==================== block 1
[src/rtl/alu_pkg.sv]
// Shared types for the two-port ALU arbiter.
// Opcode and FSM encodings plus the latched request bundle.
package alu_pkg;

  localparam int ALU_W = 4;

  typedef enum logic [2:0] {
    OP_ADD  = 3'b000,
    OP_SUB  = 3'b001,
    OP_MUL  = 3'b010,
    OP_DIV  = 3'b011,
    OP_AND  = 3'b100,
    OP_OR   = 3'b101,
    OP_XOR  = 3'b110,
    OP_NAND = 3'b111
  } alu_op_t;

  typedef enum logic [1:0] {
    IDLE = 2'd0,
    EXEC = 2'd1,
    RESP = 2'd2
  } arb_state_t;

  typedef struct packed {
    logic [ALU_W-1:0] a;
    logic [ALU_W-1:0] b;
    alu_op_t          op;
    logic             id;
  } alu_req_t;

endpackage

[src/rtl/alu_core.sv]
// Combinational 4-bit ALU; every result truncated to WIDTH bits.
// Divide by zero returns DIV0_VAL instead of an undefined quotient.
module alu_core
  import alu_pkg::*;
#(
  parameter int              WIDTH    = ALU_W,
  parameter logic [WIDTH-1:0] DIV0_VAL = 4'hF
) (
  input  logic [WIDTH-1:0] a,
  input  logic [WIDTH-1:0] b,
  input  logic [2:0]       sel,
  output logic [WIDTH-1:0] y
);

  always_comb begin
    y = '0;
    unique case (alu_op_t'(sel))
      OP_ADD:  y = a + b;
      OP_SUB:  y = a - b;
      OP_MUL:  y = a * b;
      OP_DIV:  y = (b == '0) ? DIV0_VAL : a / b;
      OP_AND:  y = a & b;
      OP_OR:   y = a | b;
      OP_XOR:  y = a ^ b;
      OP_NAND: y = ~(a & b);
      default: y = '0;
    endcase
  end

endmodule

[src/rtl/alu_arbiter.sv]
// Round-robin two-port front end for one shared alu_core.
// Optional divide-by-zero flag on rsp_err when ALU_ARB_ERR_EN is defined.
module alu_arbiter
  import alu_pkg::*;
#(
  parameter int               WIDTH    = ALU_W,
  parameter logic [WIDTH-1:0] DIV0_VAL = 4'hF
) (
  input  logic             clk,
  input  logic             rst_n,
  input  logic             req0_valid,
  output logic             req0_ready,
  input  logic [WIDTH-1:0] req0_a,
  input  logic [WIDTH-1:0] req0_b,
  input  logic [2:0]       req0_sel,
  input  logic             req1_valid,
  output logic             req1_ready,
  input  logic [WIDTH-1:0] req1_a,
  input  logic [WIDTH-1:0] req1_b,
  input  logic [2:0]       req1_sel,
  output logic             rsp_valid,
  input  logic             rsp_ready,
  output logic [WIDTH-1:0] rsp_y,
  output logic             rsp_id
`ifdef ALU_ARB_ERR_EN
  ,
  output logic             rsp_err
`endif
);

  arb_state_t       state_q, state_d;
  alu_req_t         req_q, req_d;
  logic             last_q, last_d;
  logic [WIDTH-1:0] y_q, y_d;
  logic [WIDTH-1:0] alu_y;
  logic             gnt;
  logic             idle;
`ifdef ALU_ARB_ERR_EN
  logic             err_q, err_d;
`endif

  alu_core #(
    .WIDTH    (WIDTH),
    .DIV0_VAL (DIV0_VAL)
  ) u_core (
    .a   (req_q.a),
    .b   (req_q.b),
    .sel (req_q.op),
    .y   (alu_y)
  );

  // On contention the port not granted last wins; otherwise the lone valid.
  always_comb begin
    idle       = (state_q == IDLE);
    gnt        = (req0_valid & req1_valid) ? ~last_q : req1_valid;
    req0_ready = idle & req0_valid & ~gnt;
    req1_ready = idle & req1_valid & gnt;
  end

  always_comb begin
    state_d = state_q;
    req_d   = req_q;
    last_d  = last_q;
    y_d     = y_q;
`ifdef ALU_ARB_ERR_EN
    err_d   = err_q;
`endif
    unique case (state_q)
      IDLE: begin
        if (req0_ready | req1_ready) begin
          req_d.a  = gnt ? req1_a : req0_a;
          req_d.b  = gnt ? req1_b : req0_b;
          req_d.op = alu_op_t'(gnt ? req1_sel : req0_sel);
          req_d.id = gnt;
          last_d   = gnt;
          state_d  = EXEC;
        end
      end
      EXEC: begin
        y_d     = alu_y;
`ifdef ALU_ARB_ERR_EN
        err_d   = (req_q.op == OP_DIV) && (req_q.b == '0);
`endif
        state_d = RESP;
      end
      RESP: begin
        if (rsp_ready) state_d = IDLE;
      end
      default: state_d = IDLE;
    endcase
  end

  always_ff @(posedge clk or negedge rst_n) begin
    if (!rst_n) begin
      state_q <= IDLE;
      req_q   <= '0;
      last_q  <= 1'b1;
      y_q     <= '0;
`ifdef ALU_ARB_ERR_EN
      err_q   <= 1'b0;
`endif
    end else begin
      state_q <= state_d;
      req_q   <= req_d;
      last_q  <= last_d;
      y_q     <= y_d;
`ifdef ALU_ARB_ERR_EN
      err_q   <= err_d;
`endif
    end
  end

  assign rsp_valid = (state_q == RESP);
  assign rsp_y     = y_q;
  assign rsp_id    = req_q.id;
`ifdef ALU_ARB_ERR_EN
  assign rsp_err   = err_q & rsp_valid;
`endif

endmodule

[config.mk]
export PLATFORM = sky130hd
export DESIGN_NAME = alu_arbiter
export DESIGN_NICKNAME = d
export VERILOG_FILES = /design/src/rtl/alu_pkg.sv /design/src/rtl/alu_core.sv /design/src/rtl/alu_arbiter.sv
export SDC_FILE = /design/constraint.sdc
export NUM_CORES = 1
export LEC_CHECK = 0
export CAP_MARGIN = 20
export CORE_ASPECT_RATIO = 0.7
export CORE_UTILIZATION = 55
export DETAILED_ROUTE_END_ITERATION = 7
export PLACE_DENSITY_LB_ADDON = 0.25
export SKIP_CTS_REPAIR_TIMING = 1
export SLEW_MARGIN = 5
export SYNTH_ARGS = -nofsm -noshare
export SYNTH_HDL_FRONTEND = slang
export SYNTH_HIERARCHICAL = 1
export SYNTH_SLANG_ARGS = --single-unit
[constraint.sdc]
create_clock -name clk -period 10.9 [get_ports clk]
set_input_delay 1.635 -clock clk [delete_from_list [all_inputs] [get_ports clk]]
set_output_delay 1.635 -clock clk [all_outputs]
set_load 0.01 [all_outputs]
==================== block 2
<file path="src/rtl/pipe_hazard_ctrl.sv">
// Issue/hazard controller for the 3-stage ID -> EX -> WB ADD/SUB/LOAD pipeline.
// Latency: an instruction that issues at edge T is in EX during T+1 and writes back during T+2 (freeze cycles add to this).
// Backpressure: mem_busy freezes EX/WB and blocks issue; a load-use hazard holds ID for one cycle; flush drops ID.
//
// Ports:
//   clk, reset                 clock, asynchronous active-high reset
//   id_valid/opcode/rd/rs1/rs2 instruction presented in ID (rs2 is an immediate for LOAD)
//   mem_busy                   data memory not ready: freeze EX and WB, block issue
//   flush                      discard the ID instruction this cycle
//   id_ready, stall, load_use  issue decision and stall causes for the ID stage
//   ex_valid/opcode/rd         contents of the EX slot
//   ex_fwd_a, ex_fwd_b         EX operand takes the WB result instead of the regfile
//   wb_en, wb_rd               register-file write port control
// Optional (HAZ_STALL_CNT_EN defined): stall_cycles, load_use_cycles, freeze_cycles
//   saturating 16-bit event counters.

module pipe_hazard_ctrl #(
  parameter int          NREG    = 16,
  parameter logic [3:0]  OP_ADD  = 4'b0001,
  parameter logic [3:0]  OP_SUB  = 4'b0010,
  parameter logic [3:0]  OP_LOAD = 4'b0011
) (
  input  logic                      clk,
  input  logic                      reset,
  input  logic                      id_valid,
  input  logic [3:0]                id_opcode,
  input  logic [$clog2(NREG)-1:0]   id_rd,
  input  logic [$clog2(NREG)-1:0]   id_rs1,
  input  logic [$clog2(NREG)-1:0]   id_rs2,
  input  logic                      mem_busy,
  input  logic                      flush,
  output logic                      id_ready,
  output logic                      stall,
  output logic                      load_use,
  output logic                      ex_valid,
  output logic [3:0]                ex_opcode,
  output logic [$clog2(NREG)-1:0]   ex_rd,
  output logic                      ex_fwd_a,
  output logic                      ex_fwd_b,
  output logic                      wb_en,
  output logic [$clog2(NREG)-1:0]   wb_rd
`ifdef HAZ_STALL_CNT_EN
  ,
  output logic [15:0]               stall_cycles,
  output logic [15:0]               load_use_cycles,
  output logic [15:0]               freeze_cycles
`endif
);

  localparam int RW = $clog2(NREG);

  // WB slot state; EX slot state lives directly in the ex_* output registers.
  logic          wb_valid;
  logic [RW-1:0] wb_rd_q;

  // Source/destination usage decode for the ID instruction and the EX occupant.
  logic id_uses_rs1;
  logic id_uses_rs2;
  logic ex_is_alu;
  logic ex_is_load;
  logic ex_writes;
  logic hit_rs1;
  logic hit_rs2;
  logic fwd_a_nxt;
  logic fwd_b_nxt;

  always_comb begin
    id_uses_rs1 = (id_opcode == OP_ADD) || (id_opcode == OP_SUB) || (id_opcode == OP_LOAD);
    id_uses_rs2 = (id_opcode == OP_ADD) || (id_opcode == OP_SUB);
    ex_is_alu   = (ex_opcode == OP_ADD) || (ex_opcode == OP_SUB);
    ex_is_load  = (ex_opcode == OP_LOAD);
    ex_writes   = ex_valid && (ex_is_alu || ex_is_load);

    hit_rs1 = id_uses_rs1 && (ex_rd == id_rs1);
    hit_rs2 = id_uses_rs2 && (ex_rd == id_rs2);

    // A load's data only exists at the end of EX, so a consumer right behind it
    // must wait one cycle; it then reads the regfile after the load's write.
    load_use = id_valid && ex_valid && ex_is_load && (hit_rs1 || hit_rs2);

    id_ready = id_valid && !mem_busy && !flush && !load_use;
    stall    = id_valid && !id_ready && !flush;

    // Only the EX producer is forwarded; a WB producer has already written the
    // regfile by the time the consumer reads it in EX.
    fwd_a_nxt = ex_valid && ex_is_alu && hit_rs1;
    fwd_b_nxt = ex_valid && ex_is_alu && hit_rs2;

    wb_en = wb_valid && !mem_busy;
    wb_rd = wb_rd_q;
  end

  always_ff @(posedge clk or posedge reset) begin
    if (reset) begin
      ex_valid  <= 1'b0;
      ex_opcode <= '0;
      ex_rd     <= '0;
      ex_fwd_a  <= 1'b0;
      ex_fwd_b  <= 1'b0;
      wb_valid  <= 1'b0;
      wb_rd_q   <= '0;
    end else if (!mem_busy) begin
      // Opcode 0 / undefined occupies EX but never reaches the write port.
      wb_valid <= ex_writes;
      wb_rd_q  <= ex_rd;
      if (id_ready) begin
        ex_valid  <= 1'b1;
        ex_opcode <= id_opcode;
        ex_rd     <= id_rd;
        ex_fwd_a  <= fwd_a_nxt;
        ex_fwd_b  <= fwd_b_nxt;
      end else begin
        ex_valid  <= 1'b0;
        ex_fwd_a  <= 1'b0;
        ex_fwd_b  <= 1'b0;
      end
    end
  end

`ifdef HAZ_STALL_CNT_EN
  always_ff @(posedge clk or posedge reset) begin
    if (reset) begin
      stall_cycles    <= '0;
      load_use_cycles <= '0;
      freeze_cycles   <= '0;
    end else begin
      if (stall && (stall_cycles != 16'hFFFF))
        stall_cycles <= stall_cycles + 16'd1;
      if (load_use && (load_use_cycles != 16'hFFFF))
        load_use_cycles <= load_use_cycles + 16'd1;
      if (mem_busy && (freeze_cycles != 16'hFFFF))
        freeze_cycles <= freeze_cycles + 16'd1;
    end
  end
`endif

endmodule
</file>
<file path="config.mk">
export PLATFORM = sky130hd
export DESIGN_NAME = pipe_hazard_ctrl
export DESIGN_NICKNAME = d
export VERILOG_FILES = /design/src/rtl/pipe_hazard_ctrl.sv
export SDC_FILE = /design/constraint.sdc
export NUM_CORES = 1
export LEC_CHECK = 0
export ABC_AREA = 1
export CORE_MARGIN = 3
export CORE_UTILIZATION = 38
export CTS_CLUSTER_DIAMETER = 60
export DETAILED_ROUTE_END_ITERATION = 7
export PLACE_DENSITY_LB_ADDON = 0.1
export SYNTH_ARGS = -nofsm -noshare
export SYNTH_HDL_FRONTEND = slang
export SYNTH_SLANG_ARGS = --single-unit
</file>
<file path="constraint.sdc">
create_clock -name clk -period 1.7 [get_ports clk]
set_clock_uncertainty 0.15 [all_clocks]
set_input_delay 0.51 -clock clk [delete_from_list [all_inputs] [get_ports clk]]
set_output_delay 0.51 -clock clk [all_outputs]
set_load 0.03 [all_outputs]
</file>
==================== block 3
==> config.mk <==
export PLATFORM = sky130hd
export DESIGN_NAME = hadamard_npt
export DESIGN_NICKNAME = d
export VERILOG_FILES = /design/src/rtl/hadamard_pkg.sv /design/src/rtl/hadamard_stage.sv /design/src/rtl/hadamard_npt.sv
export SDC_FILE = /design/constraint.sdc
export NUM_CORES = 1
export LEC_CHECK = 0
export CORE_MARGIN = 3
export CORE_UTILIZATION = 31
export DETAILED_ROUTE_END_ITERATION = 16
export HOLD_SLACK_MARGIN = 0.08
export PLACE_DENSITY_LB_ADDON = 0.3
export SETUP_SLACK_MARGIN = 0.3
export SLEW_MARGIN = 20
export SYNTH_ARGS = -nofsm -noshare
export SYNTH_HDL_FRONTEND = slang
export SYNTH_SLANG_ARGS = --single-unit
==> constraint.sdc <==
create_clock -name clk -period 3.4 [get_ports clk]
set_clock_uncertainty 0.15 [all_clocks]
set_input_delay 0.68 -clock clk [delete_from_list [all_inputs] [get_ports clk]]
set_output_delay 0.68 -clock clk [all_outputs]
set_load 0.005 [all_outputs]
==> src/rtl/hadamard_pkg.sv <==
// hadamard_pkg: shared widths and index helpers
// for the N-point Walsh-Hadamard pipeline.
package hadamard_pkg;

  function automatic int clog2_f(input int v);
    int r;
    r = 0;
    for (int i = 0; i < 31; i++)
      if ((1 << i) < v) r = i + 1;
    return r;
  endfunction

  function automatic int ow_w(input int dw,
                              input int log2n);
    return dw + log2n;
  endfunction

  function automatic int stage_ow(input int dw,
                                  input int s);
    return dw + s + 1;
  endfunction

  function automatic int pair_idx(input int i,
                                  input int s);
    return i ^ (1 << s);
  endfunction

  // Offset of stage s input lanes in the
  // packed inter-stage bus (widths grow by
  // one bit per stage).
  function automatic int stage_base(input int n,
                                    input int dw,
                                    input int s);
    return n * (s * dw + (s * (s - 1)) / 2);
  endfunction

endpackage

==> src/rtl/hadamard_stage.sv <==
// hadamard_stage: one registered butterfly
// layer pairing lanes i and i^(1<<S).
module hadamard_stage
  import hadamard_pkg::*;
#(
  parameter int N  = 4,
  parameter int IW = 8,
  parameter int S  = 0
) (
  input  logic              clk,
  input  logic              rst_n,
  input  logic              en,
  input  logic              v_in,
  input  logic [N*IW-1:0]   a,
  output logic              v_out,
  output logic [N*(IW+1)-1:0] b
);

  localparam int BW = IW + 1;

  logic [N*BW-1:0] sum;

  for (genvar i = 0; i < N; i++) begin : g_lane
    localparam int J = pair_idx(i, S);
    logic signed [BW-1:0] ai;
    logic signed [BW-1:0] aj;
    assign ai = {a[i*IW+IW-1], a[i*IW +: IW]};
    assign aj = {a[J*IW+IW-1], a[J*IW +: IW]};
    if (((i >> S) & 1) == 0) begin : g_sum
      assign sum[i*BW +: BW] = ai + aj;
    end else begin : g_dif
      assign sum[i*BW +: BW] = aj - ai;
    end
  end

  // valid bit: cleared on reset, moves with the pipeline
  always_ff @(posedge clk or negedge rst_n)
    if (!rst_n)  v_out <= 1'b0;
    else if (en) v_out <= v_in;

  // data: no reset, loads on every advance
  always_ff @(posedge clk)
    if (en) b <= sum;

endmodule

==> src/rtl/hadamard_npt.sv <==
// hadamard_npt: pipelined N-point Walsh-Hadamard
// transform with valid/ready stream handshake.
module hadamard_npt
  import hadamard_pkg::*;
#(
  parameter int LOG2N = 2,
  parameter int DW    = 8
) (
  input  logic clk,
  input  logic rst_n,
  input  logic in_valid,
  output logic in_ready,
  input  logic [(1<<LOG2N)*DW-1:0] x_in,
  output logic out_valid,
  input  logic out_ready,
  output logic [(1<<LOG2N)*(DW+LOG2N)-1:0] y_out
);

  localparam int N    = 1 << LOG2N;
  localparam int OW   = ow_w(DW, LOG2N);
  localparam int BUSW = stage_base(N, DW, LOG2N + 1);
  localparam int YB   = stage_base(N, DW, LOG2N);

  logic             adv;
  logic [LOG2N:0]   v;
  logic [BUSW-1:0]  bus;

  // whole pipe moves unless the output is stalled
  assign adv      = out_ready | ~out_valid;
  assign in_ready = adv;

  assign v[0]           = in_valid;
  assign bus[N*DW-1:0]  = x_in;

  for (genvar s = 0; s < LOG2N; s++) begin : g_stage
    localparam int IW = DW + s;
    localparam int IB = stage_base(N, DW, s);
    localparam int OB = stage_base(N, DW, s + 1);
    hadamard_stage #(
      .N  (N),
      .IW (IW),
      .S  (s)
    ) u_stage (
      .clk   (clk),
      .rst_n (rst_n),
      .en    (adv),
      .v_in  (v[s]),
      .a     (bus[IB +: N*IW]),
      .v_out (v[s+1]),
      .b     (bus[OB +: N*(IW+1)])
    );
  end

  assign out_valid = v[LOG2N];
  assign y_out     = bus[YB +: N*OW];

endmodule

==================== block 4
[src/rtl/bcd_display_scan_if.sv]
// Interface for the display scanner: the BCD frame coming in from the
// counter cascade and the multiplexed Nexys2 display pins going out.
//
// Signals:
//   digits    - four packed BCD digits, digit 0 in [3:0] (rightmost)
//   dp_in     - per-digit decimal point request, 1 = lit
//   enable    - 0 blanks the display while scanning keeps running
//   an        - anode selects, active-low, an[i] drives digit i
//   seg       - segments {g,f,e,d,c,b,a}, active-low
//   dp        - decimal point, active-low
//   scan_tick - one-cycle pulse on every digit-slot advance
//
// The master modport belongs to whoever supplies the digits; the slave
// modport is the scanner itself.
interface bcd_display_scan_if;
  logic [15:0] digits;
  logic [3:0]  dp_in;
  logic        enable;
  logic [3:0]  an;
  logic [6:0]  seg;
  logic        dp;
  logic        scan_tick;

  modport master (
    output digits, dp_in, enable,
    input  an, seg, dp, scan_tick
  );

  modport slave (
    input  digits, dp_in, enable,
    output an, seg, dp, scan_tick
  );
endinterface

[src/rtl/bcd_display_scan.sv]
// Four-digit multiplexed seven-segment scanner for the Nexys2 board.
//
// A prescaler divides clk down to one digit slot every REFRESH_DIV cycles.
// A 2-bit index walks the slots 0..3. At the start of every frame the
// incoming digits and decimal points are captured into a snapshot so a
// counter that changes mid-frame cannot tear the displayed value. The
// selected snapshot digit is decoded, optionally blanked as a leading zero,
// and registered onto the active-low an/seg/dp pins.
//
// Ports:
//   clk   - system clock, all logic on the rising edge
//   reset - asynchronous active-high reset, forces the display dark
//   bus   - slave side of bcd_display_scan_if (digits, dp_in, enable in;
//           an, seg, dp, scan_tick out)
//
// Parameters:
//   REFRESH_DIV - clk cycles per digit slot, must be 2 or greater
//   BLANK_LZ    - 1 blanks leading zeros in digits 3..1, 0 shows all digits
module bcd_display_scan #(
  parameter int REFRESH_DIV = 50000,
  parameter bit BLANK_LZ    = 1'b1
) (
  input  logic                clk,
  input  logic                reset,
  bcd_display_scan_if.slave   bus
);

  localparam int              PW   = $clog2(REFRESH_DIV);
  localparam logic [PW-1:0]   LAST = PW'(REFRESH_DIV - 1);

  logic [PW-1:0] r_presc;
  logic [1:0]    r_idx;
  logic          r_scanTick;
  logic [15:0]   r_snapDigits;
  logic [3:0]    r_snapDp;
  logic [3:0]    r_an;
  logic [6:0]    r_seg;
  logic          r_dp;

  logic          w_wrap;
  logic          w_load;
  logic [15:0]   w_frameDigits;
  logic [3:0]    w_frameDp;
  logic [3:0]    w_digit;
  logic [6:0]    w_decoded;
  logic [3:0]    w_zero;
  logic [3:0]    w_blankVec;
  logic          w_blank;

  assign w_wrap = (r_presc == LAST);
  assign w_load = (r_presc == '0) && (r_idx == 2'd0);

  // Prescaler, slot index and the slot-advance pulse.
  always_ff @(posedge clk or posedge reset) begin
    if (reset) begin
      r_presc    <= '0;
      r_idx      <= 2'd0;
      r_scanTick <= 1'b0;
    end else if (w_wrap) begin
      r_presc    <= '0;
      r_idx      <= r_idx + 2'd1;
      r_scanTick <= 1'b1;
    end else begin
      r_presc    <= r_presc + 1'b1;
      r_scanTick <= 1'b0;
    end
  end

  // Frame snapshot, captured on the first cycle of slot 0.
  always_ff @(posedge clk or posedge reset) begin
    if (reset) begin
      r_snapDigits <= '0;
      r_snapDp     <= '0;
    end else if (w_load) begin
      r_snapDigits <= bus.digits;
      r_snapDp     <= bus.dp_in;
    end
  end

  // On the load cycle the value being captured is used directly, so the
  // whole visible frame, including its first output cycle, comes from one
  // snapshot.
  assign w_frameDigits = w_load ? bus.digits : r_snapDigits;
  assign w_frameDp     = w_load ? bus.dp_in  : r_snapDp;
  assign w_digit       = w_frameDigits[{r_idx, 2'b00} +: 4];

  // BCD to active-low segments; anything above 9 shows a dash.
  always_comb begin
    w_decoded = 7'b0111111;
    case (w_digit)
      4'd0: w_decoded = 7'b1000000;
      4'd1: w_decoded = 7'b1111001;
      4'd2: w_decoded = 7'b0100100;
      4'd3: w_decoded = 7'b0110000;
      4'd4: w_decoded = 7'b0011001;
      4'd5: w_decoded = 7'b0010010;
      4'd6: w_decoded = 7'b0000010;
      4'd7: w_decoded = 7'b1111000;
      4'd8: w_decoded = 7'b0000000;
      4'd9: w_decoded = 7'b0010000;
      default: w_decoded = 7'b0111111;
    endcase
  end

  // A digit is a leading zero when it and every digit to its left are zero
  // and its own decimal point is not requested. Digit 0 always shows.
  assign w_zero[0] = (w_frameDigits[3:0]   == 4'd0);
  assign w_zero[1] = (w_frameDigits[7:4]   == 4'd0);
  assign w_zero[2] = (w_frameDigits[11:8]  == 4'd0);
  assign w_zero[3] = (w_frameDigits[15:12] == 4'd0);

  assign w_blankVec[0] = 1'b0;
  assign w_blankVec[1] = w_zero[1] & w_zero[2] & w_zero[3] & ~w_frameDp[1];
  assign w_blankVec[2] = w_zero[2] & w_zero[3] & ~w_frameDp[2];
  assign w_blankVec[3] = w_zero[3] & ~w_frameDp[3];

  assign w_blank = BLANK_LZ & w_blankVec[r_idx];

  // Registered pin drivers; an and seg move on the same edge so a digit
  // never flashes with its neighbour's segments.
  always_ff @(posedge clk or posedge reset) begin
    if (reset) begin
      r_an  <= 4'b1111;
      r_seg <= 7'b1111111;
      r_dp  <= 1'b1;
    end else if (!bus.enable || w_blank) begin
      r_an  <= 4'b1111;
      r_seg <= 7'b1111111;
      r_dp  <= 1'b1;
    end else begin
      r_an  <= ~(4'b0001 << r_idx);
      r_seg <= w_decoded;
      r_dp  <= ~w_frameDp[r_idx];
    end
  end

  assign bus.an        = r_an;
  assign bus.seg       = r_seg;
  assign bus.dp        = r_dp;
  assign bus.scan_tick = r_scanTick;

endmodule
[src/flat_wrapper.sv]
// flat-port wrapper written by rule: the top's interface ports become plain ports
module bcd_display_scan_flat 
#(
  parameter int REFRESH_DIV = 50000,
  parameter bit BLANK_LZ    = 1'b1
)
  (clk, reset, bus_digits, bus_dp_in, bus_enable, bus_an, bus_seg, bus_dp, bus_scan_tick);
  bcd_display_scan_if bus_i ();
  input  logic clk;
  input  logic reset;
  input wire logic [$bits(bus_i.digits)-1:0] bus_digits;
  input wire logic [$bits(bus_i.dp_in)-1:0] bus_dp_in;
  input wire logic [$bits(bus_i.enable)-1:0] bus_enable;
  output wire logic [$bits(bus_i.an)-1:0] bus_an;
  output wire logic [$bits(bus_i.seg)-1:0] bus_seg;
  output wire logic [$bits(bus_i.dp)-1:0] bus_dp;
  output wire logic [$bits(bus_i.scan_tick)-1:0] bus_scan_tick;
  assign bus_i.digits = bus_digits;
  assign bus_i.dp_in = bus_dp_in;
  assign bus_i.enable = bus_enable;
  assign bus_an = bus_i.an;
  assign bus_seg = bus_i.seg;
  assign bus_dp = bus_i.dp;
  assign bus_scan_tick = bus_i.scan_tick;
  bcd_display_scan #(.REFRESH_DIV(REFRESH_DIV), .BLANK_LZ(BLANK_LZ)) u_core (.clk(clk), .reset(reset), .bus(bus_i));
endmodule
[config.mk]
export PLATFORM = sky130hd
export DESIGN_NAME = bcd_display_scan_flat
export DESIGN_NICKNAME = d
export VERILOG_FILES = /design/src/rtl/bcd_display_scan_if.sv /design/src/rtl/bcd_display_scan.sv /design/src/flat_wrapper.sv
export SDC_FILE = /design/constraint.sdc
export NUM_CORES = 1
export LEC_CHECK = 0
export ABC_AREA = 1
export CAP_MARGIN = 10
export CORE_ASPECT_RATIO = 1.5
export CORE_MARGIN = 5
export CORE_UTILIZATION = 50
export CTS_BUF_LIST = sky130_fd_sc_hd__clkbuf_16
export DETAILED_ROUTE_END_ITERATION = 12
export PLACE_DENSITY_LB_ADDON = 0.3
export SLEW_MARGIN = 20
export SYNTH_ARGS = -nofsm -noshare
export SYNTH_HDL_FRONTEND = slang
export SYNTH_SLANG_ARGS = --single-unit
[constraint.sdc]
create_clock -name clk -period 2.5 [get_ports clk]
set_input_delay 0.5 -clock clk [delete_from_list [all_inputs] [get_ports clk]]
set_output_delay 0.5 -clock clk [all_outputs]
set_load 0.03 [all_outputs]
Block 4, cell classes on the final placement:
Fill, decap, tap and diode cells in gray.
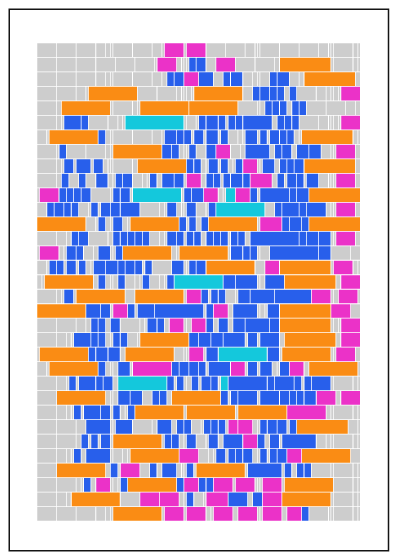
all other logic: shown in blue, cells 297, share of their area 44%. clock drivers and dummy loads: shown in cyan, cells 8, share of their area 4.5%. flip-flops: shown in orange, cells 51, share of their area 35%. other buffers and delay cells: shown in magenta, cells 62, share of their area 16%.

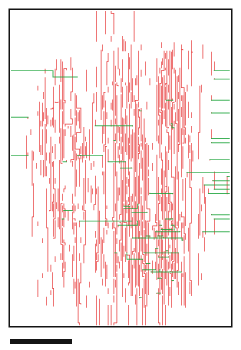
Block 4: routed metal, one color a layer
Scale bar: 20 µm. Two of the layers only.
met3: shown in green, wire length 291 µm. met2: shown in red, wire length 3790 µm.

==> summary.txt, block 4 <==
Purpose: to document the outcome of synthesis and place and route.

Final layout
The most frequent logic cell in the layout is sky130_fd_sc_hd__nand2_1. The share of the final layout cell area in sequential cells is 34.46%. The number of sequential cells in the layout is 51. Clock cells make up 4.374% of the layout cell area.

Clock tree
TritonCTS built the clock tree.

Synth
The share of synthesized area in the top cell type comes to 35.06%. The distinct cell type count of the synthesized netlist is 32.

GRT
Summed over all layers, the global routing overflow is 0. The first-pass GRT wire length is 10220 µm.

Min path
Along the worst hold path, the cell count comes to 2.

Run status
The run finished with clean final reports.

Power
The clock network power is 759 µW. The total combinational power is 204 µW. The script extracted a net switching power of 412.4 µW. Looking at the VDD voltage map, the peak drop is 0.3258 mV.

Drt
The number of vias after detailed routing is 2497. The top routing layer in use is met4.

Die
The die boundary width is 70.93 µm. The number of well taps is 70.

Setup path
The slowest stage of the critical path belongs to the cell sky130_fd_sc_hd__dfrtp_1. Per the post-run analysis, buffers plus inverters along the critical path come to 4.

Place
The worst setup timing slack at the placement stage is -58.08 ps. The placed wire-length estimate after detailed placement is 4721 µm.

Timing
Setup repair after global routing could not meet its margin everywhere.
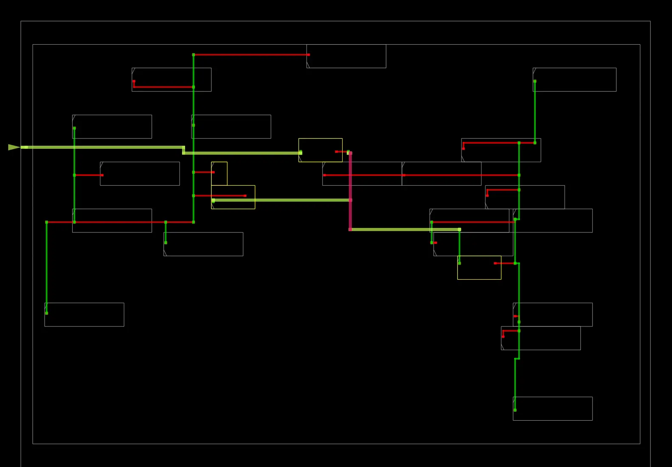
Block 1: clock wiring as the flow saved it
worst-case clock skew: 1.240 ps
Num CTS Buffers: 3

==> summary.txt, block 1 <==
Purpose: to document the outcome of synthesis and place and route.

Run status
The flow ran to the end, and the final reports show no timing, DRC or antenna violations.

Synth
The distinct cell type count of the synthesized netlist is 44. The number of nets in the synthesized netlist is 254. Once synthesis finished, the tally of register bits stood at 19. Yosys shows that the main logic family after synthesis is adder cells. The post-synth count of flops with an enable pin is 0. The predominant post-synthesis flop cell is sky130_fd_sc_hd__dfrtp_1.

Place
The number of placed instances, taps included, is 271. After detailed placement, the total cell area comes to 2307 µm².

Power
The analysis attributes to net switching a power of 388.3 µW. The clock network power is 50.0 µW. For this design the ratio of total power to cell area is 358.5 nW/µm².

Clock tree
The clock net sink count is 19. The CTS H-tree depth is 1.

Final layout
The number of flip-flops under the largest register name is 11. In the layout the commonest cells are sky130_fd_sc_hd__clkdlybuf4s50_1 (34), sky130_fd_sc_hd__ha_1 (30), sky130_fd_sc_hd__mux2_2 (21). In the final layout, the share of cells above drive strength 1 is 17.54%. The number of logic gates is 156. Per the layout area report, the sequential fraction of cell area is 20.26%.

Setup path
The critical path in this run is classified as in2out. For reference, the critical path is captured by req1_ready. Data on the critical path is required at its endpoint by 9270 ps.

The endpoint type of the worst setup path is an output pin. For reference, the critical path cell chain is clkdlybuf4s50_1 -> a21bo_4 -> nor3_1 -> clkdlybuf4s50_1.

Timing
Endpoints failing hold in the final report were tallied at 0. From the final report, the count of setup violators was given as 0.

Min path
The path class of the tightest hold or removal check is reg2reg. The worst hold path startpoint is rsp_id.

Drt
The remaining antenna violation count after routing is 0. Per the detail_route report, vias per standard cell equal 5.629.
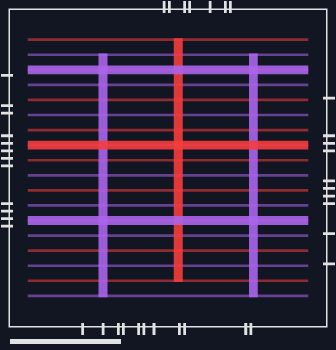
Block 2: supply network
Scale bar: 20 µm. Pins as bars on the die edge.
VSS: shown in purple. VDD: shown in red.
3 straps on met4. 18 met1 rails follow the rows. 3 straps on met5. The core has 17 rows. 40 signal pins sit on the boundary.

==> summary.txt, block 2 <==
Purpose: to document the outcome of synthesis and place and route.

Run status
The run finished, with violations left. The final reports fail on negative setup slack.

Clock tree
The number of cells upsized or downsized after cts is 52. For this design, the sink count on the clock tree is 16. For this design, the CTS-stage hold fixing added 0 buffers.

Setup path
The reg-to-reg setup timing slack is 140 ps. The critical path crosses 7 cells after its start point. Tracing the worst setup path back leads to its startpoint at flush.

Die
The area of the placeable core is 2340 µm². The die is 57.04 µm tall. The total I/O pin count is 40.

Power
Summed over the clock group, the power is 254 µW. The flow reports power dissipated in sequential cells as 473 µW.

Timing
The total of endpoints with negative setup slack in the final report is 3. Setup repair after global routing could not meet its margin everywhere. Once routing completed, OpenROAD measured the worst setup slack at -554.9 ps.

Synth
Of the post-synthesis cell area, the dominant cell type holds 40.46%. The summed standard-cell area reported by yosys is 989.7 µm². After synthesis the netlist holds a flip-flop and latch count of 16.

Flow run
In this run the tools logged warnings totalling 29.

Drt
The number of optimization iterations in the first detailed-route pass is 4. Detailed-route iteration 0 reported a violation count of 17.

Final layout
The non-filler instance count after layout is 226.

GRT
Recorded from the global router log, the overflow total was 0.
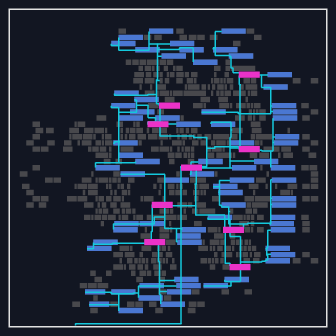
Block 3: clock distribution
flip-flops: shown in blue, count 73. clock wires: shown in cyan, length 1120 µm. cells driving clock nets: shown in magenta, count 9.
There are 10 routed clock nets.

==> summary.txt, block 3 <==
Purpose: to document the outcome of synthesis and place and route.

Final layout
The non-filler instance count after layout is 770. The final design area excluding fillers is 6441 µm². Per the final report, the share of cell area in clock cells is 5.128%. The area growth from synthesis to layout is 18.40%.

Flow run
The max-cap violation count is 0. The tool warning count for the run is 59.

Timing
The time the final worst path needs with I/O delays and setup is 2743 ps. Derived from the worst setup path, the maximum achievable clock frequency is 364.5 MHz. Checking max transition, the worst relative margin is 53.19%.

Setup repair after global routing left no endpoint under its margin.

Power
The cell-internal power is 2962 µW. The top contributor to total power is combinational cells.

Run status
The run finished with clean final reports.

Synth
Synthesis produced a netlist whose cell count is 514. In this run, the synthesized area fraction spent on AND-OR/OR-AND gates is recorded as 13.66%. Sorting the synthesized cells by how often they occur yields sky130_fd_sc_hd__edfxtp_1 (71), sky130_fd_sc_hd__ha_1 (66), sky130_fd_sc_hd__inv_1 (61). The area share of and/or/nand/nor cells after synthesis is 8.947%. The fraction of registers with async set/reset is 2.740%.

GRT
Entering global routing, the biggest net connects 44 pins. For met1 alone, demand over resource in global routing was 15.08%. The global-route met3 utilization is 2.831%.

Setup path
The depth of the most critical reg-to-reg path is 9.

Clock tree
Clock tree synthesis inserted a total of 9 buffers. The number of buffers added to fix hold violations after cts is 0.

Place
The buffer_ports step reported a buffer count of 77.

==================== block 5
[src/rtl/dsp_slice_pkg.sv]
// Shared constants for the MAC slice: OPMODE bit positions and X/Z mux encodings.
package dsp_slice_pkg;

  localparam int unsigned OpmodeW   = 8;
  localparam int unsigned SelW      = 2;
  localparam int unsigned OpXLsb    = 0;
  localparam int unsigned OpZLsb    = 2;
  localparam int unsigned OpPreEn   = 4;
  localparam int unsigned OpCinEn   = 5;
  localparam int unsigned OpPreSub  = 6;
  localparam int unsigned OpPostSub = 7;

  typedef enum logic [SelW-1:0] {
    XZero = 2'd0,
    XM    = 2'd1,
    XP    = 2'd2,
    XDab  = 2'd3
  } x_sel_e;

  typedef enum logic [SelW-1:0] {
    ZZero = 2'd0,
    ZPcin = 2'd1,
    ZP    = 2'd2,
    ZC    = 2'd3
  } z_sel_e;

endpackage

[src/rtl/dsp_pipe_reg.sv]
// Clock-enabled delay line of DEPTH stages with synchronous active-high clear.
// DEPTH = 0 is a plain wire.
module dsp_pipe_reg #(
  parameter int unsigned WIDTH = 1,
  parameter int unsigned DEPTH = 1
) (
  input  logic             clk_i,
  input  logic             rst_i,
  input  logic             ce_i,
  input  logic [WIDTH-1:0] d_i,
  output logic [WIDTH-1:0] q_o
);

  if (DEPTH == 0) begin : g_bypass
    logic unused_ctrl;
    assign unused_ctrl = ^{clk_i, rst_i, ce_i};
    assign q_o = d_i;
  end else begin : g_regs
    logic [WIDTH-1:0] stage_q [DEPTH];
    logic [WIDTH-1:0] stage_d [DEPTH];

    always_comb begin
      stage_d[0] = d_i;
      for (int i = 1; i < int'(DEPTH); i++) begin
        stage_d[i] = stage_q[i-1];
      end
    end

    always_ff @(posedge clk_i) begin
      if (rst_i) begin
        for (int i = 0; i < int'(DEPTH); i++) begin
          stage_q[i] <= '0;
        end
      end else if (ce_i) begin
        for (int i = 0; i < int'(DEPTH); i++) begin
          stage_q[i] <= stage_d[i];
        end
      end
    end

    assign q_o = stage_q[DEPTH-1];
  end

endmodule

[src/rtl/dsp_mac_slice.sv]
// DSP MAC slice: pre-adder, unsigned multiplier, X/Z muxed post-adder with optional
// saturation and pattern detect. Latency IREG+MREG+PREG enabled cycles.
module dsp_mac_slice
  import dsp_slice_pkg::*;
#(
  parameter int unsigned     A_W     = 18,
  parameter int unsigned     B_W     = 18,
  parameter int unsigned     P_W     = 48,
  parameter int unsigned     IREG    = 1,
  parameter int unsigned     MREG    = 1,
  parameter int unsigned     PREG    = 1,
  parameter int unsigned     SAT_EN  = 0,
  parameter logic [P_W-1:0]  PATTERN = '0,
  parameter logic [P_W-1:0]  MASK    = '0
) (
  input  logic               CLK,
  input  logic               RST,
  input  logic               CE,
  input  logic               IN_VALID,
  input  logic [A_W-1:0]     A,
  input  logic [B_W-1:0]     B,
  input  logic [B_W-1:0]     D,
  input  logic [P_W-1:0]     C,
  input  logic [P_W-1:0]     PCIN,
  input  logic               CARRYIN,
  input  logic [7:0]         OPMODE,
  output logic [B_W-1:0]     BCOUT,
  output logic [A_W+B_W-1:0] M,
  output logic [P_W-1:0]     P,
  output logic [P_W-1:0]     PCOUT,
  output logic               CARRYOUT,
  output logic               CARRYOUTF,
  output logic               PATDET,
  output logic               OVERFLOW,
  output logic               OUT_VALID
);

  localparam int unsigned M_W   = A_W + B_W;
  localparam int unsigned DAB_W = A_W + 2 * B_W;
  localparam int unsigned SUM_W = P_W + 1;
  localparam int unsigned CTL_W = 2 + 2 * SelW;
  localparam int unsigned IN_W  = 2 + OpmodeW + 2 * P_W + 2 * B_W + A_W;
  localparam int unsigned MID_W = 1 + CTL_W + 2 * P_W + DAB_W + M_W;
  localparam int unsigned OUT_W = 4 + P_W;

  // Input stage
  logic [IN_W-1:0]    in_d, in_q;
  logic               valid_r, carryin_r;
  logic [OpmodeW-1:0] opmode_r;
  logic [P_W-1:0]     pcin_r, c_r;
  logic [B_W-1:0]     d_r, b_r;
  logic [A_W-1:0]     a_r;

  assign in_d = {IN_VALID, CARRYIN, OPMODE, PCIN, C, D, B, A};

  dsp_pipe_reg #(
    .WIDTH(IN_W),
    .DEPTH(IREG)
  ) u_in_pipe (
    .clk_i(CLK),
    .rst_i(RST),
    .ce_i (CE),
    .d_i  (in_d),
    .q_o  (in_q)
  );

  assign {valid_r, carryin_r, opmode_r, pcin_r, c_r, d_r, b_r, a_r} = in_q;

  // Pre-adder and multiplier
  logic [B_W-1:0]   bcout;
  logic [M_W-1:0]   m_prod;
  logic [CTL_W-1:0] post_ctl;

  always_comb begin
    bcout = b_r;
    if (opmode_r[OpPreEn]) begin
      bcout = opmode_r[OpPreSub] ? (d_r - b_r) : (d_r + b_r);
    end
  end

  assign m_prod = M_W'(a_r) * M_W'(bcout);

  // Only the post-adder controls travel on; carry-in is gated here once.
  assign post_ctl = {opmode_r[OpPostSub], carryin_r & opmode_r[OpCinEn],
                     opmode_r[OpZLsb +: SelW], opmode_r[OpXLsb +: SelW]};

  // Multiplier stage, with the post-adder operands aligned to M
  logic [MID_W-1:0] mid_d, mid_q;
  logic             valid_m, post_sub_m, cin_m;
  logic [SelW-1:0]  z_sel_m, x_sel_m;
  logic [P_W-1:0]   pcin_m, c_m;
  logic [DAB_W-1:0] dab_m;
  logic [M_W-1:0]   m_m;

  assign mid_d = {valid_r, post_ctl, pcin_r, c_r, d_r, a_r, b_r, m_prod};

  dsp_pipe_reg #(
    .WIDTH(MID_W),
    .DEPTH(MREG)
  ) u_mid_pipe (
    .clk_i(CLK),
    .rst_i(RST),
    .ce_i (CE),
    .d_i  (mid_d),
    .q_o  (mid_q)
  );

  assign {valid_m, post_sub_m, cin_m, z_sel_m, x_sel_m, pcin_m, c_m, dab_m, m_m} = mid_q;

  // Post-adder
  logic [P_W-1:0]   p_fb;
  logic [P_W-1:0]   x_val, z_val, p_fin;
  logic [SUM_W-1:0] x_ext, sum;
  logic             carry, ovf, patdet;
  logic [OUT_W-1:0] out_d, out_q;
  logic [P_W-1:0]   p_out;

  // Without an output register the P feedback would be a combinational loop.
  if (PREG != 0) begin : g_fb
    assign p_fb = p_out;
  end else begin : g_no_fb
    assign p_fb = '0;
  end

  always_comb begin
    x_val = '0;
    unique case (x_sel_m)
      XZero:   x_val = '0;
      XM:      x_val = P_W'(m_m);
      XP:      x_val = p_fb;
      XDab:    x_val = P_W'(dab_m);
      default: x_val = '0;
    endcase
  end

  always_comb begin
    z_val = '0;
    unique case (z_sel_m)
      ZZero:   z_val = '0;
      ZPcin:   z_val = pcin_m;
      ZP:      z_val = p_fb;
      ZC:      z_val = c_m;
      default: z_val = '0;
    endcase
  end

  always_comb begin
    x_ext = {1'b0, x_val} + SUM_W'(cin_m);
    if (post_sub_m) begin
      sum = {1'b0, z_val} - x_ext;
    end else begin
      sum = {1'b0, z_val} + x_ext;
    end
    carry = sum[P_W];
    ovf   = carry;
    p_fin = sum[P_W-1:0];
    if ((SAT_EN != 0) && carry) begin
      p_fin = post_sub_m ? '0 : '1;
    end
    patdet = (((p_fin ^ PATTERN) & ~MASK) == '0);
  end

  // Output stage
  assign out_d = {valid_m, patdet, ovf, carry, p_fin};

  dsp_pipe_reg #(
    .WIDTH(OUT_W),
    .DEPTH(PREG)
  ) u_out_pipe (
    .clk_i(CLK),
    .rst_i(RST),
    .ce_i (CE),
    .d_i  (out_d),
    .q_o  (out_q)
  );

  assign {OUT_VALID, PATDET, OVERFLOW, CARRYOUT, p_out} = out_q;

  assign CARRYOUTF = CARRYOUT;
  assign P         = p_out;
  assign PCOUT     = p_out;
  assign M         = m_m;
  assign BCOUT     = bcout;

endmodule

[config.mk]
export PLATFORM = sky130hd
export DESIGN_NAME = dsp_mac_slice
export DESIGN_NICKNAME = d
export VERILOG_FILES = /design/src/rtl/dsp_slice_pkg.sv /design/src/rtl/dsp_pipe_reg.sv /design/src/rtl/dsp_mac_slice.sv
export SDC_FILE = /design/constraint.sdc
export NUM_CORES = 2
export LEC_CHECK = 0
export CAP_MARGIN = 20
export CORE_ASPECT_RATIO = 0.6
export CORE_MARGIN = 2
export CORE_UTILIZATION = 45
export DETAILED_ROUTE_END_ITERATION = 10
export GPL_TIMING_DRIVEN = 0
export PLACE_DENSITY = 0.63
export SYNTH_ARGS = -nofsm -noshare
export SYNTH_HDL_FRONTEND = slang
export SYNTH_SLANG_ARGS = --single-unit
[constraint.sdc]
create_clock -name CLK -period 28.4 [get_ports CLK]
set_input_delay 2.84 -clock CLK [delete_from_list [all_inputs] [get_ports CLK]]
set_output_delay 2.84 -clock CLK [all_outputs]
set_load 0.1 [all_outputs]
==================== block 6
File: config.mk
export PLATFORM = sky130hd
export DESIGN_NAME = sauria_cfg_sequencer
export DESIGN_NICKNAME = d
export VERILOG_FILES = /design/src/rtl/sauria_common_pkg.sv /design/src/rtl/sauria_cfg_table.sv /design/src/rtl/sauria_cfg_sequencer.sv
export SDC_FILE = /design/constraint.sdc
export NUM_CORES = 1
export LEC_CHECK = 0
export ABC_AREA = 1
export CORE_MARGIN = 3
export CORE_UTILIZATION = 30
export CTS_CLUSTER_SIZE = 20
export DETAILED_ROUTE_END_ITERATION = 7
export MAX_ROUTING_LAYER = met4
export SLEW_MARGIN = 40
export SYNTH_ARGS = -nofsm -noshare
export SYNTH_HDL_FRONTEND = slang
export SYNTH_HIERARCHICAL = 1
export SYNTH_SLANG_ARGS = --single-unit
File: constraint.sdc
create_clock -name i_clk -period 8.7 [get_ports i_clk]
set_clock_uncertainty 0.2 [all_clocks]
set_input_delay 1.305 -clock i_clk [delete_from_list [all_inputs] [get_ports i_clk]]
set_output_delay 1.305 -clock i_clk [all_outputs]
set_load 0.02 [all_outputs]
File: src/rtl/sauria_common_pkg.sv
// Shared types and constants for the SAURIA control-path blocks.
// Holds the configuration sequencer state encoding, AXI response codes and error codes.
package sauria_common_pkg;

    typedef enum logic [2:0] {
        ST_IDLE,
        ST_WR_REQ,
        ST_WR_RSP,
        ST_POLL_AR,
        ST_POLL_R,
        ST_FINISH
    } cfg_seq_state_e;

    localparam logic [1:0] AXI_RESP_OKAY   = 2'b00;
    localparam logic [1:0] AXI_RESP_SLVERR = 2'b10;
    localparam logic [1:0] AXI_RESP_DECERR = 2'b11;

    localparam logic [1:0] ERR_NONE         = 2'd0;
    localparam logic [1:0] ERR_WRITE_RESP   = 2'd1;
    localparam logic [1:0] ERR_READ_RESP    = 2'd2;
    localparam logic [1:0] ERR_POLL_TIMEOUT = 2'd3;

    // EXOKAY is meaningless on AXI4-Lite, so anything other than OKAY is a failure.
    function automatic logic resp_is_error(input logic [1:0] resp);
        return resp != AXI_RESP_OKAY;
    endfunction

endpackage

File: src/rtl/sauria_cfg_table.sv
// Configuration table: N_CFG entries of {register address, register data}.
// One synchronous write port, one asynchronous read port; contents are never reset.
module sauria_cfg_table #(
    parameter int N_CFG  = 16,
    parameter int ADDR_W = 32,
    parameter int DATA_W = 32
) (
    input  logic                     clk,
    input  logic                     we,
    input  logic [$clog2(N_CFG)-1:0] wr_idx,
    input  logic [ADDR_W-1:0]        wr_addr,
    input  logic [DATA_W-1:0]        wr_data,
    input  logic [$clog2(N_CFG)-1:0] rd_idx,
    output logic [ADDR_W-1:0]        rd_addr,
    output logic [DATA_W-1:0]        rd_data
);
    localparam int IDX_W = $clog2(N_CFG);

    logic [ADDR_W+DATA_W-1:0] entry_reg [N_CFG];

    generate
        for (genvar gi = 0; gi < N_CFG; gi++) begin : g_entry
            always_ff @(posedge clk) begin
                if (we && (wr_idx == IDX_W'(gi))) begin
                    entry_reg[gi] <= {wr_addr, wr_data};
                end
            end
        end
    endgenerate

    assign {rd_addr, rd_data} = entry_reg[rd_idx];

endmodule

File: src/rtl/sauria_cfg_sequencer.sv
// AXI4-Lite master that replays the configuration table into the accelerator,
// then polls a status register until the masked completion pattern appears.
module sauria_cfg_sequencer
    import sauria_common_pkg::*;
#(
    parameter int ADDR_W   = 32,
    parameter int DATA_W   = 32,
    parameter int N_CFG    = 16,
    parameter int POLL_MAX = 1024
) (
    input  logic                     i_clk,
    input  logic                     i_rstn,
    input  logic                     i_cfg_we,
    input  logic [$clog2(N_CFG)-1:0] i_cfg_idx,
    input  logic [ADDR_W-1:0]        i_cfg_addr,
    input  logic [DATA_W-1:0]        i_cfg_data,
    input  logic [$clog2(N_CFG):0]   i_num_cfg,
    input  logic [ADDR_W-1:0]        i_poll_addr,
    input  logic [DATA_W-1:0]        i_poll_mask,
    input  logic                     i_start,
    output logic                     o_awvalid,
    input  logic                     i_awready,
    output logic [ADDR_W-1:0]        o_awaddr,
    output logic [2:0]               o_awprot,
    output logic                     o_wvalid,
    input  logic                     i_wready,
    output logic [DATA_W-1:0]        o_wdata,
    output logic [DATA_W/8-1:0]      o_wstrb,
    input  logic                     i_bvalid,
    output logic                     o_bready,
    input  logic [1:0]               i_bresp,
    output logic                     o_arvalid,
    input  logic                     i_arready,
    output logic [ADDR_W-1:0]        o_araddr,
    output logic [2:0]               o_arprot,
    input  logic                     i_rvalid,
    output logic                     o_rready,
    input  logic [DATA_W-1:0]        i_rdata,
    input  logic [1:0]               i_rresp,
    output logic                     o_busy,
    output logic                     o_done,
    output logic                     o_err,
    output logic [1:0]               o_err_code
);
    localparam int IDX_W  = $clog2(N_CFG);
    localparam int CNT_W  = IDX_W + 1;
    localparam int PCNT_W = $clog2(POLL_MAX + 1);

    cfg_seq_state_e    state_reg, state_next;
    logic [CNT_W-1:0]  ptr_reg, ptr_next;
    logic [CNT_W-1:0]  num_reg, num_next;
    logic [PCNT_W-1:0] poll_cnt_reg, poll_cnt_next;
    logic [ADDR_W-1:0] poll_addr_reg, poll_addr_next;
    logic [DATA_W-1:0] mask_reg, mask_next;
    logic              awvalid_reg, awvalid_next, wvalid_reg, wvalid_next;
    logic [ADDR_W-1:0] awaddr_reg, awaddr_next, araddr_reg, araddr_next;
    logic [DATA_W-1:0] wdata_reg, wdata_next;
    logic              bready_reg, bready_next, arvalid_reg, arvalid_next;
    logic              rready_reg, rready_next, busy_reg, busy_next;
    logic              done_reg, done_next, err_reg, err_next;
    logic [1:0]        err_code_reg, err_code_next;

    logic [CNT_W-1:0]  num_clamp;
    logic [IDX_W-1:0]  tbl_rd_idx;
    logic [ADDR_W-1:0] tbl_addr;
    logic [DATA_W-1:0] tbl_data;

    assign num_clamp = (i_num_cfg > CNT_W'(N_CFG)) ? CNT_W'(N_CFG) : i_num_cfg;
    // The entry needed next is always 0 at start or the one after the pointer after a B.
    assign tbl_rd_idx = (state_reg == ST_IDLE) ? '0 : ptr_reg[IDX_W-1:0] + IDX_W'(1);

    sauria_cfg_table #(
        .N_CFG  (N_CFG),
        .ADDR_W (ADDR_W),
        .DATA_W (DATA_W)
    ) u_table (
        .clk     (i_clk),
        .we      (i_cfg_we && (state_reg == ST_IDLE)),
        .wr_idx  (i_cfg_idx),
        .wr_addr (i_cfg_addr),
        .wr_data (i_cfg_data),
        .rd_idx  (tbl_rd_idx),
        .rd_addr (tbl_addr),
        .rd_data (tbl_data)
    );

    always_comb begin
        state_next     = state_reg;
        ptr_next       = ptr_reg;
        num_next       = num_reg;
        poll_cnt_next  = poll_cnt_reg;
        poll_addr_next = poll_addr_reg;
        mask_next      = mask_reg;
        awvalid_next   = awvalid_reg;
        wvalid_next    = wvalid_reg;
        awaddr_next    = awaddr_reg;
        wdata_next     = wdata_reg;
        bready_next    = bready_reg;
        arvalid_next   = arvalid_reg;
        araddr_next    = araddr_reg;
        rready_next    = rready_reg;
        busy_next      = busy_reg;
        done_next      = 1'b0;
        err_next       = 1'b0;
        err_code_next  = err_code_reg;
        case (state_reg)
            ST_IDLE: begin
                if (i_start) begin
                    num_next       = num_clamp;
                    poll_addr_next = i_poll_addr;
                    mask_next      = i_poll_mask;
                    ptr_next       = '0;
                    poll_cnt_next  = '0;
                    err_code_next  = ERR_NONE;
                    busy_next      = 1'b1;
                    if (num_clamp != '0) begin
                        state_next   = ST_WR_REQ;
                        awvalid_next = 1'b1;
                        wvalid_next  = 1'b1;
                        awaddr_next  = tbl_addr;
                        wdata_next   = tbl_data;
                    end else begin
                        state_next   = ST_POLL_AR;
                        arvalid_next = 1'b1;
                        araddr_next  = i_poll_addr;
                    end
                end
            end
            ST_WR_REQ: begin
                awvalid_next = awvalid_reg && !i_awready;
                wvalid_next  = wvalid_reg && !i_wready;
                if (!awvalid_next && !wvalid_next) begin
                    state_next  = ST_WR_RSP;
                    bready_next = 1'b1;
                end
            end
            ST_WR_RSP: begin
                if (i_bvalid) begin
                    bready_next = 1'b0;
                    if (resp_is_error(i_bresp)) begin
                        state_next    = ST_FINISH;
                        busy_next     = 1'b0;
                        err_next      = 1'b1;
                        err_code_next = ERR_WRITE_RESP;
                    end else begin
                        ptr_next = ptr_reg + CNT_W'(1);
                        if (ptr_next == num_reg) begin
                            state_next   = ST_POLL_AR;
                            arvalid_next = 1'b1;
                            araddr_next  = poll_addr_reg;
                        end else begin
                            state_next   = ST_WR_REQ;
                            awvalid_next = 1'b1;
                            wvalid_next  = 1'b1;
                            awaddr_next  = tbl_addr;
                            wdata_next   = tbl_data;
                        end
                    end
                end
            end
            ST_POLL_AR: begin
                if (i_arready) begin
                    state_next   = ST_POLL_R;
                    arvalid_next = 1'b0;
                    rready_next  = 1'b1;
                end
            end
            ST_POLL_R: begin
                if (i_rvalid) begin
                    rready_next   = 1'b0;
                    poll_cnt_next = poll_cnt_reg + PCNT_W'(1);
                    if (resp_is_error(i_rresp)) begin
                        state_next    = ST_FINISH;
                        busy_next     = 1'b0;
                        err_next      = 1'b1;
                        err_code_next = ERR_READ_RESP;
                    end else if ((i_rdata & mask_reg) == mask_reg) begin
                        state_next = ST_FINISH;
                        busy_next  = 1'b0;
                        done_next  = 1'b1;
                    end else if (poll_cnt_next == PCNT_W'(POLL_MAX)) begin
                        state_next    = ST_FINISH;
                        busy_next     = 1'b0;
                        err_next      = 1'b1;
                        err_code_next = ERR_POLL_TIMEOUT;
                    end else begin
                        state_next   = ST_POLL_AR;
                        arvalid_next = 1'b1;
                    end
                end
            end
            ST_FINISH: state_next = ST_IDLE;
            default:   state_next = ST_IDLE;
        endcase
    end

    always_ff @(posedge i_clk or negedge i_rstn) begin
        if (!i_rstn) begin
            state_reg     <= ST_IDLE;
            ptr_reg       <= '0;
            num_reg       <= '0;
            poll_cnt_reg  <= '0;
            poll_addr_reg <= '0;
            mask_reg      <= '0;
            awvalid_reg   <= 1'b0;
            wvalid_reg    <= 1'b0;
            awaddr_reg    <= '0;
            wdata_reg     <= '0;
            bready_reg    <= 1'b0;
            arvalid_reg   <= 1'b0;
            araddr_reg    <= '0;
            rready_reg    <= 1'b0;
            busy_reg      <= 1'b0;
            done_reg      <= 1'b0;
            err_reg       <= 1'b0;
            err_code_reg  <= ERR_NONE;
        end else begin
            state_reg     <= state_next;
            ptr_reg       <= ptr_next;
            num_reg       <= num_next;
            poll_cnt_reg  <= poll_cnt_next;
            poll_addr_reg <= poll_addr_next;
            mask_reg      <= mask_next;
            awvalid_reg   <= awvalid_next;
            wvalid_reg    <= wvalid_next;
            awaddr_reg    <= awaddr_next;
            wdata_reg     <= wdata_next;
            bready_reg    <= bready_next;
            arvalid_reg   <= arvalid_next;
            araddr_reg    <= araddr_next;
            rready_reg    <= rready_next;
            busy_reg      <= busy_next;
            done_reg      <= done_next;
            err_reg       <= err_next;
            err_code_reg  <= err_code_next;
        end
    end

    assign o_awvalid  = awvalid_reg;
    assign o_awaddr   = awaddr_reg;
    assign o_awprot   = 3'b000;
    assign o_wvalid   = wvalid_reg;
    assign o_wdata    = wdata_reg;
    assign o_wstrb    = '1;
    assign o_bready   = bready_reg;
    assign o_arvalid  = arvalid_reg;
    assign o_araddr   = araddr_reg;
    assign o_arprot   = 3'b000;
    assign o_rready   = rready_reg;
    assign o_busy     = busy_reg;
    assign o_done     = done_reg;
    assign o_err      = err_reg;
    assign o_err_code = err_code_reg;

endmodule

==================== block 7
File: src/rtl/pingpong_serializer_pkg.sv
// Shared constants, read-FSM state type and index-width helper for the
// ping-pong frame serialiser.
package pingpong_serializer_pkg;

    localparam int unsigned L4_DW = 16;
    localparam int unsigned L4_N  = 84;

    typedef enum logic {
        ST_IDLE,
        ST_STREAM
    } rd_state_e;

    function automatic int unsigned idx_width(input int unsigned n);
        return (n > 1) ? $clog2(n) : 1;
    endfunction

endpackage

File: src/rtl/pingpong_serializer_if.sv
// Frame-in / element-stream-out bus of the ping-pong serialiser.
interface pingpong_serializer_if
    import pingpong_serializer_pkg::*;
#(
    parameter int unsigned DW = L4_DW,
    parameter int unsigned N  = L4_N,
    parameter int unsigned AW = idx_width(N)
) ();

    logic [N*DW-1:0] din;
    logic            save;
    logic            save_ready;
    logic [DW-1:0]   dout;
    logic [AW-1:0]   addr;
    logic            dout_valid;
    logic            dout_ready;
    logic            dout_last;
    logic            overflow;
    logic            ovf_clr;

    modport master (
        output din, save, dout_ready, ovf_clr,
        input  save_ready, dout, addr, dout_valid, dout_last, overflow
    );

    modport slave (
        input  din, save, dout_ready, ovf_clr,
        output save_ready, dout, addr, dout_valid, dout_last, overflow
    );

endinterface

File: src/rtl/pingpong_serializer_bank_regs.sv
// Two banks of N elements: whole-frame parallel write, element-indexed read.
module pp_bank_regs
    import pingpong_serializer_pkg::*;
#(
    parameter int unsigned DW = L4_DW,
    parameter int unsigned N  = L4_N,
    parameter int unsigned AW = idx_width(N)
) (
    input  logic            clk,
    input  logic            we_i,
    input  logic            wr_bank_i,
    input  logic [N*DW-1:0] wdata_i,
    input  logic            rd_bank_i,
    input  logic [AW-1:0]   rd_idx_i,
    output logic [DW-1:0]   rd_data_o
);

    logic [DW-1:0] mem_q [2][N];

    // Element 0 lives in the MSBs of the frame word; contents are never reset.
    always_ff @(posedge clk) begin
        if (we_i) begin
            for (int unsigned k = 0; k < N; k++) begin
                mem_q[wr_bank_i][k] <= wdata_i[(N-k)*DW-1 -: DW];
            end
        end
    end

    always_comb begin
        rd_data_o = '0;
        if (32'(rd_idx_i) < N) begin
            rd_data_o = mem_q[rd_bank_i][rd_idx_i];
        end
    end

endmodule

File: src/rtl/pingpong_serializer.sv
// Double-buffered frame capture with element-serial, back-pressured readout
// and gap-free streaming across consecutive frames.
module pingpong_serializer
    import pingpong_serializer_pkg::*;
#(
    parameter int unsigned DW = L4_DW,
    parameter int unsigned N  = L4_N,
    parameter int unsigned AW = idx_width(N)
) (
    input  logic               clk,
    input  logic               rst,
    pingpong_serializer_if.slave bus
);

    rd_state_e     state_q;
    logic [1:0]    full_q, full_d;
    logic          wptr_q, wptr_d;
    logic          rptr_q, rptr_d;
    logic          ovf_q, ovf_d;
    logic [DW-1:0] dout_q;
    logic [AW-1:0] addr_q;
    logic          valid_q;

    logic          save_ready_c;
    logic          wr_c;
    logic          accept_c;
    logic          last_c;
    logic          release_c;
    logic          rd_bank_c;
    logic [AW-1:0] rd_idx_c;
    logic [DW-1:0] rd_data;

    pp_bank_regs #(.DW(DW), .N(N), .AW(AW)) u_banks (
        .clk       (clk),
        .we_i      (wr_c),
        .wr_bank_i (wptr_q),
        .wdata_i   (bus.din),
        .rd_bank_i (rd_bank_c),
        .rd_idx_i  (rd_idx_c),
        .rd_data_o (rd_data)
    );

    // Flag updates use pre-edge state, so a bank being released is not writable this cycle.
    always_comb begin
        save_ready_c = ~full_q[wptr_q];
        wr_c         = bus.save && save_ready_c;
        accept_c     = valid_q && bus.dout_ready;
        last_c       = (addr_q == AW'(N - 1));
        release_c    = (state_q == ST_STREAM) && accept_c && last_c;

        full_d = full_q;
        wptr_d = wptr_q;
        rptr_d = rptr_q;
        if (wr_c) begin
            full_d[wptr_q] = 1'b1;
            wptr_d         = ~wptr_q;
        end
        if (release_c) begin
            full_d[rptr_q] = 1'b0;
            rptr_d         = ~rptr_q;
        end

        ovf_d = ovf_q;
        if (bus.ovf_clr) begin
            ovf_d = 1'b0;
        end
        if (bus.save && !save_ready_c) begin
            ovf_d = 1'b1;
        end

        // Read address for whatever the FSM will load at the next edge.
        rd_bank_c = rptr_q;
        rd_idx_c  = '0;
        if (state_q == ST_STREAM) begin
            if (release_c) begin
                rd_bank_c = ~rptr_q;
            end else begin
                rd_idx_c = addr_q + AW'(1);
            end
        end
    end

    always_ff @(posedge clk or posedge rst) begin
        if (rst) begin
            state_q <= ST_IDLE;
            full_q  <= '0;
            wptr_q  <= 1'b0;
            rptr_q  <= 1'b0;
            ovf_q   <= 1'b0;
            dout_q  <= '0;
            addr_q  <= '0;
            valid_q <= 1'b0;
        end else begin
            full_q <= full_d;
            wptr_q <= wptr_d;
            rptr_q <= rptr_d;
            ovf_q  <= ovf_d;
            case (state_q)
                ST_IDLE: begin
                    if (full_q[rptr_q]) begin
                        dout_q  <= rd_data;
                        addr_q  <= '0;
                        valid_q <= 1'b1;
                        state_q <= ST_STREAM;
                    end
                end
                ST_STREAM: begin
                    if (accept_c) begin
                        if (!last_c) begin
                            addr_q <= addr_q + AW'(1);
                            dout_q <= rd_data;
                        end else if (full_q[~rptr_q]) begin
                            dout_q <= rd_data;
                            addr_q <= '0;
                        end else begin
                            valid_q <= 1'b0;
                            state_q <= ST_IDLE;
                        end
                    end
                end
            endcase
        end
    end

    assign bus.save_ready = save_ready_c;
    assign bus.dout       = dout_q;
    assign bus.addr       = addr_q;
    assign bus.dout_valid = valid_q;
    assign bus.dout_last  = valid_q && last_c;
    assign bus.overflow   = ovf_q;

endmodule

File: src/flat_wrapper.sv
// flat-port wrapper written by rule: the top's interface ports become plain ports
module pingpong_serializer_flat import pingpong_serializer_pkg::*;
#(
    parameter int unsigned DW = L4_DW,
    parameter int unsigned N  = L4_N,
    parameter int unsigned AW = idx_width(N)
)
  (clk, rst, bus_din, bus_save, bus_dout_ready, bus_ovf_clr, bus_save_ready, bus_dout, bus_addr, bus_dout_valid, bus_dout_last, bus_overflow);
  pingpong_serializer_if #(.DW(DW), .N(N), .AW(AW)) bus_i ();
  input  logic clk;
  input  logic rst;
  input wire logic [$bits(bus_i.din)-1:0] bus_din;
  input wire logic [$bits(bus_i.save)-1:0] bus_save;
  input wire logic [$bits(bus_i.dout_ready)-1:0] bus_dout_ready;
  input wire logic [$bits(bus_i.ovf_clr)-1:0] bus_ovf_clr;
  output wire logic [$bits(bus_i.save_ready)-1:0] bus_save_ready;
  output wire logic [$bits(bus_i.dout)-1:0] bus_dout;
  output wire logic [$bits(bus_i.addr)-1:0] bus_addr;
  output wire logic [$bits(bus_i.dout_valid)-1:0] bus_dout_valid;
  output wire logic [$bits(bus_i.dout_last)-1:0] bus_dout_last;
  output wire logic [$bits(bus_i.overflow)-1:0] bus_overflow;
  assign bus_i.din = bus_din;
  assign bus_i.save = bus_save;
  assign bus_i.dout_ready = bus_dout_ready;
  assign bus_i.ovf_clr = bus_ovf_clr;
  assign bus_save_ready = bus_i.save_ready;
  assign bus_dout = bus_i.dout;
  assign bus_addr = bus_i.addr;
  assign bus_dout_valid = bus_i.dout_valid;
  assign bus_dout_last = bus_i.dout_last;
  assign bus_overflow = bus_i.overflow;
  pingpong_serializer #(.DW(DW), .N(N), .AW(AW)) u_core (.clk(clk), .rst(rst), .bus(bus_i));
endmodule
File: config.mk
export PLATFORM = sky130hd
export DESIGN_NAME = pingpong_serializer_flat
export DESIGN_NICKNAME = d
export VERILOG_FILES = /design/src/rtl/pingpong_serializer_pkg.sv /design/src/rtl/pingpong_serializer_if.sv /design/src/rtl/pingpong_serializer_bank_regs.sv /design/src/rtl/pingpong_serializer.sv /design/src/flat_wrapper.sv
export SDC_FILE = /design/constraint.sdc
export NUM_CORES = 2
export LEC_CHECK = 0
export ABC_AREA = 1
export CORE_UTILIZATION = 33
export DETAILED_ROUTE_END_ITERATION = 16
export HOLD_SLACK_MARGIN = 0.1
export PLACE_DENSITY_LB_ADDON = 0.25
export SLEW_MARGIN = 15
export SYNTH_ARGS = -nofsm -noshare
export SYNTH_HDL_FRONTEND = slang
export SYNTH_SLANG_ARGS = --single-unit
File: constraint.sdc
create_clock -name clk -period 141.3 [get_ports clk]
set_input_delay 21.195 -clock clk [delete_from_list [all_inputs] [get_ports clk]]
set_output_delay 21.195 -clock clk [all_outputs]
set_load 0.005 [all_outputs]
==================== block 8
===== config.mk =====
export PLATFORM = sky130hd
export DESIGN_NAME = config_uart_streamer
export DESIGN_NICKNAME = d
export VERILOG_FILES = /design/src/rtl/config_uart_streamer_pkg.sv /design/src/rtl/config_uart_streamer.sv
export SDC_FILE = /design/constraint.sdc
export NUM_CORES = 1
export LEC_CHECK = 0
export ABC_AREA = 1
export CAP_MARGIN = 20
export CORE_MARGIN = 1.5
export CORE_UTILIZATION = 35
export CTS_CLUSTER_SIZE = 24
export DETAILED_ROUTE_END_ITERATION = 10
export GPL_ROUTABILITY_DRIVEN = 1
export PLACE_DENSITY_LB_ADDON = 0.05
export SYNTH_ARGS = -nofsm -noshare
export SYNTH_HDL_FRONTEND = slang
export SYNTH_SLANG_ARGS = --single-unit

===== constraint.sdc =====
create_clock -name clk -period 3.3 [get_ports clk]
set_clock_uncertainty 0.15 [all_clocks]
set_input_delay 0.66 -clock clk [delete_from_list [all_inputs] [get_ports clk]]
set_output_delay 0.66 -clock clk [all_outputs]
set_load 0.01 [all_outputs]

===== src/rtl/config_uart_streamer_pkg.sv =====
// Shared types and constants for the config-ROM to UART byte streamer.
package config_uart_streamer_pkg;

  typedef enum logic [2:0] {
    IDLE,
    LOAD,
    TRIG,
    WAIT_HI,
    WAIT_LO
  } state_e;

  localparam int BYTES_PER_WORD  = 4;
  localparam int TX_FRAME_CYCLES = 91;

endpackage


===== src/rtl/config_uart_streamer.sv =====
// Streams config words 0..NUM_WORDS-1 to the UART TX as 4 bytes each, LSB first,
// pacing every byte off the transmitter's busy flag (send, see busy rise, see it fall).
module config_uart_streamer
  import config_uart_streamer_pkg::*;
#(
  parameter int ADDR_WIDTH = 5,
  parameter int NUM_WORDS  = 32
) (
  input  logic                  clk,
  input  logic                  rst,
  input  logic                  start,
  output logic [ADDR_WIDTH-1:0] mem_address,
  input  logic [31:0]           mem_readdata,
  input  logic                  tx_bsy,
  output logic                  send_trig,
  output logic [7:0]            send_data,
  output logic                  busy,
  output logic                  done
);

  localparam int             CNT_W    = $clog2(NUM_WORDS + 1);
  localparam logic [CNT_W-1:0] LAST_WORD = CNT_W'(NUM_WORDS - 1);
  localparam logic [1:0]     LAST_IDX = 2'(BYTES_PER_WORD - 1);

  state_e                state_q;
  logic [31:0]           word_q;
  logic [1:0]            idx_q;
  logic [1:0]            idx_d;
  logic [CNT_W-1:0]      cnt_q;
  logic [ADDR_WIDTH-1:0] addr_q;
  logic [7:0]            data_q;
  logic                  busy_q;
  logic                  done_q;

  assign idx_d = idx_q + 2'd1;

  always_ff @(posedge clk or posedge rst) begin
    if (rst) begin
      state_q <= IDLE;
      word_q  <= '0;
      idx_q   <= '0;
      cnt_q   <= '0;
      addr_q  <= '0;
      data_q  <= '0;
      busy_q  <= 1'b0;
      done_q  <= 1'b0;
    end else begin
      done_q <= 1'b0;
      case (state_q)
        IDLE: begin
          // A start coinciding with the done pulse is dropped.
          if (start && !done_q) begin
            addr_q  <= '0;
            cnt_q   <= '0;
            busy_q  <= 1'b1;
            state_q <= LOAD;
          end
        end
        LOAD: begin
          word_q  <= mem_readdata;
          idx_q   <= '0;
          data_q  <= mem_readdata[7:0];
          state_q <= TRIG;
        end
        TRIG: begin
          if (!tx_bsy) state_q <= WAIT_HI;
        end
        WAIT_HI: begin
          if (tx_bsy) state_q <= WAIT_LO;
        end
        WAIT_LO: begin
          if (!tx_bsy) begin
            if (idx_q != LAST_IDX) begin
              // Next byte is loaded on entry to TRIG so it is stable for the whole frame.
              idx_q   <= idx_d;
              data_q  <= word_q[{idx_d, 3'b000} +: 8];
              state_q <= TRIG;
            end else if (cnt_q == LAST_WORD) begin
              done_q  <= 1'b1;
              busy_q  <= 1'b0;
              state_q <= IDLE;
            end else begin
              cnt_q   <= cnt_q + 1'b1;
              addr_q  <= addr_q + 1'b1;
              state_q <= LOAD;
            end
          end
        end
        default: state_q <= IDLE;
      endcase
    end
  end

  // The strobe must land in the TRIG cycle that sees the transmitter idle.
  assign send_trig   = (state_q == TRIG) && !tx_bsy;
  assign send_data   = data_q;
  assign mem_address = addr_q;
  assign busy        = busy_q;
  assign done        = done_q;

endmodule

Block 7, cell classes on the final placement:
Fill, decap, tap and diode cells in gray.
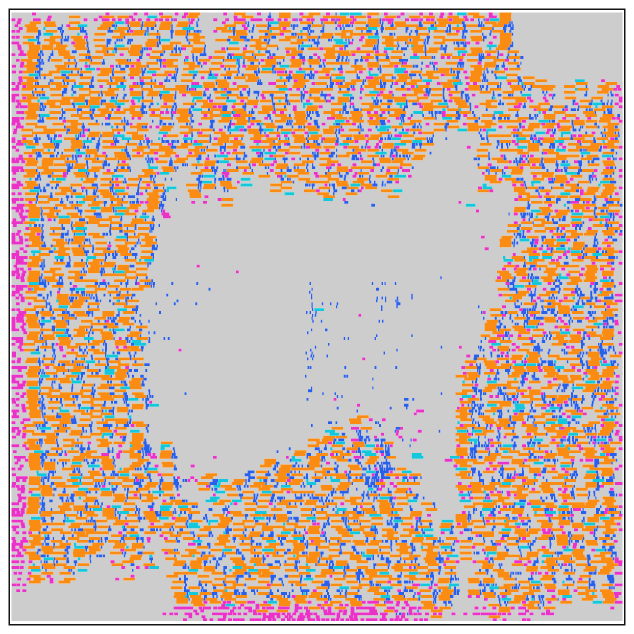
other buffers and delay cells: shown in magenta, cells 1506, share of their area 11%. flip-flops: shown in orange, cells 2718, share of their area 62%. all other logic: shown in blue, cells 5567, share of their area 19%. clock drivers and dummy loads: shown in cyan, cells 532, share of their area 7.4%.

==> summary.txt, block 7 <==
Purpose: to document the outcome of synthesis and place and route.

Run status
The run finished with clean final reports.

Synth
The fraction of registers with async set/reset is 1.104%. In the Yosys stats the netlist draws on 35 distinct library cells. The cell-mix breakdown from Yosys lists the adder-cell area share as 0.01149%.

Yosys mapped a number of flops with a built-in enable equal to 2688.

Clock tree
The CTS H-tree depth is 5. In the CTS report, the clock slew at the register clock pins of the worst setup and hold paths is listed as 60 ps.

Drt
For this run, the detailed router reports a per-instance via density of 5.264. The detailed router reports a met2 wire length of 201800 µm. In the log, the iteration count for the first detailed-route pass is 6.

Final layout
The non-filler instance count after layout is 14.77k.

Die
The floorplan step defined a core boundary enclosing 327700 µm².

Timing
The setup slack of the critical path after layout is 112150 ps.

Setup path
The total buffers and inverters traversed by the critical path is 7. In this run the critical path is formed by clkdlybuf4s50_1 -> nand2_1 -> nor2_4 -> nand3_4 -> nand2_4 -> buf_4 -> buf_4 -> buf_4 -> buf_4 -> buf_4 -> buf_4 -> nand2_1 -> nand3_1 -> nand3_1 -> nand3_1 -> nand3_1 -> nand3_1 -> nand3_1 -> nand2_1 -> nand3_1 -> nand2_1.
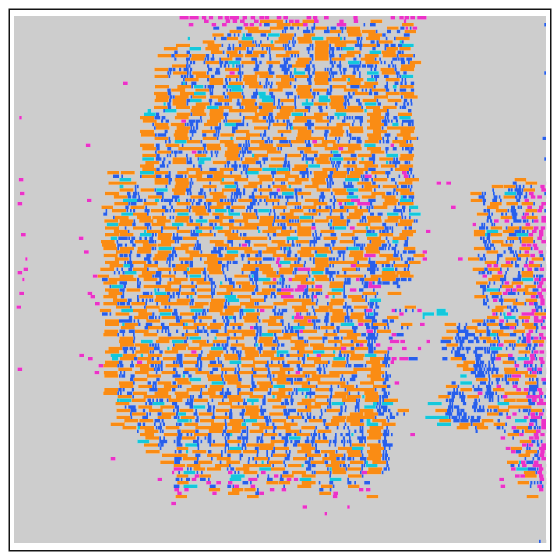
Block 6: cell classes on the final placement
Fill, decap, tap and diode cells in gray.
all other logic: shown in blue, cells 3763, share of their area 27%. clock drivers and dummy loads: shown in cyan, cells 237, share of their area 7.1%. flip-flops: shown in orange, cells 1218, share of their area 60%. other buffers and delay cells: shown in magenta, cells 341, share of their area 5.9%.

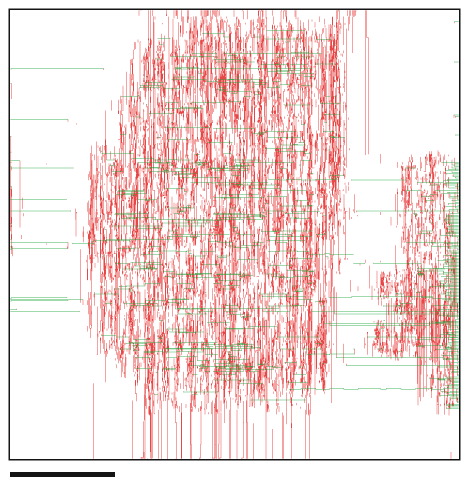
Block 6: routed metal, one color a layer
Scale bar: 100 µm. Two of the layers only.
met3: shown in green, wire length 10900 µm. met2: shown in red, wire length 68.7 mm.

==> summary.txt, block 6 <==
Purpose: to document the outcome of synthesis and place and route.

Run status
The run finished with clean final reports.

Setup path
The reg-to-reg critical path startpoint is state_reg[0]. The worst setup path is of the in2reg kind.

Power
In this run switching power makes up 37.65% of total power. The cell-internal power is 12120 µW. The power report lists the sequential group at 7070 µW. In this run, flip-flops and latches consume 36.3% of the power.

Place
The count of buffers added on input and output ports is 287. The placed cell count is 7644.

Final layout
The proportion of cell area spent on the clock network is 6.789%. The class occupying the most area after layout is reported as sequential cells. The most frequent logic cell in the layout is sky130_fd_sc_hd__nand2_1.

Die
The vertical die size is 426.4 µm. According to the floorplan report, the total die area is 181800 µm².

Clock tree
The CTS H-tree depth is 4. The CTS root buffer is sky130_fd_sc_hd__clkbuf_16.

Timing
Static timing analysis puts the maximum clock frequency at 249.0 MHz. Headroom to the max-slew limit came out at 41.97%. The tightest hold path in the finished design has a slack of 242.7 ps. The transition time recorded at the tightest slew-check pin is 867.8 ps.

Synth
Among all flip-flop cells after synthesis, the most frequent one is sky130_fd_sc_hd__edfxtp_1. In the post-synthesis netlist, the cell with the most instances is sky130_fd_sc_hd__nand2_1. Summing the areas of all fa, ha and maj instances in the mapped netlist gives 0.04720% of the synthesized area. The area share of and/or/nand/nor cells after synthesis is 20.50%.

GRT
Per the GRT log, the top usage layer is met2.

Flow run
The logs give a warning total of 48.
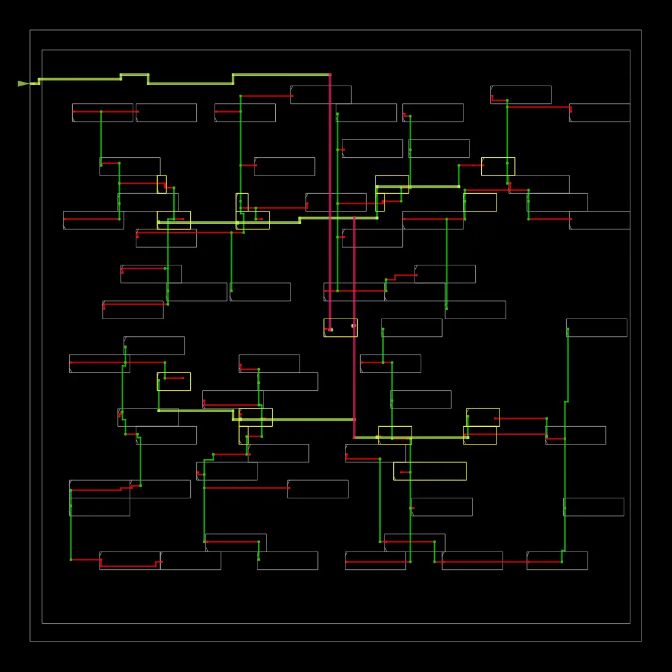
Block 8: clock wiring as the flow saved it
clock network power consumption: 660 µW
number of sequential cells: 58
Num CTS Buffers: 9

==> summary.txt, block 8 <==
Purpose: to document the outcome of synthesis and place and route.

Timing
The maximum operating frequency is 360.1 MHz. The pin closest to its max-slew limit shows a slew of 733.3 ps. The post-route fraction of the period consumed by the critical path is 84.15%.

Final layout
Excluding fillers, the count of instances in the completed layout stands at 489. The number of antenna diodes in the final layout is 0. The most frequent logic cell in the layout is sky130_fd_sc_hd__nand2_1. The post-layout utilization of the core is 46.42%.

Setup path
The endpoint identified for the worst register-to-register timing path is send_data[3]. Looking at the reg2reg group, the worst path starts from idx_q[0].

Clock tree
The number of cells upsized or downsized after cts is 0.

Synth
The synthesis stat section lists a flop and latch total of 58. The synthesis warning total is 0. The gate count after technology mapping is 330. The commonest cells after synthesis are sky130_fd_sc_hd__nand2_1 (121), sky130_fd_sc_hd__dfrtp_1 (58), sky130_fd_sc_hd__nand3_1 (32). The synthesized-area fraction occupied by xor and xnor cells is 1.241%.

For this run, the register share of the synthesized area comes to 51.42%.

Drt
The wire length on met2 is 2859 µm. The highest metal layer carrying signal wires in the routed design is met4. After detailed routing, the met3 layer carries 251 µm of wire.

GRT
The first global-routing pass estimated 10460 µm of wire.

Power
Net switching is 34.85% of the power. The sequential cell fraction of total power is 40.9%. The fraction of power consumed by combinational cells is 36.2%. The power report puts the net switching power at 1006 µW.

Run status
The flow ran to the end, and the final reports show no timing, DRC or antenna violations.

Die
The floorplan utilization is 36.34%.
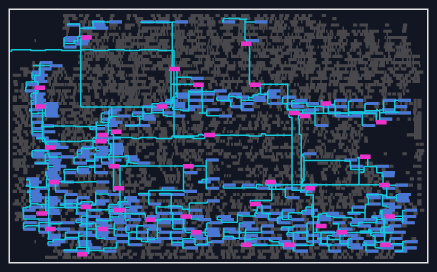
Block 5: clock distribution
clock wires: shown in cyan, length 5630 µm. flip-flops: shown in blue, count 398. cells driving clock nets: shown in magenta, count 41.
There are 42 routed clock nets.

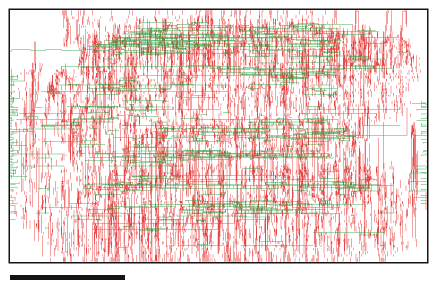
Block 5: routed metal, one color a layer
Scale bar: 100 µm. Two of the layers only.
met2: shown in red, wire length 42.0 mm. met3: shown in green, wire length 13400 µm.

==> summary.txt, block 5 <==
Purpose: to document the outcome of synthesis and place and route.

Drt
The number of vias after detailed routing is 26.54k. The final wirelength is 112900 µm. The top routing layer in use is met5. Nets still carrying antenna violations after routing amount to 0.

Timing
The post-route fraction of the period consumed by the critical path is 41.34%. The time the final worst path needs with I/O delays and setup is 11740 ps.

Synth
The yosys cell count is 3415. The synthesized-area fraction occupied by ao, oa, aoi and oai cells is 9.595%. The net count after synthesis is 4015. The count of flip-flops with a built-in enable after synthesis is 398. For this run, asynchronously set or reset flops after synthesis account for 0%.

Die
The area of the placeable core is 75640 µm².

Place
The weighted congestion reported at the end of routability-driven placement is 0.9584.

Clock tree
The total CTS buffers is 41. In this run the deepest clock path goes through 3 buffers.

Final layout
The proportion of cell area spent on the clock network is 3.427%. The number of sequential cells in the layout is 398. The non-filler instance count after layout is 4823.

Run status
The flow ran to the end, and the final reports show no timing, DRC or antenna violations.

Setup path
The reg-to-reg critical path startpoint is u_mid_pipe.g_regs.stage_q[0][186]. Together, buffers and inverters on the worst path number 11.

Power
The fraction of power consumed by combinational cells is 65.6%.

Min path
The path class of the tightest hold or removal check is reg2reg.


## Gallery

Supply network.
image #1
Scale bar: 100 µm. Pins as bars on the die edge.
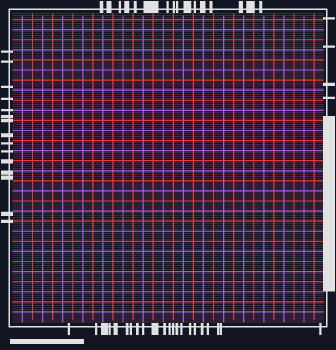
image #2
Scale bar: 50 µm. Pins as bars on the die edge.
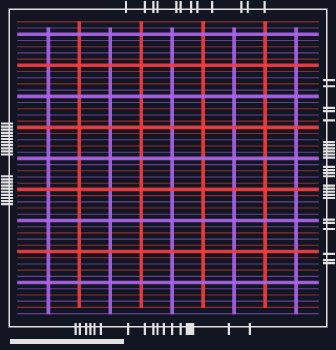
image #3
Scale bar: 100 µm. Pins as bars on the die edge.
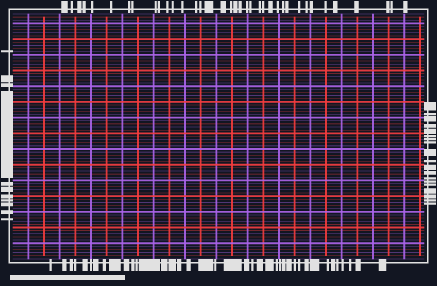
image #4
Scale bar: 200 µm. Pins as bars on the die edge.
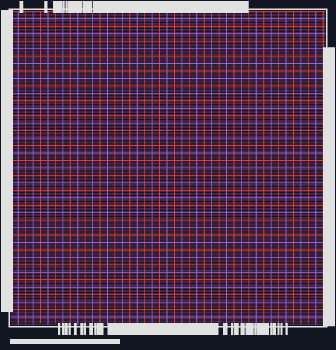
image #5
Scale bar: 20 µm. Pins as bars on the die edge.
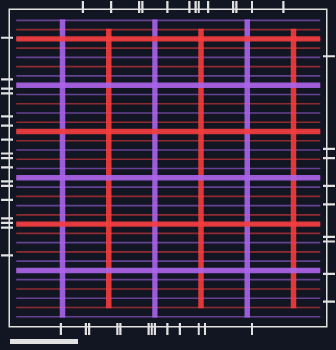
image #6
Scale bar: 20 µm. Pins as bars on the die edge.
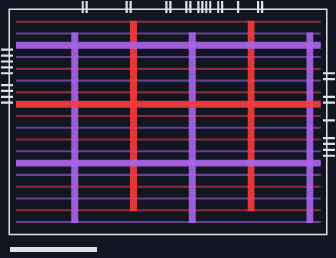
Block 7 is image #4.
Block 6 is image #1.
Block 1 is image #6.
Block 5 is image #3.
Block 8 is image #5.
Block 3 is image #2.
The one with the largest die is image #4.

Key to image #6:
VDD: shown in red. VSS: shown in purple.
3 straps on met5. 5 straps on met4. 35 signal pins sit on the boundary. 18 met1 rails follow the rows.


==> layout pictures side by side <==
Clock wiring as the flow saved it.
picture 1
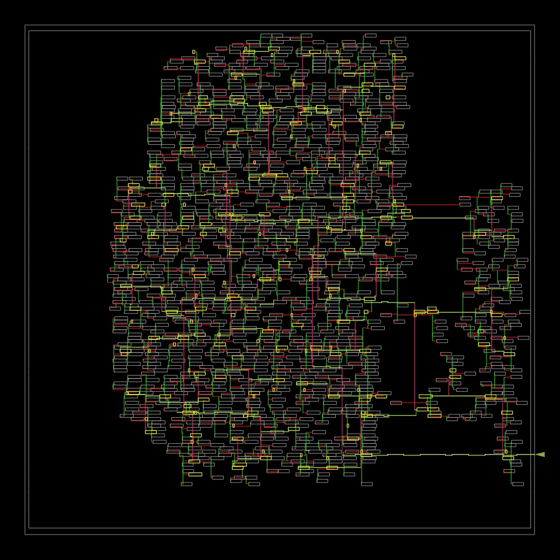
picture 2
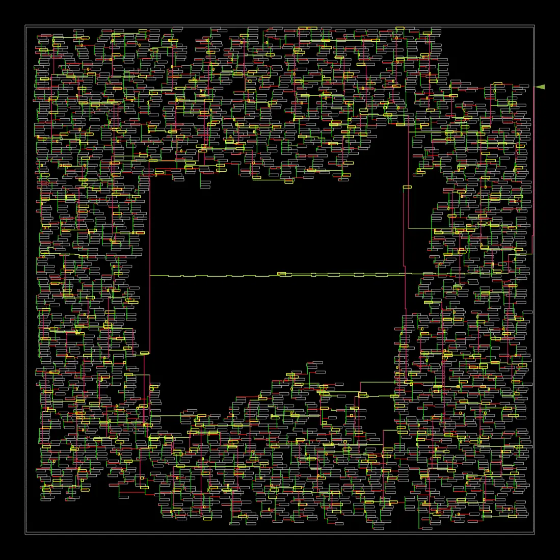
picture 3
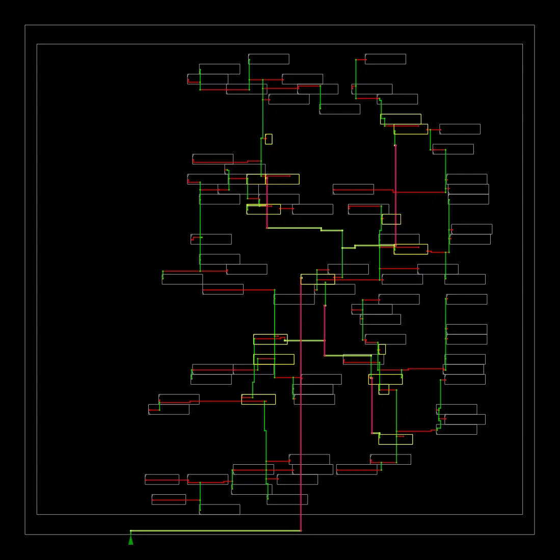
picture 4
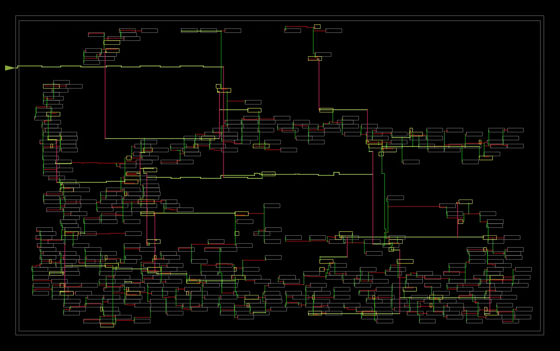
picture 5
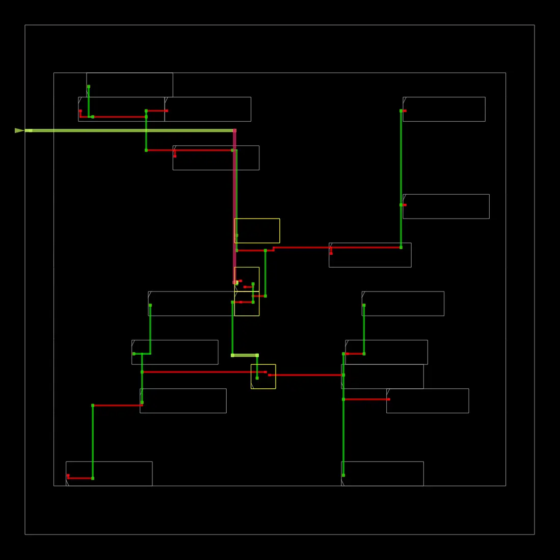
picture 6
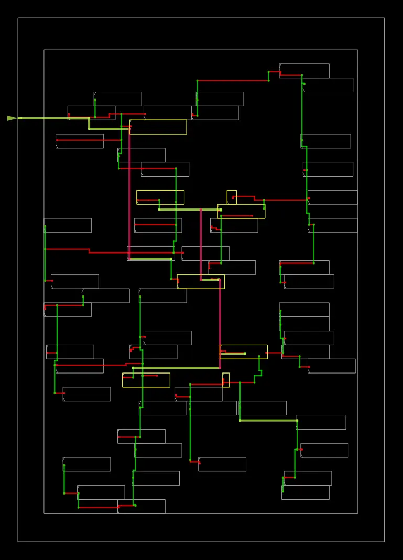
picture 3: block 3
picture 4: block 5
picture 2: block 7
picture 6: block 4
picture 1: block 6
picture 5: block 2
The one with the most sequential cells is picture 2.

Power figures rest on the tool's default switching activity, not on a simulated workload.
